# ---- instr_encoder_loader ----
**instr_encoder_loader: gate families picked out**

Drawn at 6 px/µm.
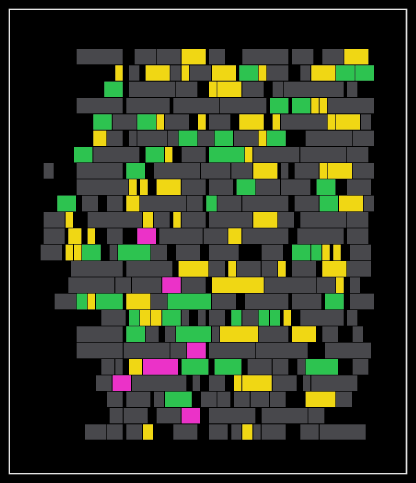

<file path="src/rtl/instr_encoder_loader.sv">
// Packs decoded instruction fields into 16-bit words and streams them into program memory.
// Optional feature macro: CHECKSUM_EN appends an XOR checksum word after the last instruction.
module instr_encoder_loader #(
  parameter int unsigned ADDR_W = 4
) (
  input  logic              clk,
  input  logic              reset,
  input  logic              start,
  input  logic [ADDR_W-1:0] start_addr,
  input  logic              in_valid,
  output logic              in_ready,
  input  logic              in_last,
  input  logic [1:0]        cond,
  input  logic [3:0]        opcode,
  input  logic [2:0]        reg_dest,
  input  logic [2:0]        reg_1,
  input  logic [2:0]        reg_2,
  input  logic              shift_bit,
  output logic              mem_we,
  output logic [ADDR_W-1:0] mem_addr,
  output logic [15:0]       mem_wdata,
  output logic              busy,
  output logic              done,
  output logic              overflow,
  output logic [ADDR_W:0]   word_count
);

  localparam int unsigned       WORD_W    = 16;
  localparam int unsigned       CNT_W     = ADDR_W + 1;
  localparam logic [ADDR_W-1:0] LAST_ADDR = '1;

`ifdef CHECKSUM_EN
  typedef enum logic [1:0] {S_IDLE, S_LOAD, S_CSUM, S_DONE} state_t;
`else
  typedef enum logic [1:0] {S_IDLE, S_LOAD, S_DONE} state_t;
`endif

  state_t              state_q;
  logic [ADDR_W-1:0]   ptr_q;
  logic [ADDR_W-1:0]   ptr_d;
  logic                in_ready_q;
  logic                mem_we_q;
  logic [ADDR_W-1:0]   mem_addr_q;
  logic [WORD_W-1:0]   mem_wdata_q;
  logic                busy_q;
  logic                done_q;
  logic                overflow_q;
  logic [CNT_W-1:0]    word_count_q;
`ifdef CHECKSUM_EN
  logic [WORD_W-1:0]   csum_q;
`endif

  logic [WORD_W-1:0]   enc_word;
  logic                xfer;
  logic                at_end;

  // Field packing, transfer qualifier and saturating pointer advance.
  always_comb begin
    enc_word = {cond, opcode, reg_dest, reg_1, reg_2, shift_bit};
    xfer     = in_valid & in_ready_q;
    at_end   = (ptr_q == LAST_ADDR);
    ptr_d    = at_end ? ptr_q : ptr_q + ADDR_W'(1);
  end

  always_ff @(posedge clk) begin
    if (reset) begin
      state_q      <= S_IDLE;
      ptr_q        <= '0;
      in_ready_q   <= 1'b0;
      mem_we_q     <= 1'b0;
      mem_addr_q   <= '0;
      mem_wdata_q  <= '0;
      busy_q       <= 1'b0;
      done_q       <= 1'b0;
      overflow_q   <= 1'b0;
      word_count_q <= '0;
`ifdef CHECKSUM_EN
      csum_q       <= '0;
`endif
    end else begin
      mem_we_q <= 1'b0;
      done_q   <= 1'b0;
      case (state_q)
        S_IDLE: begin
          if (start) begin
            ptr_q        <= start_addr;
            word_count_q <= '0;
            overflow_q   <= 1'b0;
            in_ready_q   <= 1'b1;
            busy_q       <= 1'b1;
`ifdef CHECKSUM_EN
            csum_q       <= '0;
`endif
            state_q      <= S_LOAD;
          end
        end
        S_LOAD: begin
          if (xfer) begin
            mem_we_q     <= 1'b1;
            mem_addr_q   <= ptr_q;
            mem_wdata_q  <= enc_word;
            ptr_q        <= ptr_d;
            word_count_q <= word_count_q + CNT_W'(1);
`ifdef CHECKSUM_EN
            csum_q       <= csum_q ^ enc_word;
`endif
            // Session ends on the flagged word or when the top address is consumed.
            if (in_last) begin
              in_ready_q <= 1'b0;
`ifdef CHECKSUM_EN
              if (at_end) begin
                overflow_q <= 1'b1;
                state_q    <= S_DONE;
              end else begin
                state_q    <= S_CSUM;
              end
`else
              state_q    <= S_DONE;
`endif
            end else if (at_end) begin
              in_ready_q <= 1'b0;
              overflow_q <= 1'b1;
              state_q    <= S_DONE;
            end
          end
        end
`ifdef CHECKSUM_EN
        S_CSUM: begin
          mem_we_q     <= 1'b1;
          mem_addr_q   <= ptr_q;
          mem_wdata_q  <= csum_q;
          ptr_q        <= ptr_d;
          word_count_q <= word_count_q + CNT_W'(1);
          state_q      <= S_DONE;
        end
`endif
        S_DONE: begin
          done_q  <= 1'b1;
          busy_q  <= 1'b0;
          state_q <= S_IDLE;
        end
        default: begin
          state_q <= S_IDLE;
        end
      endcase
    end
  end

  assign in_ready   = in_ready_q;
  assign mem_we     = mem_we_q;
  assign mem_addr   = mem_addr_q;
  assign mem_wdata  = mem_wdata_q;
  assign busy       = busy_q;
  assign done       = done_q;
  assign overflow   = overflow_q;
  assign word_count = word_count_q;

endmodule

</file>
<file path="config.mk">
export PLATFORM = sky130hd
export DESIGN_NAME = instr_encoder_loader
export DESIGN_NICKNAME = d
export VERILOG_FILES = /design/src/rtl/instr_encoder_loader.sv
export SDC_FILE = /design/constraint.sdc
export NUM_CORES = 1
export LEC_CHECK = 0
export CAP_MARGIN = 10
export CORE_ASPECT_RATIO = 1.2
export CORE_MARGIN = 5
export CORE_UTILIZATION = 39
export CTS_CLUSTER_DIAMETER = 100
export CTS_CLUSTER_SIZE = 24
export DETAILED_ROUTE_END_ITERATION = 16
export PLACE_DENSITY = 0.75
export SETUP_SLACK_MARGIN = 0.4
export SYNTH_ARGS = -nofsm -noshare
export SYNTH_HDL_FRONTEND = slang
export SYNTH_SLANG_ARGS = --single-unit
</file>
<file path="constraint.sdc">
create_clock -name clk -period 1.4 [get_ports clk]
set_input_delay 0.35 -clock clk [delete_from_list [all_inputs] [get_ports clk]]
set_output_delay 0.35 -clock clk [all_outputs]
set_load 0.005 [all_outputs]
</file>
# ---- coordinate_transform_pipe ----
### config.mk
export PLATFORM = sky130hd
export DESIGN_NAME = coordinate_transform_pipe
export DESIGN_NICKNAME = d
export VERILOG_FILES = /design/src/rtl/coordinate_transform_pipe_pkg.sv /design/src/rtl/coordinate_transform_pipe_lane.sv /design/src/rtl/coordinate_transform_pipe.sv
export SDC_FILE = /design/constraint.sdc
export NUM_CORES = 2
export LEC_CHECK = 0
export ABC_AREA = 1
export CORE_MARGIN = 3
export CORE_UTILIZATION = 45
export DETAILED_ROUTE_END_ITERATION = 16
export GPL_TIMING_DRIVEN = 1
export PLACE_DENSITY_LB_ADDON = 0.15
export SKIP_LAST_GASP = 1
export SLEW_MARGIN = 10
export SYNTH_ARGS = -nofsm -noshare
export SYNTH_HDL_FRONTEND = slang
export SYNTH_HIERARCHICAL = 1
export SYNTH_SLANG_ARGS = --single-unit
export TNS_END_PERCENT = 30
### constraint.sdc
create_clock -name clk -period 6.73 [get_ports clk]
set_clock_uncertainty 0.1 [all_clocks]
set_input_delay 2.019 -clock clk [delete_from_list [all_inputs] [get_ports clk]]
set_output_delay 2.019 -clock clk [all_outputs]
set_load 0.02 [all_outputs]
### src/rtl/coordinate_transform_pipe_pkg.sv
// Shared types and elaboration-time scale-constant math for the pyramid
// coordinate transformer.
`timescale 1ns/1ps
package coord_xform_pkg;

  typedef struct packed {
    logic [7:0] octave;
    logic [7:0] sublevel;
  } level_t;

  function automatic int unsigned scale_width(input int unsigned frac_bits,
                                              input int unsigned octaves);
    return frac_bits + octaves + 1;
  endfunction

  localparam int unsigned KW = scale_width(16, 4);

  // round(2^frac_bits * 2^(+/-s)), s = octave + sublevel/levels; elaboration only
  function automatic longint unsigned scale_const(input int unsigned octave,
                                                  input int unsigned sublevel,
                                                  input int unsigned levels,
                                                  input bit          inverse,
                                                  input int unsigned frac_bits);
    real s;
    real e;
    real v;
    s = real'(octave) + real'(sublevel) / real'(levels);
    e = inverse ? s : -s;
    v = (2.0 ** real'(frac_bits)) * (2.0 ** e);
    return longint'($floor(v + 0.5));
  endfunction

endpackage

### src/rtl/coordinate_transform_pipe_lane.sv
// One coordinate channel: S2 multiply, S3 round-half-up and saturate.
`timescale 1ns/1ps
module coord_scale_lane #(
  parameter int unsigned COORD_BITS = 16,
  parameter int unsigned FRAC_BITS  = 16,
  parameter int unsigned SCALE_W    = 21
) (
  input  logic                  clk,
  input  logic                  rst,
  input  logic                  en,
  input  logic [SCALE_W-1:0]    k,
  input  logic [COORD_BITS-1:0] coord,
  output logic [COORD_BITS-1:0] result,
  output logic                  sat
);

  localparam int unsigned PW = COORD_BITS + SCALE_W;
  localparam logic [PW-1:0] HALF = PW'(1) << (FRAC_BITS - 1);

  logic [PW-1:0] p_q;
  logic [PW-1:0] rounded;
  logic [PW-1:0] shifted;
  logic          ovf;

  // Max product plus HALF still fits in PW bits, so no carry is lost.
  always_comb begin
    rounded = p_q + HALF;
    shifted = rounded >> FRAC_BITS;
    ovf     = |shifted[PW-1:COORD_BITS];
  end

  always_ff @(posedge clk or posedge rst) begin
    if (rst) begin
      p_q    <= '0;
      result <= '0;
      sat    <= 1'b0;
    end else if (en) begin
      p_q    <= PW'(coord) * PW'(k);
      result <= ovf ? '1 : shifted[COORD_BITS-1:0];
      sat    <= ovf;
    end
  end

endmodule

### src/rtl/coordinate_transform_pipe.sv
// Three-stage valid/ready pipeline mapping (x,y) between base image and a
// selectable pyramid level, in either direction.
`timescale 1ns/1ps
module coordinate_transform_pipe
  import coord_xform_pkg::*;
#(
  parameter int unsigned COORD_BITS        = 16,
  parameter int unsigned OCTAVES           = 4,
  parameter int unsigned LEVELS_PER_OCTAVE = 3,
  parameter int unsigned FRAC_BITS         = 16,
  parameter int unsigned TAG_BITS          = 8
) (
  input  logic                                 clk,
  input  logic                                 rst,
  input  logic                                 in_valid,
  output logic                                 in_ready,
  input  logic [COORD_BITS-1:0]                in_x,
  input  logic [COORD_BITS-1:0]                in_y,
  input  logic [$clog2(OCTAVES)-1:0]           in_octave,
  input  logic [$clog2(LEVELS_PER_OCTAVE)-1:0] in_sublevel,
  input  logic                                 in_inverse,
  input  logic [TAG_BITS-1:0]                  in_tag,
  output logic                                 out_valid,
  input  logic                                 out_ready,
  output logic [COORD_BITS-1:0]                out_x,
  output logic [COORD_BITS-1:0]                out_y,
  output logic [TAG_BITS-1:0]                  out_tag,
  output logic                                 out_sat,
  output logic                                 out_err
);

  localparam int unsigned SCALE_W    = scale_width(FRAC_BITS, OCTAVES);
  localparam int unsigned NUM_LEVELS = OCTAVES * LEVELS_PER_OCTAVE;
  localparam int unsigned IDX_W      = $clog2(NUM_LEVELS);

  logic [SCALE_W-1:0] rom_fwd [NUM_LEVELS];
  logic [SCALE_W-1:0] rom_inv [NUM_LEVELS];

  for (genvar o = 0; o < OCTAVES; o++) begin : g_oct
    for (genvar l = 0; l < LEVELS_PER_OCTAVE; l++) begin : g_lvl
      localparam logic [SCALE_W-1:0] K_FWD =
        SCALE_W'(scale_const(o, l, LEVELS_PER_OCTAVE, 1'b0, FRAC_BITS));
      localparam logic [SCALE_W-1:0] K_INV =
        SCALE_W'(scale_const(o, l, LEVELS_PER_OCTAVE, 1'b1, FRAC_BITS));
      assign rom_fwd[o*LEVELS_PER_OCTAVE + l] = K_FWD;
      assign rom_inv[o*LEVELS_PER_OCTAVE + l] = K_INV;
    end
  end

  logic               en;
  level_t             lvl;
  logic               lvl_bad;
  logic [IDX_W-1:0]   rom_idx;
  logic [SCALE_W-1:0] k_sel;

  assign en       = out_ready | ~out_valid;
  assign in_ready = en;

  // An illegal level selects K=0, which forces zero outputs and no saturation.
  always_comb begin
    lvl          = '0;
    lvl.octave   = 8'(in_octave);
    lvl.sublevel = 8'(in_sublevel);
    lvl_bad      = (32'(lvl.octave) >= OCTAVES) ||
                   (32'(lvl.sublevel) >= LEVELS_PER_OCTAVE);
    rom_idx      = '0;
    k_sel        = '0;
    if (!lvl_bad) begin
      rom_idx = IDX_W'(32'(lvl.octave) * LEVELS_PER_OCTAVE + 32'(lvl.sublevel));
      k_sel   = in_inverse ? rom_inv[rom_idx] : rom_fwd[rom_idx];
    end
  end

  logic                  v1, v2;
  logic [COORD_BITS-1:0] x1, y1;
  logic [SCALE_W-1:0]    k1;
  logic [TAG_BITS-1:0]   tag1, tag2;
  logic                  err1, err2;

  always_ff @(posedge clk or posedge rst) begin
    if (rst) begin
      v1        <= 1'b0;
      v2        <= 1'b0;
      out_valid <= 1'b0;
      x1        <= '0;
      y1        <= '0;
      k1        <= '0;
      tag1      <= '0;
      tag2      <= '0;
      out_tag   <= '0;
      err1      <= 1'b0;
      err2      <= 1'b0;
      out_err   <= 1'b0;
    end else if (en) begin
      v1        <= in_valid;
      x1        <= in_x;
      y1        <= in_y;
      k1        <= k_sel;
      tag1      <= in_tag;
      err1      <= lvl_bad;
      v2        <= v1;
      tag2      <= tag1;
      err2      <= err1;
      out_valid <= v2;
      out_tag   <= tag2;
      out_err   <= err2;
    end
  end

  logic sat_x, sat_y;

  coord_scale_lane #(
    .COORD_BITS(COORD_BITS),
    .FRAC_BITS (FRAC_BITS),
    .SCALE_W   (SCALE_W)
  ) u_lane_x (
    .clk   (clk),
    .rst   (rst),
    .en    (en),
    .k     (k1),
    .coord (x1),
    .result(out_x),
    .sat   (sat_x)
  );

  coord_scale_lane #(
    .COORD_BITS(COORD_BITS),
    .FRAC_BITS (FRAC_BITS),
    .SCALE_W   (SCALE_W)
  ) u_lane_y (
    .clk   (clk),
    .rst   (rst),
    .en    (en),
    .k     (k1),
    .coord (y1),
    .result(out_y),
    .sat   (sat_y)
  );

  assign out_sat = sat_x | sat_y;

endmodule

# ---- medium_buffer_reader ----
[config.mk]
export PLATFORM = sky130hd
export DESIGN_NAME = medium_buffer_reader
export DESIGN_NICKNAME = d
export VERILOG_FILES = /design/src/rtl/medium_buffer_reader.sv
export SDC_FILE = /design/constraint.sdc
export NUM_CORES = 1
export LEC_CHECK = 0
export CAP_MARGIN = 15
export CORE_MARGIN = 3
export CORE_UTILIZATION = 45
export DETAILED_ROUTE_END_ITERATION = 8
export HOLD_SLACK_MARGIN = 0.1
export PLACE_DENSITY = 0.8
export SLEW_MARGIN = 20
export SYNTH_ARGS = -nofsm -noshare
export SYNTH_HDL_FRONTEND = slang
export SYNTH_SLANG_ARGS = --single-unit
[constraint.sdc]
create_clock -name clk -period 3.2 [get_ports clk]
set_input_delay 0.64 -clock clk [delete_from_list [all_inputs] [get_ports clk]]
set_output_delay 0.64 -clock clk [all_outputs]
set_load 0.02 [all_outputs]
[src/rtl/medium_buffer_reader.sv]
// ---------------------------------------------------------------------------
// medium_buffer_reader
//
// Read side of a shared 4-entry byte buffer. The writer pulses wr_strobe each
// time it commits a byte; this block tracks how many entries are unread. It
// fetches each byte through rd_addr/rd_data and presents it to a
// valid/ready consumer.
//
// Each byte goes through three states. IDLE waits for data. FETCH spends one
// cycle and captures rd_data on exit. PRESENT holds the byte until the
// consumer accepts it.
//
// Ports
//   clk        in   sole clock, rising edge
//   rst        in   asynchronous, active-low reset
//   wr_strobe  in   writer committed one byte this cycle
//   rd_addr    out  [1:0] read address into the shared buffer (= rd_ptr)
//   rd_data    in   [7:0] combinational buffer contents at rd_addr
//   out_valid  out  out_data holds an unread byte
//   out_ready  in   consumer accepts when out_valid & out_ready at an edge
//   out_data   out  [7:0] byte presented to the consumer
//   out_match  out  out_data is one of {0,10,20,30,40} (qualify with out_valid)
//   level      out  [2:0] number of unread entries, 0..4
//   ovf        out  sticky overflow flag (write while full, no accept)
//   clr_ovf    in   synchronous clear of ovf (an overflow in the same cycle wins)
//
// Configuration
//   MEDIUM_READER_MATCH_EN  defined: out_match is computed from the captured
//                           byte. Undefined: out_match is tied to 0 and no
//                           compare logic is built.
// ---------------------------------------------------------------------------
module medium_buffer_reader (
  input  logic       clk,
  input  logic       rst,
  input  logic       wr_strobe,
  output logic [1:0] rd_addr,
  input  logic [7:0] rd_data,
  output logic       out_valid,
  input  logic       out_ready,
  output logic [7:0] out_data,
  output logic       out_match,
  output logic [2:0] level,
  output logic       ovf,
  input  logic       clr_ovf
);

  typedef enum logic [1:0] {
    IDLE    = 2'd0,
    FETCH   = 2'd1,
    PRESENT = 2'd2
  } state_t;

  localparam logic [2:0] DEPTH = 3'd4;

  state_t     state;
  state_t     state_next;
  logic [1:0] rd_ptr;
  logic [2:0] level_next;
  logic       accept;
  logic       full;
  logic       ovf_event;

  assign rd_addr   = rd_ptr;
  // out_valid is decoded from the state, so an asynchronous reset drops it
  // immediately and discards any byte being presented.
  assign out_valid = (state == PRESENT);
  assign accept    = out_valid && out_ready;
  assign full      = (level == DEPTH);
  // A write into a full buffer is only an overflow if no slot frees up in the
  // same cycle.
  assign ovf_event = wr_strobe && full && !accept;

  // NOTE: every signal driven from always_comb gets a default first, so no
  // path leaves it unassigned and no latch is inferred.
  always_comb begin
    level_next = level;
    if (wr_strobe && !accept && !full) begin
      level_next = level + 3'd1;
    end else if (accept && !wr_strobe) begin
      level_next = level - 3'd1;
    end
  end

  always_comb begin
    state_next = state;
    unique case (state)
      IDLE:    if (level != 3'd0) state_next = FETCH;
      FETCH:   state_next = PRESENT;
      PRESENT: if (accept) state_next = (level_next != 3'd0) ? FETCH : IDLE;
      default: state_next = IDLE;
    endcase
  end

  // NOTE: sequential state uses non-blocking assignments only, so every
  // register samples the values from before the clock edge.
  always_ff @(posedge clk or negedge rst) begin
    if (!rst) begin
      state    <= IDLE;
      rd_ptr   <= 2'd0;
      level    <= 3'd0;
      ovf      <= 1'b0;
      out_data <= 8'h00;
    end else begin
      state <= state_next;
      level <= level_next;
      if (accept) begin
        rd_ptr <= rd_ptr + 2'd1;
      end
      if (ovf_event) begin
        ovf <= 1'b1;
      end else if (clr_ovf) begin
        ovf <= 1'b0;
      end
      if (state == FETCH) begin
        out_data <= rd_data;
      end
    end
  end

`ifdef MEDIUM_READER_MATCH_EN
  logic match_cmp;

  assign match_cmp = rd_data inside {8'd0, 8'd10, 8'd20, 8'd30, 8'd40};

  // The match flag is registered alongside out_data, so both stay stable
  // while the byte is presented.
  always_ff @(posedge clk or negedge rst) begin
    if (!rst) begin
      out_match <= 1'b0;
    end else if (state == FETCH) begin
      out_match <= match_cmp;
    end
  end
`else
  assign out_match = 1'b0;
`endif

endmodule


==> notes/layouts.md <==
Pictures saved along the way, in no particular order.

The metal 1 layer.
(a)
Drawn at 8 px/µm. Supply wires on this layer in grey.
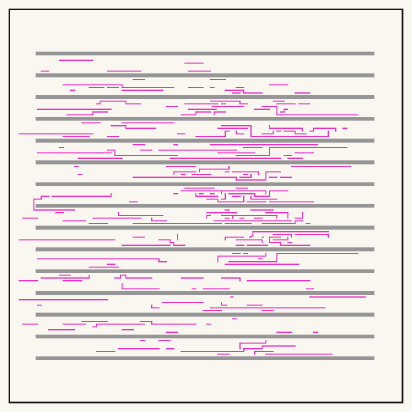
(b)
Drawn at 4 px/µm. Supply wires on this layer in grey.
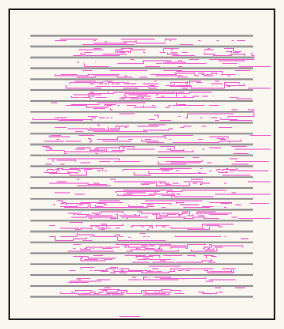
(c)
Drawn at 1.5 px/µm. Supply wires on this layer in grey.
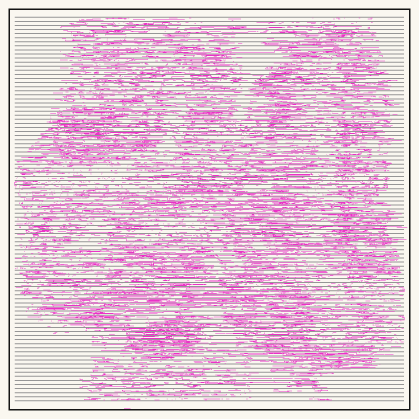
The one with the largest die is (c).
The one with the smallest die is (a).
| from | picture |
|---|---|
| medium_buffer_reader | (a) |
| coordinate_transform_pipe | (c) |
| instr_encoder_loader | (b) |

Key to (b):
261 nets have wire on it. The layer carries 2120 µm of wire. The longest straight run is 17.9 µm.

**coordinate_transform_pipe: routing congestion map**

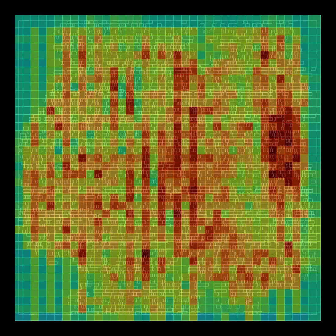
post-layout util: 49.7%
global route hottest layer: met2
M2 GR Usage: 43.0%

==> impl_metrics.env, coordinate_transform_pipe <==
# yosys + openroad results
export IMPL_status="finished, final reports clean"
export IMPL_yosys_warnings=6
export IMPL_finalSetupViolCount=0
export IMPL_buf_share_pct=4.82
export IMPL_drive_gt1_share_pct=3.94
export IMPL_clock_path_buffers=2
export IMPL_cp_common_cell="fa_1"
export IMPL_grt_use_met1_pct=30.8
export IMPL_cts_tree="built"
export IMPL_r2r_cells=21
export IMPL_die_area_um2=70800
export IMPL_path_buffers=5
export IMPL_place_area_um2=32400
export IMPL_mux_area_share_pct=0
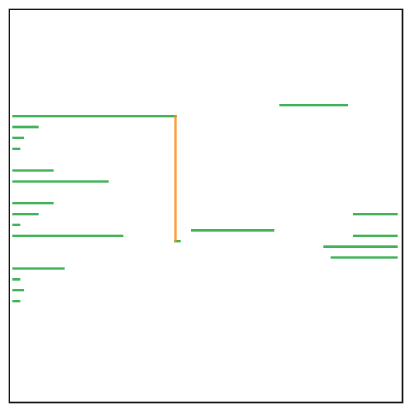
**Above:** medium_buffer_reader (wiring by layer).
Drawn at 8 px/µm. Two of the layers only.
Orange is met4, wire length 15.6 µm. Green is met3, wire length 119 µm.
GRT Overall Usage: 17.1%
DR WL/cell: 14.2 µm
drt total wl: 1690 µm

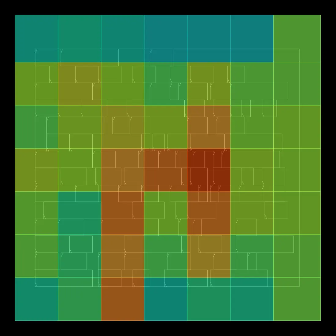
**Above:** medium_buffer_reader (routing congestion map).
post-layout util: 69.8%
M3 GR Usage: 5.20%
global route hottest layer: met2

==> impl_metrics.env, medium_buffer_reader <==
# yosys + openroad results
export IMPL_grt_use_met1_pct=19.1
export IMPL_first_pass_iters=4
export IMPL_top_regs="out_data (8), level (3)"
export IMPL_largest_reg_flops=8
export IMPL_yosysMostFrequentCell="dfrtp_1"
export IMPL_routed_top_layer="met4"
export IMPL_yosys_area_top_type="dfrtp_1"
export IMPL_cts_resized=0
export IMPL_cts_made_buffers=3
export IMPL_status="finished, final reports clean"
export IMPL_synth_logic_top_family="AND-OR/OR-AND gates"
export IMPL_finalSetupViolCount=0
export IMPL_critPathLaunchType="flop"
export IMPL_syn_avg_cell_area_um2=12.0
export IMPL_syn_num_nets=85
export IMPL_setup_slack_ps=993
export IMPL_critical_path_required_ps=2560
export IMPL_xor_share_pct=2.11
export IMPL_warnings=28
export IMPL_ys_types=33
export IMPL_synthCells=69
export IMPL_layout_top_cell="clkdlybuf4s50_1"
export IMPL_adder_share_pct=4.52
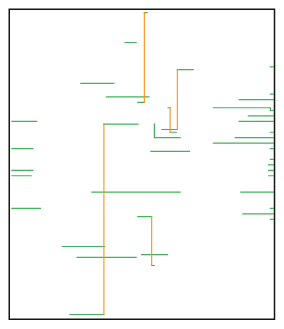
**Above:** instr_encoder_loader (wiring by layer).
Drawn at 4 px/µm. Two of the layers only.
Orange is met4, wire length 103 µm. Green is met3, wire length 244 µm.

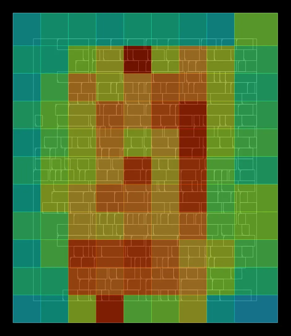
**Above:** instr_encoder_loader (routing congestion map).
GRT Overall Usage: 17.7%
M2 GR Usage: 31.1%

About 'gate families picked out' of instr_encoder_loader:
Yellow is NAND gates, cells 60. Green is inverting AOI/OAI gates, cells 39. Magenta is XOR/XNOR gates, cells 6, where bottom centre.

==> impl_metrics.env, instr_encoder_loader <==
# yosys + openroad results
export IMPL_status="finished, final reports clean"
export IMPL_critical_path_required_ps=1580
export IMPL_ff_type="dfxtp_1"
export IMPL_wirelength_um=5460
export IMPL_instances_no_fill=320
export IMPL_synth_logic_top_family="simple AND/OR/NAND/NOR gates"
export IMPL_place_area_um2=2220
export IMPL_buf_share_pct=31.8
export IMPL_end_kind="flop"
export IMPL_grt_max_degree=23
export IMPL_drc=0
export IMPL_ant_nets=0
export IMPL_edf_count=0
export IMPL_rsz0062_at_grt="true"
export IMPL_hold_ws_ps=458
export IMPL_tightestPinTransition_ps=269
export IMPL_hold_buffers=0
export IMPL_critical_path_class="flop to flop"
export IMPL_fp_util_pct=40.3
export IMPL_max_freq_ghz=0.744
export IMPL_overflow=0
export IMPL_path_cells="nand2b_4 > buf_4 > a211oi_2 > xnor2_1 > nor2_1"
export IMPL_finalSetupViolCount=0

# ---- fifo_flex_flat ----
**fifo_flex_flat: routing congestion map**

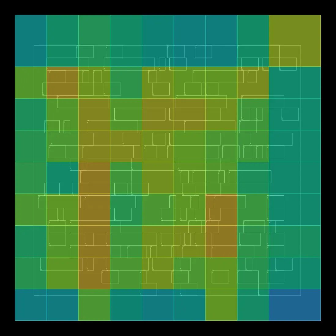

--- config.mk ---
export PLATFORM = sky130hd
export DESIGN_NAME = fifo_flex_flat
export DESIGN_NICKNAME = d
export VERILOG_FILES = /design/src/rtl/fifo_flex_if.sv /design/src/rtl/fifo_flex.sv /design/src/flat_wrapper.sv
export SDC_FILE = /design/constraint.sdc
export NUM_CORES = 1
export LEC_CHECK = 0
export CAP_MARGIN = 20
export CELL_PAD_IN_SITES_DETAIL_PLACEMENT = 1
export CELL_PAD_IN_SITES_GLOBAL_PLACEMENT = 2
export CORE_MARGIN = 4
export CORE_UTILIZATION = 35
export CTS_CLUSTER_SIZE = 28
export DETAILED_ROUTE_END_ITERATION = 8
export PLACE_DENSITY_LB_ADDON = 0.12
export REMOVE_ABC_BUFFERS = 1
export SKIP_CTS_REPAIR_TIMING = 1
export SYNTH_ARGS = -nofsm -noshare
export SYNTH_HDL_FRONTEND = slang
export SYNTH_SLANG_ARGS = --single-unit
--- constraint.sdc ---
create_clock -name clk -period 4.5 [get_ports clk]
set_input_delay 0.9 -clock clk [delete_from_list [all_inputs] [get_ports clk]]
set_output_delay 0.9 -clock clk [all_outputs]
set_load 0.01 [all_outputs]
--- src/rtl/fifo_flex_if.sv ---
// Handshake bundle for fifo_flex: producer/consumer requests, read data and status.
// Error-flag signals exist only when FIFO_ERR_FLAGS_EN is defined.
interface fifo_flex_if #(
  parameter int unsigned DATA_WIDTH = 8,
  parameter int unsigned FIFO_DEPTH = 2
);
  localparam int unsigned CntW = $clog2(FIFO_DEPTH + 1);

  logic                  flush;
  logic                  write;
  logic [DATA_WIDTH-1:0] write_data;
  logic                  read;
  logic [DATA_WIDTH-1:0] read_data;
  logic [CntW-1:0]       fill_level;
  logic                  full;
  logic                  empty;
  logic                  almost_full;
  logic                  almost_empty;
`ifdef FIFO_ERR_FLAGS_EN
  logic                  err_clr;
  logic                  overflow;
  logic                  underflow;

  modport master (
    output flush, write, write_data, read, err_clr,
    input  read_data, fill_level, full, empty, almost_full, almost_empty, overflow, underflow
  );
  modport slave (
    input  flush, write, write_data, read, err_clr,
    output read_data, fill_level, full, empty, almost_full, almost_empty, overflow, underflow
  );
`else
  modport master (
    output flush, write, write_data, read,
    input  read_data, fill_level, full, empty, almost_full, almost_empty
  );
  modport slave (
    input  flush, write, write_data, read,
    output read_data, fill_level, full, empty, almost_full, almost_empty
  );
`endif
endinterface

--- src/rtl/fifo_flex.sv ---
// Synchronous FIFO with any depth, registered or first-word-fall-through read, and status flags.
// Define FIFO_ERR_FLAGS_EN to add sticky overflow/underflow flags with err_clr.
module fifo_flex #(
  parameter int unsigned DATA_WIDTH = 8,
  parameter int unsigned FIFO_DEPTH = 2,
  parameter int unsigned FWFT       = 0,
  parameter int unsigned AF_THRESH  = FIFO_DEPTH - 1,
  parameter int unsigned AE_THRESH  = 1
) (
  input  logic       clk,
  input  logic       rst_n,
  fifo_flex_if.slave bus
);
  localparam int unsigned      PtrW    = (FIFO_DEPTH > 1) ? $clog2(FIFO_DEPTH) : 1;
  localparam int unsigned      CntW    = $clog2(FIFO_DEPTH + 1);
  localparam logic [PtrW-1:0]  LastPtr = PtrW'(FIFO_DEPTH - 1);
  localparam logic [CntW-1:0]  FullCnt = CntW'(FIFO_DEPTH);
  localparam logic [CntW-1:0]  AfCnt   = CntW'(AF_THRESH);
  localparam logic [CntW-1:0]  AeCnt   = CntW'(AE_THRESH);

  logic [DATA_WIDTH-1:0] mem [FIFO_DEPTH];
  logic [PtrW-1:0]       wr_ptr_q, wr_ptr_d;
  logic [PtrW-1:0]       rd_ptr_q, rd_ptr_d;
  logic [CntW-1:0]       count_q, count_d;
  logic                  full, empty, rd_acc, wr_acc;

  // Explicit wrap so non-power-of-two depths never index past the last slot.
  function automatic logic [PtrW-1:0] ptr_inc(input logic [PtrW-1:0] p);
    return (p == LastPtr) ? '0 : p + PtrW'(1);
  endfunction

  assign full   = (count_q == FullCnt);
  assign empty  = (count_q == '0);
  assign rd_acc = bus.read & ~empty & ~bus.flush;
  assign wr_acc = bus.write & (~full | rd_acc) & ~bus.flush;

  always_comb begin
    wr_ptr_d = wr_ptr_q;
    rd_ptr_d = rd_ptr_q;
    count_d  = count_q;
    if (bus.flush) begin
      wr_ptr_d = '0;
      rd_ptr_d = '0;
      count_d  = '0;
    end else begin
      if (wr_acc) wr_ptr_d = ptr_inc(wr_ptr_q);
      if (rd_acc) rd_ptr_d = ptr_inc(rd_ptr_q);
      if (wr_acc && !rd_acc) begin
        count_d = count_q + CntW'(1);
      end else if (!wr_acc && rd_acc) begin
        count_d = count_q - CntW'(1);
      end
    end
  end

  always_ff @(posedge clk or negedge rst_n) begin
    if (!rst_n) begin
      wr_ptr_q <= '0;
      rd_ptr_q <= '0;
      count_q  <= '0;
    end else begin
      wr_ptr_q <= wr_ptr_d;
      rd_ptr_q <= rd_ptr_d;
      count_q  <= count_d;
    end
  end

  // Storage is intentionally left out of reset.
  always_ff @(posedge clk) begin
    if (wr_acc) mem[wr_ptr_q] <= bus.write_data;
  end

  assign bus.fill_level   = count_q;
  assign bus.full         = full;
  assign bus.empty        = empty;
  assign bus.almost_full  = (count_q >= AfCnt);
  assign bus.almost_empty = (count_q <= AeCnt);

  if (FWFT != 0) begin : g_fwft
    // Head entry shown combinationally; zero while empty keeps reset output at 0.
    assign bus.read_data = empty ? '0 : mem[rd_ptr_q];
  end else begin : g_reg
    logic [DATA_WIDTH-1:0] rdata_q;
    always_ff @(posedge clk or negedge rst_n) begin
      if (!rst_n) begin
        rdata_q <= '0;
      end else if (rd_acc) begin
        rdata_q <= mem[rd_ptr_q];
      end
    end
    assign bus.read_data = rdata_q;
  end

`ifdef FIFO_ERR_FLAGS_EN
  logic overflow_q, overflow_d, underflow_q, underflow_d;

  // Clear first so a same-cycle error event overrides err_clr.
  always_comb begin
    overflow_d  = overflow_q;
    underflow_d = underflow_q;
    if (bus.err_clr) begin
      overflow_d  = 1'b0;
      underflow_d = 1'b0;
    end
    if (bus.write && full && !rd_acc) overflow_d = 1'b1;
    if (bus.read && empty) underflow_d = 1'b1;
  end

  always_ff @(posedge clk or negedge rst_n) begin
    if (!rst_n) begin
      overflow_q  <= 1'b0;
      underflow_q <= 1'b0;
    end else begin
      overflow_q  <= overflow_d;
      underflow_q <= underflow_d;
    end
  end

  assign bus.overflow  = overflow_q;
  assign bus.underflow = underflow_q;
`endif
endmodule

--- src/flat_wrapper.sv ---
// flat-port wrapper written by rule: the top's interface ports become plain ports
module fifo_flex_flat 
#(
  parameter int unsigned DATA_WIDTH = 8,
  parameter int unsigned FIFO_DEPTH = 2,
  parameter int unsigned FWFT       = 0,
  parameter int unsigned AF_THRESH  = FIFO_DEPTH - 1,
  parameter int unsigned AE_THRESH  = 1
)
  (clk, rst_n, bus_flush, bus_write, bus_write_data, bus_read, bus_read_data, bus_fill_level, bus_full, bus_empty, bus_almost_full, bus_almost_empty);
  fifo_flex_if #(.DATA_WIDTH(DATA_WIDTH), .FIFO_DEPTH(FIFO_DEPTH)) bus_i ();
  input  logic clk;
  input  logic rst_n;
  input wire logic [$bits(bus_i.flush)-1:0] bus_flush;
  input wire logic [$bits(bus_i.write)-1:0] bus_write;
  input wire logic [$bits(bus_i.write_data)-1:0] bus_write_data;
  input wire logic [$bits(bus_i.read)-1:0] bus_read;
  output wire logic [$bits(bus_i.read_data)-1:0] bus_read_data;
  output wire logic [$bits(bus_i.fill_level)-1:0] bus_fill_level;
  output wire logic [$bits(bus_i.full)-1:0] bus_full;
  output wire logic [$bits(bus_i.empty)-1:0] bus_empty;
  output wire logic [$bits(bus_i.almost_full)-1:0] bus_almost_full;
  output wire logic [$bits(bus_i.almost_empty)-1:0] bus_almost_empty;
  assign bus_i.flush = bus_flush;
  assign bus_i.write = bus_write;
  assign bus_i.write_data = bus_write_data;
  assign bus_i.read = bus_read;
  assign bus_read_data = bus_i.read_data;
  assign bus_fill_level = bus_i.fill_level;
  assign bus_full = bus_i.full;
  assign bus_empty = bus_i.empty;
  assign bus_almost_full = bus_i.almost_full;
  assign bus_almost_empty = bus_i.almost_empty;
  fifo_flex #(.DATA_WIDTH(DATA_WIDTH), .FIFO_DEPTH(FIFO_DEPTH), .FWFT(FWFT), .AF_THRESH(AF_THRESH), .AE_THRESH(AE_THRESH)) u_core (.clk(clk), .rst_n(rst_n), .bus(bus_i));
endmodule
# ---- ysram_owner_sched ----
File: config.mk
export PLATFORM = sky130hd
export DESIGN_NAME = ysram_owner_sched
export DESIGN_NICKNAME = d
export VERILOG_FILES = /design/src/rtl/ysram_sched_pkg.sv /design/src/rtl/ysram_hold_timer.sv /design/src/rtl/ysram_owner_sched.sv
export SDC_FILE = /design/constraint.sdc
export NUM_CORES = 1
export LEC_CHECK = 0
export ABC_AREA = 1
export CELL_PAD_IN_SITES_DETAIL_PLACEMENT = 1
export CELL_PAD_IN_SITES_GLOBAL_PLACEMENT = 2
export CORE_MARGIN = 2
export CORE_UTILIZATION = 32
export CTS_CLUSTER_DIAMETER = 60
export DETAILED_ROUTE_END_ITERATION = 16
export GPL_TIMING_DRIVEN = 0
export PLACE_DENSITY_LB_ADDON = 0.1
export REMOVE_ABC_BUFFERS = 1
export SETUP_SLACK_MARGIN = 0.1
export SLEW_MARGIN = 20
export SYNTH_ARGS = -nofsm -noshare
export SYNTH_HDL_FRONTEND = slang
export SYNTH_SLANG_ARGS = --single-unit
File: constraint.sdc
create_clock -name clk -period 3 [get_ports clk]
set_input_delay 0.6 -clock clk [delete_from_list [all_inputs] [get_ports clk]]
set_output_delay 0.6 -clock clk [all_outputs]
set_load 0.03 [all_outputs]
File: src/rtl/ysram_sched_pkg.sv
// ---------------------------------------------------------------------------
// ysram_sched_pkg: shared types and helpers for the Y SRAM owner scheduler
// Rev 1.0
// ---------------------------------------------------------------------------
`default_nettype none

package ysram_sched_pkg;

  typedef enum logic [1:0] {
    IDLE  = 2'd0,
    OWN_C = 2'd1,
    OWN_W = 2'd2,
    TURN  = 2'd3
  } sched_state_e;

  localparam int MAX_HOLD_DEFAULT = 64;

  function automatic int hold_cnt_width(input int max_hold);
    return $clog2(max_hold + 1);
  endfunction

endpackage

`default_nettype wire

File: src/rtl/ysram_hold_timer.sv
// ---------------------------------------------------------------------------
// ysram_hold_timer: clearable saturating hold counter with a full flag
// Rev 1.0
// ---------------------------------------------------------------------------
`default_nettype none

module ysram_hold_timer
  import ysram_sched_pkg::*;
#(
  parameter int MAX_HOLD = MAX_HOLD_DEFAULT,
  parameter int CNT_W    = hold_cnt_width(MAX_HOLD)
) (
  input  logic clk,
  input  logic reset,
  input  logic clr_i,
  input  logic en_i,
  output logic full_o
);

  localparam logic [CNT_W-1:0] MAX_CNT = CNT_W'(MAX_HOLD);

  logic [CNT_W-1:0] cnt_q;
  logic [CNT_W-1:0] cnt_d;

  always_comb begin
    cnt_d = cnt_q;
    if (clr_i) begin
      cnt_d = '0;
    end else if (en_i && (cnt_q != MAX_CNT)) begin
      cnt_d = cnt_q + CNT_W'(1);
    end
  end

  always_ff @(posedge clk) begin
    if (reset) begin
      cnt_q <= '0;
    end else begin
      cnt_q <= cnt_d;
    end
  end

  assign full_o = (cnt_q == MAX_CNT);

endmodule

`default_nettype wire

File: src/rtl/ysram_owner_sched.sv
// ---------------------------------------------------------------------------
// ysram_owner_sched: round-robin owner scheduler for the Y SRAM bus mux
// Rev 1.0
// ---------------------------------------------------------------------------
`default_nettype none

module ysram_owner_sched
  import ysram_sched_pkg::*;
#(
  parameter int MAX_HOLD = MAX_HOLD_DEFAULT
) (
  input  logic clk,
  input  logic reset,
  input  logic in_computeReq,
  input  logic in_writeReq,
  output logic op_yComputeModuleEnable,
  output logic op_yWriteModuleEnable,
  output logic op_computeGrant,
  output logic op_writeGrant,
  output logic op_yieldReq,
  output logic op_busy
);

  sched_state_e state_q;
  sched_state_e state_d;
  logic         lastw_q;
  logic         lastw_d;
  logic         cen_q;
  logic         wen_q;
  logic         yield_q;
  logic         yield_d;
  logic         busy_q;
  logic         hold_full;
  logic         owning;

  assign owning = (state_q == OWN_C) || (state_q == OWN_W);

  // Counter sits at zero outside ownership, so it is zero on every entry.
  ysram_hold_timer #(
    .MAX_HOLD (MAX_HOLD)
  ) u_hold_timer (
    .clk    (clk),
    .reset  (reset),
    .clr_i  (!owning),
    .en_i   (owning),
    .full_o (hold_full)
  );

  always_comb begin
    state_d = state_q;
    lastw_d = lastw_q;
    unique case (state_q)
      IDLE: begin
        if (in_computeReq && in_writeReq) begin
          state_d = lastw_q ? OWN_C : OWN_W;
        end else if (in_computeReq) begin
          state_d = OWN_C;
        end else if (in_writeReq) begin
          state_d = OWN_W;
        end
      end
      OWN_C: begin
        if (!in_computeReq) begin
          state_d = TURN;
          lastw_d = 1'b0;
        end
      end
      OWN_W: begin
        if (!in_writeReq) begin
          state_d = TURN;
          lastw_d = 1'b1;
        end
      end
      TURN:    state_d = IDLE;
      default: state_d = IDLE;
    endcase
  end

  // With both requests high the owner is staying and the other side waits.
  assign yield_d = owning && hold_full && in_computeReq && in_writeReq;

  always_ff @(posedge clk) begin
    if (reset) begin
      state_q <= IDLE;
      lastw_q <= 1'b1;
      cen_q   <= 1'b0;
      wen_q   <= 1'b0;
      yield_q <= 1'b0;
      busy_q  <= 1'b0;
    end else begin
      state_q <= state_d;
      lastw_q <= lastw_d;
      cen_q   <= (state_d == OWN_C);
      wen_q   <= (state_d == OWN_W);
      yield_q <= yield_d;
      busy_q  <= (state_d != IDLE);
    end
  end

  assign op_yComputeModuleEnable = cen_q;
  assign op_yWriteModuleEnable   = wen_q;
  assign op_computeGrant         = cen_q;
  assign op_writeGrant           = wen_q;
  assign op_yieldReq             = yield_q;
  assign op_busy                 = busy_q;

endmodule

`default_nettype wire
# ---- ysyx_22050854_wb_arbiter_flat ----
[config.mk]
export PLATFORM = sky130hd
export DESIGN_NAME = ysyx_22050854_wb_arbiter_flat
export DESIGN_NICKNAME = d
export VERILOG_FILES = /design/src/rtl/ysyx_22050854_wb_arbiter_pkg.sv /design/src/rtl/ysyx_22050854_wb_arbiter_if.sv /design/src/rtl/ysyx_22050854_scoreboard.sv /design/src/rtl/ysyx_22050854_wb_arbiter.sv /design/src/flat_wrapper.sv
export SDC_FILE = /design/constraint.sdc
export NUM_CORES = 1
export LEC_CHECK = 0
export CAP_MARGIN = 10
export CORE_ASPECT_RATIO = 1.1
export CORE_MARGIN = 4
export CORE_UTILIZATION = 37
export DETAILED_ROUTE_END_ITERATION = 8
export PLACE_DENSITY = 0.8
export SKIP_LAST_GASP = 1
export SYNTH_ARGS = -nofsm -noshare
export SYNTH_HDL_FRONTEND = slang
export SYNTH_SLANG_ARGS = --single-unit
export TNS_END_PERCENT = 30
[constraint.sdc]
create_clock -name clk -period 2.55 [get_ports clk]
set_input_delay 0.6375 -clock clk [delete_from_list [all_inputs] [get_ports clk]]
set_output_delay 0.6375 -clock clk [all_outputs]
set_load 0.01 [all_outputs]
[src/rtl/ysyx_22050854_wb_arbiter_pkg.sv]
// rtl/ysyx_22050854_wb_arbiter_pkg.sv - shared CPU constants and types for the writeback stage
package ysyx_22050854_wb_arbiter_pkg;

  localparam int REG_ADDR_W = 5;
  localparam int XLEN       = 64;

  typedef logic [REG_ADDR_W-1:0] reg_addr_t;

  localparam reg_addr_t REG_ZERO = 5'd0;

  typedef enum logic [1:0] {
    GNT_NONE,
    GNT_LSU,
    GNT_EXU
  } grant_e;

  // x0 is architecturally constant, so a write to it is a no-op
  function automatic logic writes_reg(input logic wen, input reg_addr_t rd);
    return wen && (rd != REG_ZERO);
  endfunction

endpackage

[src/rtl/ysyx_22050854_wb_arbiter_if.sv]
// rtl/ysyx_22050854_wb_arbiter_if.sv - producer, decode and register-file signals of the writeback stage
interface ysyx_22050854_wb_arbiter_if
  import ysyx_22050854_wb_arbiter_pkg::*;
#(
  parameter int XLEN = ysyx_22050854_wb_arbiter_pkg::XLEN
);

  logic            exu_valid;
  logic            exu_ready;
  reg_addr_t       exu_rd;
  logic            exu_wen;
  logic [XLEN-1:0] exu_data;

  logic            lsu_valid;
  logic            lsu_ready;
  reg_addr_t       lsu_rd;
  logic            lsu_wen;
  logic [XLEN-1:0] lsu_data;

  logic            iss_fire;
  reg_addr_t       iss_rd;
  logic            iss_wen;

  reg_addr_t       chk_rs1;
  reg_addr_t       chk_rs2;
  reg_addr_t       chk_rd;
  logic            busy_rs1;
  logic            busy_rs2;
  logic            busy_rd;
  logic            fwd_en1;
  logic            fwd_en2;
  logic [XLEN-1:0] fwd_data;

  logic            wen;
  reg_addr_t       waddr;
  logic [XLEN-1:0] wdata;

  modport slave (
    input  exu_valid, exu_rd, exu_wen, exu_data,
    input  lsu_valid, lsu_rd, lsu_wen, lsu_data,
    input  iss_fire, iss_rd, iss_wen,
    input  chk_rs1, chk_rs2, chk_rd,
    output exu_ready, lsu_ready,
    output busy_rs1, busy_rs2, busy_rd, fwd_en1, fwd_en2, fwd_data,
    output wen, waddr, wdata
  );

  modport master (
    output exu_valid, exu_rd, exu_wen, exu_data,
    output lsu_valid, lsu_rd, lsu_wen, lsu_data,
    output iss_fire, iss_rd, iss_wen,
    output chk_rs1, chk_rs2, chk_rd,
    input  exu_ready, lsu_ready,
    input  busy_rs1, busy_rs2, busy_rd, fwd_en1, fwd_en2, fwd_data,
    input  wen, waddr, wdata
  );

endinterface

[src/rtl/ysyx_22050854_scoreboard.sv]
// rtl/ysyx_22050854_scoreboard.sv - per-register pending bits with RAW/WAW lookup and commit bypass
module ysyx_22050854_scoreboard
  import ysyx_22050854_wb_arbiter_pkg::*;
(
  input  logic      clk,
  input  logic      rst_n,
  input  logic      set_en_i,
  input  reg_addr_t set_idx_i,
  input  logic      clr_en_i,
  input  reg_addr_t clr_idx_i,
  input  reg_addr_t chk_rs1_i,
  input  reg_addr_t chk_rs2_i,
  input  reg_addr_t chk_rd_i,
  output logic      busy_rs1_o,
  output logic      busy_rs2_o,
  output logic      busy_rd_o,
  output logic      fwd_en1_o,
  output logic      fwd_en2_o
);

  localparam int NREG = 1 << REG_ADDR_W;

  logic [NREG-1:0] sb_q;
  logic [NREG-1:0] sb_d;

  // Set is applied after clear so a re-issue in the clear cycle keeps the bit
  always_comb begin
    sb_d = sb_q;
    if (clr_en_i) begin
      sb_d[clr_idx_i] = 1'b0;
    end
    if (set_en_i) begin
      sb_d[set_idx_i] = 1'b1;
    end
    sb_d[REG_ZERO] = 1'b0;
  end

  always_ff @(posedge clk or negedge rst_n) begin
    if (!rst_n) begin
      sb_q <= '0;
    end else begin
      sb_q <= sb_d;
    end
  end

  // The write being committed this cycle still has its bit set; bypass it
  always_comb begin
    fwd_en1_o  = clr_en_i && (clr_idx_i == chk_rs1_i) && (chk_rs1_i != REG_ZERO);
    fwd_en2_o  = clr_en_i && (clr_idx_i == chk_rs2_i) && (chk_rs2_i != REG_ZERO);
    busy_rs1_o = sb_q[chk_rs1_i] && !fwd_en1_o;
    busy_rs2_o = sb_q[chk_rs2_i] && !fwd_en2_o;
    busy_rd_o  = sb_q[chk_rd_i];
  end

endmodule

[src/rtl/ysyx_22050854_wb_arbiter.sv]
// rtl/ysyx_22050854_wb_arbiter.sv - EXU/LSU writeback arbiter with starvation guard and commit register
module ysyx_22050854_wb_arbiter
  import ysyx_22050854_wb_arbiter_pkg::*;
#(
  parameter int XLEN         = ysyx_22050854_wb_arbiter_pkg::XLEN,
  parameter int STARVE_LIMIT = 4
) (
  input logic                       clk,
  input logic                       rst_n,
  ysyx_22050854_wb_arbiter_if.slave wb
);

  localparam logic [3:0] LIMIT = 4'(STARVE_LIMIT);

  logic [3:0]      starve_q, starve_d;
  logic            wen_q, wen_d;
  reg_addr_t       waddr_q, waddr_d;
  logic [XLEN-1:0] wdata_q, wdata_d;

  logic   starved;
  logic   exu_ready;
  logic   lsu_ready;
  logic   exu_fire;
  logic   lsu_fire;
  grant_e grant;

  // LSU normally wins; a saturated counter hands EXU a single cycle of priority
  always_comb begin
    starved   = (starve_q == LIMIT);
    exu_ready = starved || !wb.lsu_valid;
    lsu_ready = !starved || !wb.exu_valid;
    exu_fire  = wb.exu_valid && exu_ready;
    lsu_fire  = wb.lsu_valid && lsu_ready;
    grant     = GNT_NONE;
    if (exu_fire) begin
      grant = GNT_EXU;
    end else if (lsu_fire) begin
      grant = GNT_LSU;
    end
  end

  always_comb begin
    starve_d = starve_q;
    if (exu_fire) begin
      starve_d = '0;
    end else if (wb.exu_valid && !exu_ready && (starve_q < LIMIT)) begin
      starve_d = starve_q + 4'd1;
    end
  end

  // waddr/wdata hold between writes so fwd_data stays equal to wdata
  always_comb begin
    wen_d   = 1'b0;
    waddr_d = waddr_q;
    wdata_d = wdata_q;
    case (grant)
      GNT_EXU: begin
        if (writes_reg(wb.exu_wen, wb.exu_rd)) begin
          wen_d   = 1'b1;
          waddr_d = wb.exu_rd;
          wdata_d = wb.exu_data;
        end
      end
      GNT_LSU: begin
        if (writes_reg(wb.lsu_wen, wb.lsu_rd)) begin
          wen_d   = 1'b1;
          waddr_d = wb.lsu_rd;
          wdata_d = wb.lsu_data;
        end
      end
      default: ;
    endcase
  end

  always_ff @(posedge clk or negedge rst_n) begin
    if (!rst_n) begin
      starve_q <= '0;
      wen_q    <= 1'b0;
      waddr_q  <= REG_ZERO;
      wdata_q  <= '0;
    end else begin
      starve_q <= starve_d;
      wen_q    <= wen_d;
      waddr_q  <= waddr_d;
      wdata_q  <= wdata_d;
    end
  end

  logic busy_rs1, busy_rs2, busy_rd, fwd_en1, fwd_en2;

  ysyx_22050854_scoreboard u_scoreboard (
    .clk        (clk),
    .rst_n      (rst_n),
    .set_en_i   (wb.iss_fire && wb.iss_wen),
    .set_idx_i  (wb.iss_rd),
    .clr_en_i   (wen_q),
    .clr_idx_i  (waddr_q),
    .chk_rs1_i  (wb.chk_rs1),
    .chk_rs2_i  (wb.chk_rs2),
    .chk_rd_i   (wb.chk_rd),
    .busy_rs1_o (busy_rs1),
    .busy_rs2_o (busy_rs2),
    .busy_rd_o  (busy_rd),
    .fwd_en1_o  (fwd_en1),
    .fwd_en2_o  (fwd_en2)
  );

  assign wb.exu_ready = exu_ready;
  assign wb.lsu_ready = lsu_ready;
  assign wb.wen       = wen_q;
  assign wb.waddr     = waddr_q;
  assign wb.wdata     = wdata_q;
  assign wb.fwd_data  = wdata_q;
  assign wb.busy_rs1  = busy_rs1;
  assign wb.busy_rs2  = busy_rs2;
  assign wb.busy_rd   = busy_rd;
  assign wb.fwd_en1   = fwd_en1;
  assign wb.fwd_en2   = fwd_en2;

endmodule
[src/flat_wrapper.sv]
// flat-port wrapper written by rule: the top's interface ports become plain ports
module ysyx_22050854_wb_arbiter_flat import ysyx_22050854_wb_arbiter_pkg::*;
#(
  parameter int XLEN         = ysyx_22050854_wb_arbiter_pkg::XLEN,
  parameter int STARVE_LIMIT = 4
)
  (clk, rst_n, wb_exu_valid, wb_exu_rd, wb_exu_wen, wb_exu_data, wb_lsu_valid, wb_lsu_rd, wb_lsu_wen, wb_lsu_data, wb_iss_fire, wb_iss_rd, wb_iss_wen, wb_chk_rs1, wb_chk_rs2, wb_chk_rd, wb_exu_ready, wb_lsu_ready, wb_busy_rs1, wb_busy_rs2, wb_busy_rd, wb_fwd_en1, wb_fwd_en2, wb_fwd_data, wb_wen, wb_waddr, wb_wdata);
  ysyx_22050854_wb_arbiter_if #(.XLEN(XLEN)) wb_i ();
  input logic clk;
  input logic rst_n;
  input wire logic [$bits(wb_i.exu_valid)-1:0] wb_exu_valid;
  input wire logic [$bits(wb_i.exu_rd)-1:0] wb_exu_rd;
  input wire logic [$bits(wb_i.exu_wen)-1:0] wb_exu_wen;
  input wire logic [$bits(wb_i.exu_data)-1:0] wb_exu_data;
  input wire logic [$bits(wb_i.lsu_valid)-1:0] wb_lsu_valid;
  input wire logic [$bits(wb_i.lsu_rd)-1:0] wb_lsu_rd;
  input wire logic [$bits(wb_i.lsu_wen)-1:0] wb_lsu_wen;
  input wire logic [$bits(wb_i.lsu_data)-1:0] wb_lsu_data;
  input wire logic [$bits(wb_i.iss_fire)-1:0] wb_iss_fire;
  input wire logic [$bits(wb_i.iss_rd)-1:0] wb_iss_rd;
  input wire logic [$bits(wb_i.iss_wen)-1:0] wb_iss_wen;
  input wire logic [$bits(wb_i.chk_rs1)-1:0] wb_chk_rs1;
  input wire logic [$bits(wb_i.chk_rs2)-1:0] wb_chk_rs2;
  input wire logic [$bits(wb_i.chk_rd)-1:0] wb_chk_rd;
  output wire logic [$bits(wb_i.exu_ready)-1:0] wb_exu_ready;
  output wire logic [$bits(wb_i.lsu_ready)-1:0] wb_lsu_ready;
  output wire logic [$bits(wb_i.busy_rs1)-1:0] wb_busy_rs1;
  output wire logic [$bits(wb_i.busy_rs2)-1:0] wb_busy_rs2;
  output wire logic [$bits(wb_i.busy_rd)-1:0] wb_busy_rd;
  output wire logic [$bits(wb_i.fwd_en1)-1:0] wb_fwd_en1;
  output wire logic [$bits(wb_i.fwd_en2)-1:0] wb_fwd_en2;
  output wire logic [$bits(wb_i.fwd_data)-1:0] wb_fwd_data;
  output wire logic [$bits(wb_i.wen)-1:0] wb_wen;
  output wire logic [$bits(wb_i.waddr)-1:0] wb_waddr;
  output wire logic [$bits(wb_i.wdata)-1:0] wb_wdata;
  assign wb_i.exu_valid = wb_exu_valid;
  assign wb_i.exu_rd = wb_exu_rd;
  assign wb_i.exu_wen = wb_exu_wen;
  assign wb_i.exu_data = wb_exu_data;
  assign wb_i.lsu_valid = wb_lsu_valid;
  assign wb_i.lsu_rd = wb_lsu_rd;
  assign wb_i.lsu_wen = wb_lsu_wen;
  assign wb_i.lsu_data = wb_lsu_data;
  assign wb_i.iss_fire = wb_iss_fire;
  assign wb_i.iss_rd = wb_iss_rd;
  assign wb_i.iss_wen = wb_iss_wen;
  assign wb_i.chk_rs1 = wb_chk_rs1;
  assign wb_i.chk_rs2 = wb_chk_rs2;
  assign wb_i.chk_rd = wb_chk_rd;
  assign wb_exu_ready = wb_i.exu_ready;
  assign wb_lsu_ready = wb_i.lsu_ready;
  assign wb_busy_rs1 = wb_i.busy_rs1;
  assign wb_busy_rs2 = wb_i.busy_rs2;
  assign wb_busy_rd = wb_i.busy_rd;
  assign wb_fwd_en1 = wb_i.fwd_en1;
  assign wb_fwd_en2 = wb_i.fwd_en2;
  assign wb_fwd_data = wb_i.fwd_data;
  assign wb_wen = wb_i.wen;
  assign wb_waddr = wb_i.waddr;
  assign wb_wdata = wb_i.wdata;
  ysyx_22050854_wb_arbiter #(.XLEN(XLEN), .STARVE_LIMIT(STARVE_LIMIT)) u_core (.clk(clk), .rst_n(rst_n), .wb(wb_i));
endmodule
# ---- button_debounce ----
[src/rtl/button_debounce.sv]
// button_debounce
//   Conditions raw active-low board buttons for the control block. Each bit
//   is synchronised into clk with two flops, then debounced by its own FSM.
//   Outputs are registered, active-high levels plus one-cycle event pulses.
//
// Ports
//   clk         : system clock, rising edge
//   rst_n       : asynchronous active-low reset
//   button_n    : raw buttons, 0 = pressed, idle 1
//   btn_level   : debounced state, 1 = pressed
//   btn_press   : one-cycle pulse on an accepted press
//   btn_release : one-cycle pulse on an accepted release
//   btn_long    : one-cycle pulse once per hold reaching LONG_PRESS_CYCLES
module button_debounce #(
  parameter int NUM_BUTTONS       = 2,
  parameter int DEBOUNCE_CYCLES   = 270000,
  parameter int LONG_PRESS_CYCLES = 27000000
) (
  input  logic                   clk,
  input  logic                   rst_n,
  input  logic [NUM_BUTTONS-1:0] button_n,
  output logic [NUM_BUTTONS-1:0] btn_level,
  output logic [NUM_BUTTONS-1:0] btn_press,
  output logic [NUM_BUTTONS-1:0] btn_release,
  output logic [NUM_BUTTONS-1:0] btn_long
);

  localparam int CW = $clog2(DEBOUNCE_CYCLES + 1);
  localparam int LW = $clog2(LONG_PRESS_CYCLES + 1);

  localparam logic [CW-1:0] DB_MAX   = CW'(DEBOUNCE_CYCLES);
  localparam logic [CW-1:0] CNT_ONE  = CW'(1);
  localparam logic [LW-1:0] LONG_MAX = LW'(LONG_PRESS_CYCLES);
  localparam logic [LW-1:0] LONG_PRE = LW'(LONG_PRESS_CYCLES - 1);
  localparam logic [LW-1:0] LONG_ONE = LW'(1);

  typedef enum logic [1:0] {
    RELEASED,
    PRESS_CHK,
    PRESSED,
    RELEASE_CHK
  } state_e;

  logic [NUM_BUTTONS-1:0] sync1_q, sync1_d;
  logic [NUM_BUTTONS-1:0] sync2_q, sync2_d;
  logic [NUM_BUTTONS-1:0] s;

  state_e        state_q [NUM_BUTTONS];
  state_e        state_d [NUM_BUTTONS];
  logic [CW-1:0] cnt_q   [NUM_BUTTONS];
  logic [CW-1:0] cnt_d   [NUM_BUTTONS];
  logic [LW-1:0] long_q  [NUM_BUTTONS];
  logic [LW-1:0] long_d  [NUM_BUTTONS];

  logic [NUM_BUTTONS-1:0] level_q,   level_d;
  logic [NUM_BUTTONS-1:0] press_q,   press_d;
  logic [NUM_BUTTONS-1:0] release_q, release_d;
  logic [NUM_BUTTONS-1:0] lpulse_q,  lpulse_d;

  assign sync1_d = button_n;
  assign sync2_d = sync1_q;
  assign s       = ~sync2_q;

  // State register (synchroniser, FSMs, counters, registered outputs)
  always_ff @(posedge clk or negedge rst_n) begin
    if (!rst_n) begin
      sync1_q   <= '1;
      sync2_q   <= '1;
      level_q   <= '0;
      press_q   <= '0;
      release_q <= '0;
      lpulse_q  <= '0;
      for (int unsigned i = 0; i < NUM_BUTTONS; i++) begin
        state_q[i] <= RELEASED;
        cnt_q[i]   <= '0;
        long_q[i]  <= '0;
      end
    end else begin
      sync1_q   <= sync1_d;
      sync2_q   <= sync2_d;
      level_q   <= level_d;
      press_q   <= press_d;
      release_q <= release_d;
      lpulse_q  <= lpulse_d;
      for (int unsigned i = 0; i < NUM_BUTTONS; i++) begin
        state_q[i] <= state_d[i];
        cnt_q[i]   <= cnt_d[i];
        long_q[i]  <= long_d[i];
      end
    end
  end

  // Next-state logic, one FSM per button
  always_comb begin
    for (int unsigned i = 0; i < NUM_BUTTONS; i++) begin
      state_d[i] = state_q[i];
      cnt_d[i]   = cnt_q[i];
      long_d[i]  = long_q[i];
      unique case (state_q[i])
        RELEASED: begin
          long_d[i] = '0;
          cnt_d[i]  = '0;
          if (s[i]) begin
            state_d[i] = PRESS_CHK;
            cnt_d[i]   = CNT_ONE;
          end
        end
        PRESS_CHK: begin
          if (!s[i]) begin
            state_d[i] = RELEASED;
            cnt_d[i]   = '0;
          end else if (cnt_q[i] == DB_MAX) begin
            state_d[i] = PRESSED;
            cnt_d[i]   = '0;
            long_d[i]  = '0;
          end else begin
            cnt_d[i] = cnt_q[i] + CNT_ONE;
          end
        end
        PRESSED: begin
          if (long_q[i] != LONG_MAX) long_d[i] = long_q[i] + LONG_ONE;
          if (!s[i]) begin
            state_d[i] = RELEASE_CHK;
            cnt_d[i]   = CNT_ONE;
          end
        end
        RELEASE_CHK: begin
          // Hold time keeps accumulating while a release is being qualified
          if (long_q[i] != LONG_MAX) long_d[i] = long_q[i] + LONG_ONE;
          if (s[i]) begin
            state_d[i] = PRESSED;
            cnt_d[i]   = '0;
          end else if (cnt_q[i] == DB_MAX) begin
            state_d[i] = RELEASED;
            cnt_d[i]   = '0;
            long_d[i]  = '0;
          end else begin
            cnt_d[i] = cnt_q[i] + CNT_ONE;
          end
        end
        default: begin
          state_d[i] = RELEASED;
          cnt_d[i]   = '0;
          long_d[i]  = '0;
        end
      endcase
    end
  end

  // Output logic: decoded from the transition so the flops present it
  // on the same edge the FSM changes state
  always_comb begin
    level_d   = '0;
    press_d   = '0;
    release_d = '0;
    lpulse_d  = '0;
    for (int unsigned i = 0; i < NUM_BUTTONS; i++) begin
      level_d[i]   = (state_d[i] == PRESSED) || (state_d[i] == RELEASE_CHK);
      press_d[i]   = (state_q[i] == PRESS_CHK) && (state_d[i] == PRESSED);
      release_d[i] = (state_q[i] == RELEASE_CHK) && (state_d[i] == RELEASED);
      // Only the step into saturation fires, so one pulse per hold
      lpulse_d[i]  = ((state_q[i] == PRESSED) || (state_q[i] == RELEASE_CHK)) &&
                     (long_q[i] == LONG_PRE) && (long_d[i] == LONG_MAX);
    end
  end

  assign btn_level   = level_q;
  assign btn_press   = press_q;
  assign btn_release = release_q;
  assign btn_long    = lpulse_q;

endmodule

[config.mk]
export PLATFORM = sky130hd
export DESIGN_NAME = button_debounce
export DESIGN_NICKNAME = d
export VERILOG_FILES = /design/src/rtl/button_debounce.sv
export SDC_FILE = /design/constraint.sdc
export NUM_CORES = 1
export LEC_CHECK = 0
export CORE_ASPECT_RATIO = 0.9
export CORE_MARGIN = 5
export CORE_UTILIZATION = 60
export DETAILED_ROUTE_END_ITERATION = 10
export PLACE_DENSITY = 0.81
export SYNTH_ARGS = -nofsm -noshare
export SYNTH_HDL_FRONTEND = slang
export SYNTH_SLANG_ARGS = --single-unit
[constraint.sdc]
create_clock -name clk -period 3.55 [get_ports clk]
set_clock_uncertainty 0.15 [all_clocks]
set_input_delay 0.5325 -clock clk [delete_from_list [all_inputs] [get_ports clk]]
set_output_delay 0.5325 -clock clk [all_outputs]
set_load 0.005 [all_outputs]
**fifo_flex_flat: wiring by layer**

Drawn at 6 px/µm. Two of the layers only.
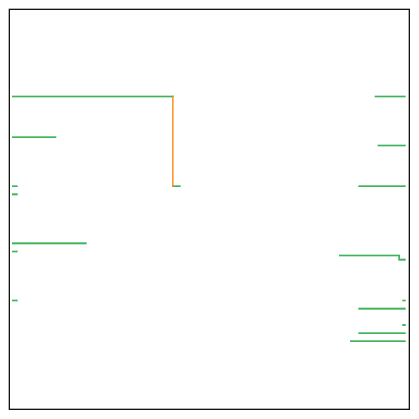
Orange is met4, wire length 15.0 µm. Green is met3, wire length 103 µm.
drt total wl: 2110 µm
DR WL/cell: 13.5 µm
vias: 717

## Picture notes: 'routing congestion map' of fifo_flex_flat
GRT Overall Usage: 10.6%
met1 usage: 13.3%
post-layout util: 48.9%

==> impl_metrics.env, fifo_flex_flat <==
# yosys + openroad results
export IMPL_ys_types=21
export IMPL_adder_share_pct=4.19
export IMPL_ys_seq_share_pct=65.3
export IMPL_worstSetupStartpoint="u_core.bus.fill_level[0]"
export IMPL_buf_share_pct=17.9
export IMPL_top_register="u_core.mem"
export IMPL_synthCells=84
export IMPL_yosysMostFrequentCell="edfxtp_1"
export IMPL_max_freq_ghz=0.377
export IMPL_endpoint="bus_empty"
export IMPL_common_cells="edfxtp_1 (16), nor2_1 (13), dfrtp_1 (12), mux2i_1 (10), a21oi_1 (6)"
export IMPL_fp_util_pct=37.9
export IMPL_hpwlAfterDp_um=1600
export IMPL_seq_cells=28
export IMPL_top_level_ports=27
export IMPL_place_area_um2=1480
export IMPL_path_buffers=2
export IMPL_end_kind="output pin"
export IMPL_overflow=0
export IMPL_drc=0
export IMPL_status="finished, final reports clean"
export IMPL_largest_reg_flops=16
export IMPL_instances_no_fill=157
export IMPL_cpMaxStageDelayCell="clkdlybuf4s50_1"
export IMPL_hold_path_depth=2
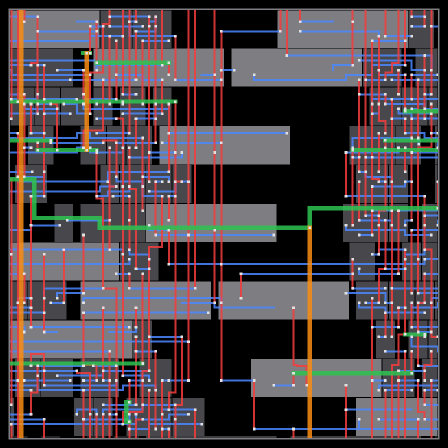
**Above:** button_debounce (zoomed window).
Region (42, 57) to (72, 87) µm. Cells in grey, sequential cells in the stronger grey; small squares are vias.
Orange is met4. Green is met3. Red is met2. Blue is met1.
Netlist names of flops here include long_q (11), btn_long (1). Sequential cells in the window: 12. 64 logic cells have their middle in the window. Most frequent: dfrtp_1 (12), nor2_1 (10).

==> impl_metrics.env, button_debounce <==
# yosys + openroad results
export IMPL_power_density_nw_per_um2=318
export IMPL_end_kind="flop"
export IMPL_antenna_found_initial=0
export IMPL_mux_area_share_pct=0
export IMPL_routed_top_layer="met4"
export IMPL_common_cells="dfrtp_1 (100), o21ai_0 (79), nor2_1 (71), nand2_1 (62), a21oi_1 (40)"
export IMPL_fp_coreArea_um2=9570
export IMPL_met3_length_um=852
export IMPL_layout_top_cell="dfrtp_1"
export IMPL_p_int_uw=1500
export IMPL_postCtsSetupRepairBufs=0
export IMPL_edf_count=0
export IMPL_top_register="long_q"
export IMPL_syn2layout_area_growth_pct=6.73
export IMPL_setup_slack_ps=539
export IMPL_fillCellCount=803
export IMPL_status="finished, final reports clean"
export IMPL_wirelength_um=13400
export IMPL_synthCells=675
export IMPL_finalPower_uw=1980
export IMPL_power_switching_share_pct=24.1
export IMPL_rr_startpoint="cnt_q[33]"
export IMPL_slowest_delay_ps=650
export IMPL_dp_slack_ps=610
export IMPL_port_buffers=11
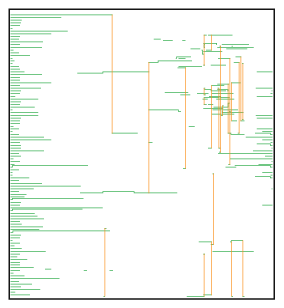
**Above:** ysyx_22050854_wb_arbiter_flat (wiring by layer).
Drawn at 2 px/µm. Two of the layers only.
Green is met3, wire length 1720 µm. Orange is met4, wire length 687 µm.
DR WL/cell: 19.6 µm
drt total wl: 22000 µm
vias: 5824

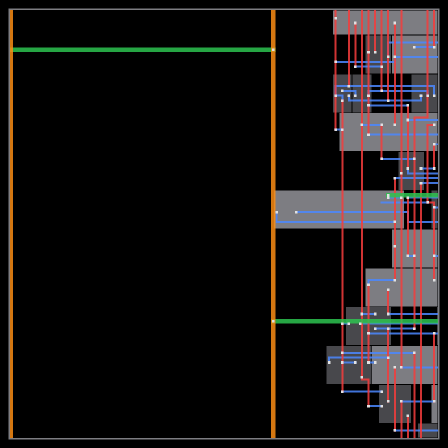
**Above:** ysyx_22050854_wb_arbiter_flat (zoomed window).
Region (51, 86) to (81, 116) µm. Cells in grey, sequential cells in the stronger grey; small squares are vias.
Blue is met1. Red is met2. Green is met3. Orange is met4.
Netlist names of flops here include u_core.u_scoreboard.sb_q (5). Sequential cells in the window: 5. Most frequent: dfrtp_1 (5), o21ai_0 (2), or3b_2 (2). 13 logic cells have their middle in the window.

==> impl_metrics.env, ysyx_22050854_wb_arbiter_flat <==
# yosys + openroad results
export IMPL_violations="setup timing"
export IMPL_async_reset_ff_share_pct=100
export IMPL_worst_ir_drop_vdd_uv=340
export IMPL_yosys_area_top_type="dfrtp_1"
export IMPL_finalSetupViolCount=4
export IMPL_warnings=29
export IMPL_rsz0062_at_grt="true"
export IMPL_r2r_cells=8
export IMPL_port_buffers=306
export IMPL_worstSetupStartpoint="wb_chk_rs1[0]"
export IMPL_layout_top_cell="clkdlybuf4s50_1"
export IMPL_first_pass_iters=5
export IMPL_cts_num_sinks=105
export IMPL_setup_slack_ps=-115
export IMPL_grt_usage_pct=22.6
export IMPL_drtIter0Drc=407
export IMPL_ys_types=39
export IMPL_final_cell_area_um2=9840
export IMPL_comb_area_share_pct=30.0
export IMPL_cp_num_cells=7
export IMPL_htree_levels=3
export IMPL_status="complete, but fails checks"
export IMPL_path_buffers=3
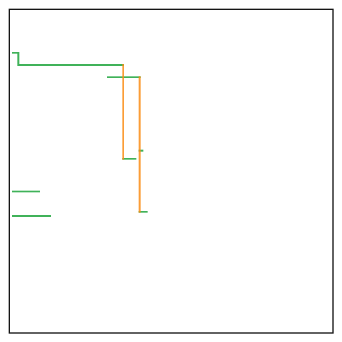
**Above:** ysram_owner_sched (wiring by layer).
Drawn at 6 px/µm. Two of the layers only.
Green is met3, wire length 39.8 µm. Orange is met4, wire length 38.1 µm.

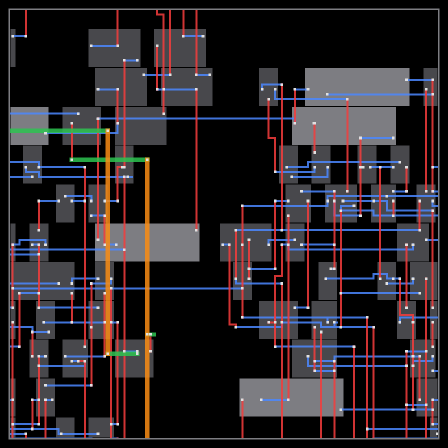
**Above:** ysram_owner_sched (zoomed window).
Region (12, 23) to (42, 53) µm. Cells in grey, sequential cells in the stronger grey; small squares are vias.
Orange is met4. Blue is met1. Green is met3. Red is met2.
Netlist names of flops here include u_hold_timer.cnt_q (3), op_computeGrant (1). Sequential cells in the window: 4. Most frequent: nand2_1 (11), inv_1 (6). 48 logic cells have their middle in the window.

==> impl_metrics.env, ysram_owner_sched <==
# yosys + openroad results
export IMPL_clkSlewWorstSetupHoldPaths_ps=80
export IMPL_tightestPinTransition_ps=349
export IMPL_routed_top_layer="met4"
export IMPL_wl_met2_um=812
export IMPL_dp_slack_ps=1150
export IMPL_yosys_area_share_aoi_pct=8.39
export IMPL_comb_area_share_pct=44.8
export IMPL_dp_cells=146
export IMPL_n_tap_cell=30
export IMPL_period_minus_slack_ps=1870
export IMPL_async_reset_ff_share_pct=0
export IMPL_htree_levels=1
export IMPL_status="finished, final reports clean"
export IMPL_grt_use_met3_pct=3.33
export IMPL_p_clk_uw=103
export IMPL_r2r_cells=6
export IMPL_hpwlAfterDp_um=1320
export IMPL_place_area_um2=887
export IMPL_grt_pass1_wl_um=2750
export IMPL_mux_area_share_pct=0
export IMPL_xor_share_pct=1.11
export IMPL_synth_logic_top_family="simple AND/OR/NAND/NOR gates"
export IMPL_ys_types=20
export IMPL_setup_slack_ps=1130
export IMPL_pwr_share_comb_pct=46.1
export IMPL_fillCellCount=316

# ---- ula_ctrl ----
[config.mk]
export PLATFORM = sky130hd
export DESIGN_NAME = ula_ctrl
export DESIGN_NICKNAME = d
export VERILOG_FILES = /design/src/rtl/ula_ctrl_pkg.sv /design/src/rtl/ula_ctrl_regfile.sv /design/src/rtl/ula_ctrl.sv
export SDC_FILE = /design/constraint.sdc
export NUM_CORES = 1
export LEC_CHECK = 0
export ABC_AREA = 1
export CORE_MARGIN = 3
export CORE_UTILIZATION = 40
export CTS_CLUSTER_SIZE = 14
export DETAILED_ROUTE_END_ITERATION = 8
export PLACE_DENSITY = 0.7
export SYNTH_ARGS = -nofsm -noshare
export SYNTH_HDL_FRONTEND = slang
export SYNTH_SLANG_ARGS = --single-unit
[constraint.sdc]
create_clock -name clk -period 4.7 [get_ports clk]
set_input_delay 0.94 -clock clk [delete_from_list [all_inputs] [get_ports clk]]
set_output_delay 0.94 -clock clk [all_outputs]
set_load 0.01 [all_outputs]
[src/rtl/ula_ctrl_pkg.sv]
// Shared definitions for the ALU controller: opcodes / ALU select codes,
// controller state encoding and small decode helpers.
package ula_ctrl_pkg;

  // Width of the register-address fields ra/rb inside the instruction byte.
  localparam int RA_W = 2;

  // The 4-bit opcode doubles as the ALU select code: the controller forwards
  // opcode[3:0] unchanged on alu_sel, and the ALU decodes the same values.
  typedef enum logic [3:0] {
    OP_NOT  = 4'h0,
    OP_AND  = 4'h1,
    OP_OR   = 4'h2,
    OP_XOR  = 4'h3,
    OP_ADD  = 4'h4,
    OP_SUB  = 4'h5,
    OP_SHL  = 4'h6,
    OP_SHR  = 4'h7,
    OP_MUL  = 4'h8,
    OP_ROL  = 4'h9,
    OP_LOAD = 4'hF
  } opcode_e;

  typedef enum logic [1:0] {
    ST_IDLE = 2'd0,
    ST_EXEC = 2'd1,
    ST_WB   = 2'd2
  } state_e;

  // True for every opcode that is executed by the external ALU.
  function automatic logic is_alu_op(input logic [3:0] op);
    return op <= OP_ROL;
  endfunction

  // True for the immediate-load opcode.
  function automatic logic is_load_op(input logic [3:0] op);
    return op == OP_LOAD;
  endfunction

endpackage

[src/rtl/ula_ctrl_regfile.sv]
// Register file: NREGS x DW, two combinational read ports, one synchronous
// write port, synchronous active-high clear to zero.
module ula_ctrl_regfile
  import ula_ctrl_pkg::*;
#(
  parameter int NREGS = 4,
  parameter int DW    = 8
) (
  input  logic            clk,
  input  logic            rst,
  input  logic            we,
  input  logic [RA_W-1:0] waddr,
  input  logic [DW-1:0]   wdata,
  input  logic [RA_W-1:0] raddr_a,
  input  logic [RA_W-1:0] raddr_b,
  output logic [DW-1:0]   rdata_a,
  output logic [DW-1:0]   rdata_b
);

  logic [DW-1:0] regs [NREGS];

  // Storage update: reset clears every register, otherwise one write per cycle.
  // NOTE: the array is cleared on reset because software relies on R[i]=0 after
  // reset; this keeps it in flops rather than a RAM macro, which is fine at 4x8.
  always_ff @(posedge clk) begin
    if (rst) begin
      for (int i = 0; i < NREGS; i++) begin
        // NOTE: non-blocking even inside the loop, so every read of regs in
        // this clock sees the pre-edge value regardless of block ordering.
        regs[i] <= '0;
      end
    end else if (we) begin
      regs[waddr] <= wdata;
    end
  end

  // Combinational reads return the stored (pre-write) value in the write cycle.
  assign rdata_a = regs[raddr_a];
  assign rdata_b = regs[raddr_b];

endmodule

[src/rtl/ula_ctrl.sv]
// ALU controller: accepts one instruction at a time over a valid/ready
// handshake, feeds operands to an external ALU, and writes results back.
module ula_ctrl
  import ula_ctrl_pkg::*;
#(
  parameter int NREGS = 4,
  parameter int DW    = 8
) (
  input  logic          clk,
  input  logic          rst,
  input  logic          instr_valid,
  output logic          instr_ready,
  input  logic [7:0]    instr,
  input  logic [DW-1:0] data_in,
  output logic [DW-1:0] alu_a,
  output logic [DW-1:0] alu_b,
  output logic [3:0]    alu_sel,
  input  logic [DW-1:0] alu_s,
  output logic          result_valid,
  output logic [DW-1:0] result,
  output logic          illegal
);

  // Instruction fields as offered on the input bus.
  logic [3:0]      op_in;
  logic [RA_W-1:0] ra_in;
  logic [RA_W-1:0] rb_in;

  assign op_in = instr[7:4];
  assign ra_in = instr[3:2];
  assign rb_in = instr[1:0];

  state_e          state;
  logic [RA_W-1:0] ra_q;        // destination of the instruction in flight
  logic [DW-1:0]   alu_a_q;
  logic [DW-1:0]   alu_b_q;
  logic [3:0]      alu_sel_q;
  logic [DW-1:0]   result_q;    // ALU capture or latched LOAD operand
  logic            rv_q;
  logic            illegal_q;

  logic [DW-1:0]   rd_a;
  logic [DW-1:0]   rd_b;
  logic            wr_en;
  logic            transfer;

  // Ready only when idle and not being reset, so a transfer can never race rst.
  assign instr_ready = (state == ST_IDLE) && !rst;
  assign transfer    = instr_valid && instr_ready;

  // Write-back happens on the edge that closes WB; a reset on that edge wins.
  assign wr_en = (state == ST_WB) && !rst;

  ula_ctrl_regfile #(
    .NREGS (NREGS),
    .DW    (DW)
  ) u_regfile (
    .clk     (clk),
    .rst     (rst),
    .we      (wr_en),
    .waddr   (ra_q),
    .wdata   (result_q),
    .raddr_a (ra_in),
    .raddr_b (rb_in),
    .rdata_a (rd_a),
    .rdata_b (rd_b)
  );

  // Controller FSM with registered ALU operands, result and status pulses.
  always_ff @(posedge clk) begin
    if (rst) begin
      state     <= ST_IDLE;
      ra_q      <= '0;
      alu_a_q   <= '0;
      alu_b_q   <= '0;
      alu_sel_q <= '0;
      result_q  <= '0;
      rv_q      <= 1'b0;
      illegal_q <= 1'b0;
    end else begin
      rv_q      <= 1'b0;
      illegal_q <= 1'b0;
      case (state)
        ST_IDLE: begin
          if (transfer) begin
            ra_q <= ra_in;
            if (is_alu_op(op_in)) begin
              // Operands are read now, so ra==rb sees one pre-write value.
              alu_a_q   <= rd_a;
              alu_b_q   <= rd_b;
              alu_sel_q <= op_in;
              state     <= ST_EXEC;
            end else if (is_load_op(op_in)) begin
              result_q <= data_in;
              rv_q     <= 1'b1;
              state    <= ST_WB;
            end else begin
              // Undefined opcode: flag it and stay idle without any write.
              illegal_q <= 1'b1;
            end
          end
        end
        ST_EXEC: begin
          result_q  <= alu_s;
          rv_q      <= 1'b1;
          alu_a_q   <= '0;
          alu_b_q   <= '0;
          alu_sel_q <= '0;
          state     <= ST_WB;
        end
        ST_WB: begin
          state <= ST_IDLE;
        end
        default: begin
          state <= ST_IDLE;
        end
      endcase
    end
  end

  assign alu_a   = alu_a_q;
  assign alu_b   = alu_b_q;
  assign alu_sel = alu_sel_q;
  assign result  = result_q;
  assign illegal = illegal_q;

  // A reset arriving during WB aborts the write, so the pulse is withdrawn too.
  assign result_valid = rv_q && !rst;

endmodule

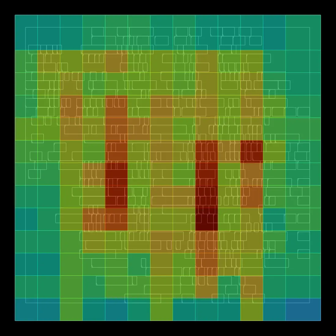
**Above:** ula_ctrl (routing congestion map).
post-layout util: 53.2%
global route hottest layer: met2
GRT Overall Usage: 17.8%

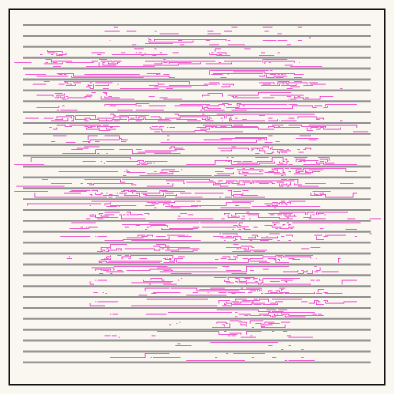
**Above:** ula_ctrl (the metal 1 layer).
Drawn at 4 px/µm. Supply wires on this layer in grey.
The layer carries 3370 µm of wire. The layer holds 45% of the routed length.

==> impl_metrics.env <==
# yosys + openroad results
export IMPL_final_cell_area_um2=3900
export IMPL_cp_common_cell="clkdlybuf4s50_1"
export IMPL_nNetsFinal=458
export IMPL_syn2layout_area_growth_pct=27.2
export IMPL_min_to="alu_b[0]"
export IMPL_hold_ws_ps=465
export IMPL_endpoint="instr_ready"
export IMPL_slowest_delay_ps=660
export IMPL_min_from="alu_b[0]"
export IMPL_hold_class="flop to flop"
export IMPL_drc=0
export IMPL_warnings=26
export IMPL_cts_made_buffers=9
export IMPL_cp_num_cells=3
export IMPL_status="finished, final reports clean"
export IMPL_met3_length_um=542
export IMPL_ff_type="dfxtp_1"
export IMPL_pg_comb_uw=157
export IMPL_mux_area_share_pct=0
export IMPL_finalSetupViolCount=0
export IMPL_fp_coreArea_um2=7330


==> gallery <==
Routing congestion map.
picture 1
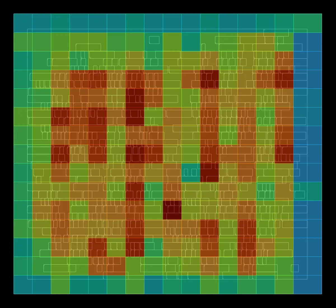
picture 2
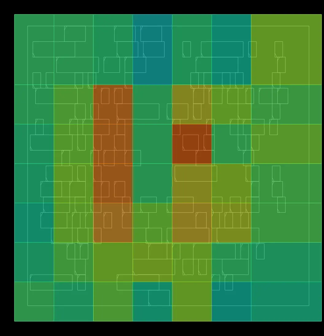
picture 3
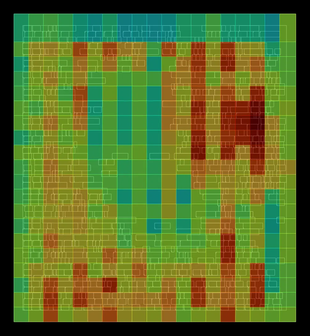
Of these, least wire per cell: picture 2
Of these, lowest track usage: picture 2
- picture 1 = button_debounce
- picture 2 = ysram_owner_sched
- picture 3 = ysyx_22050854_wb_arbiter_flat


==> screenshots <==
The metal 1 layer.
panel A
Drawn at 6 px/µm. Supply wires on this layer in grey.
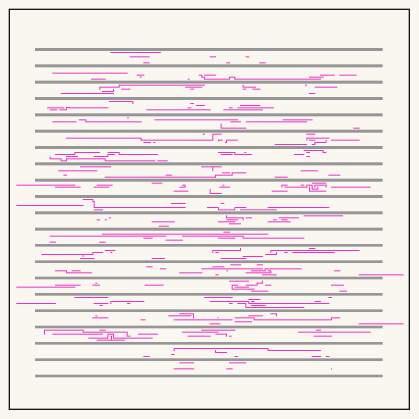
panel B
Drawn at 3 px/µm. Supply wires on this layer in grey.
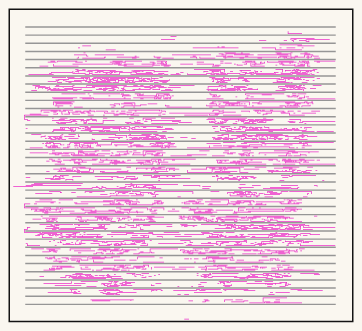
panel C
Drawn at 2 px/µm. Supply wires on this layer in grey.
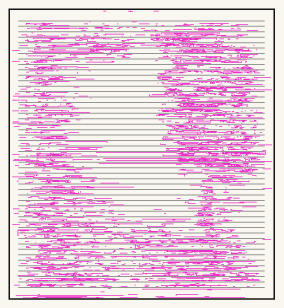
panel D
Drawn at 6 px/µm. Supply wires on this layer in grey.
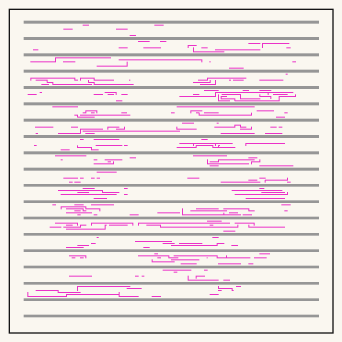
button_debounce -> panel B
ysram_owner_sched -> panel D
ysyx_22050854_wb_arbiter_flat -> panel C
fifo_flex_flat -> panel A
- smallest die: panel D

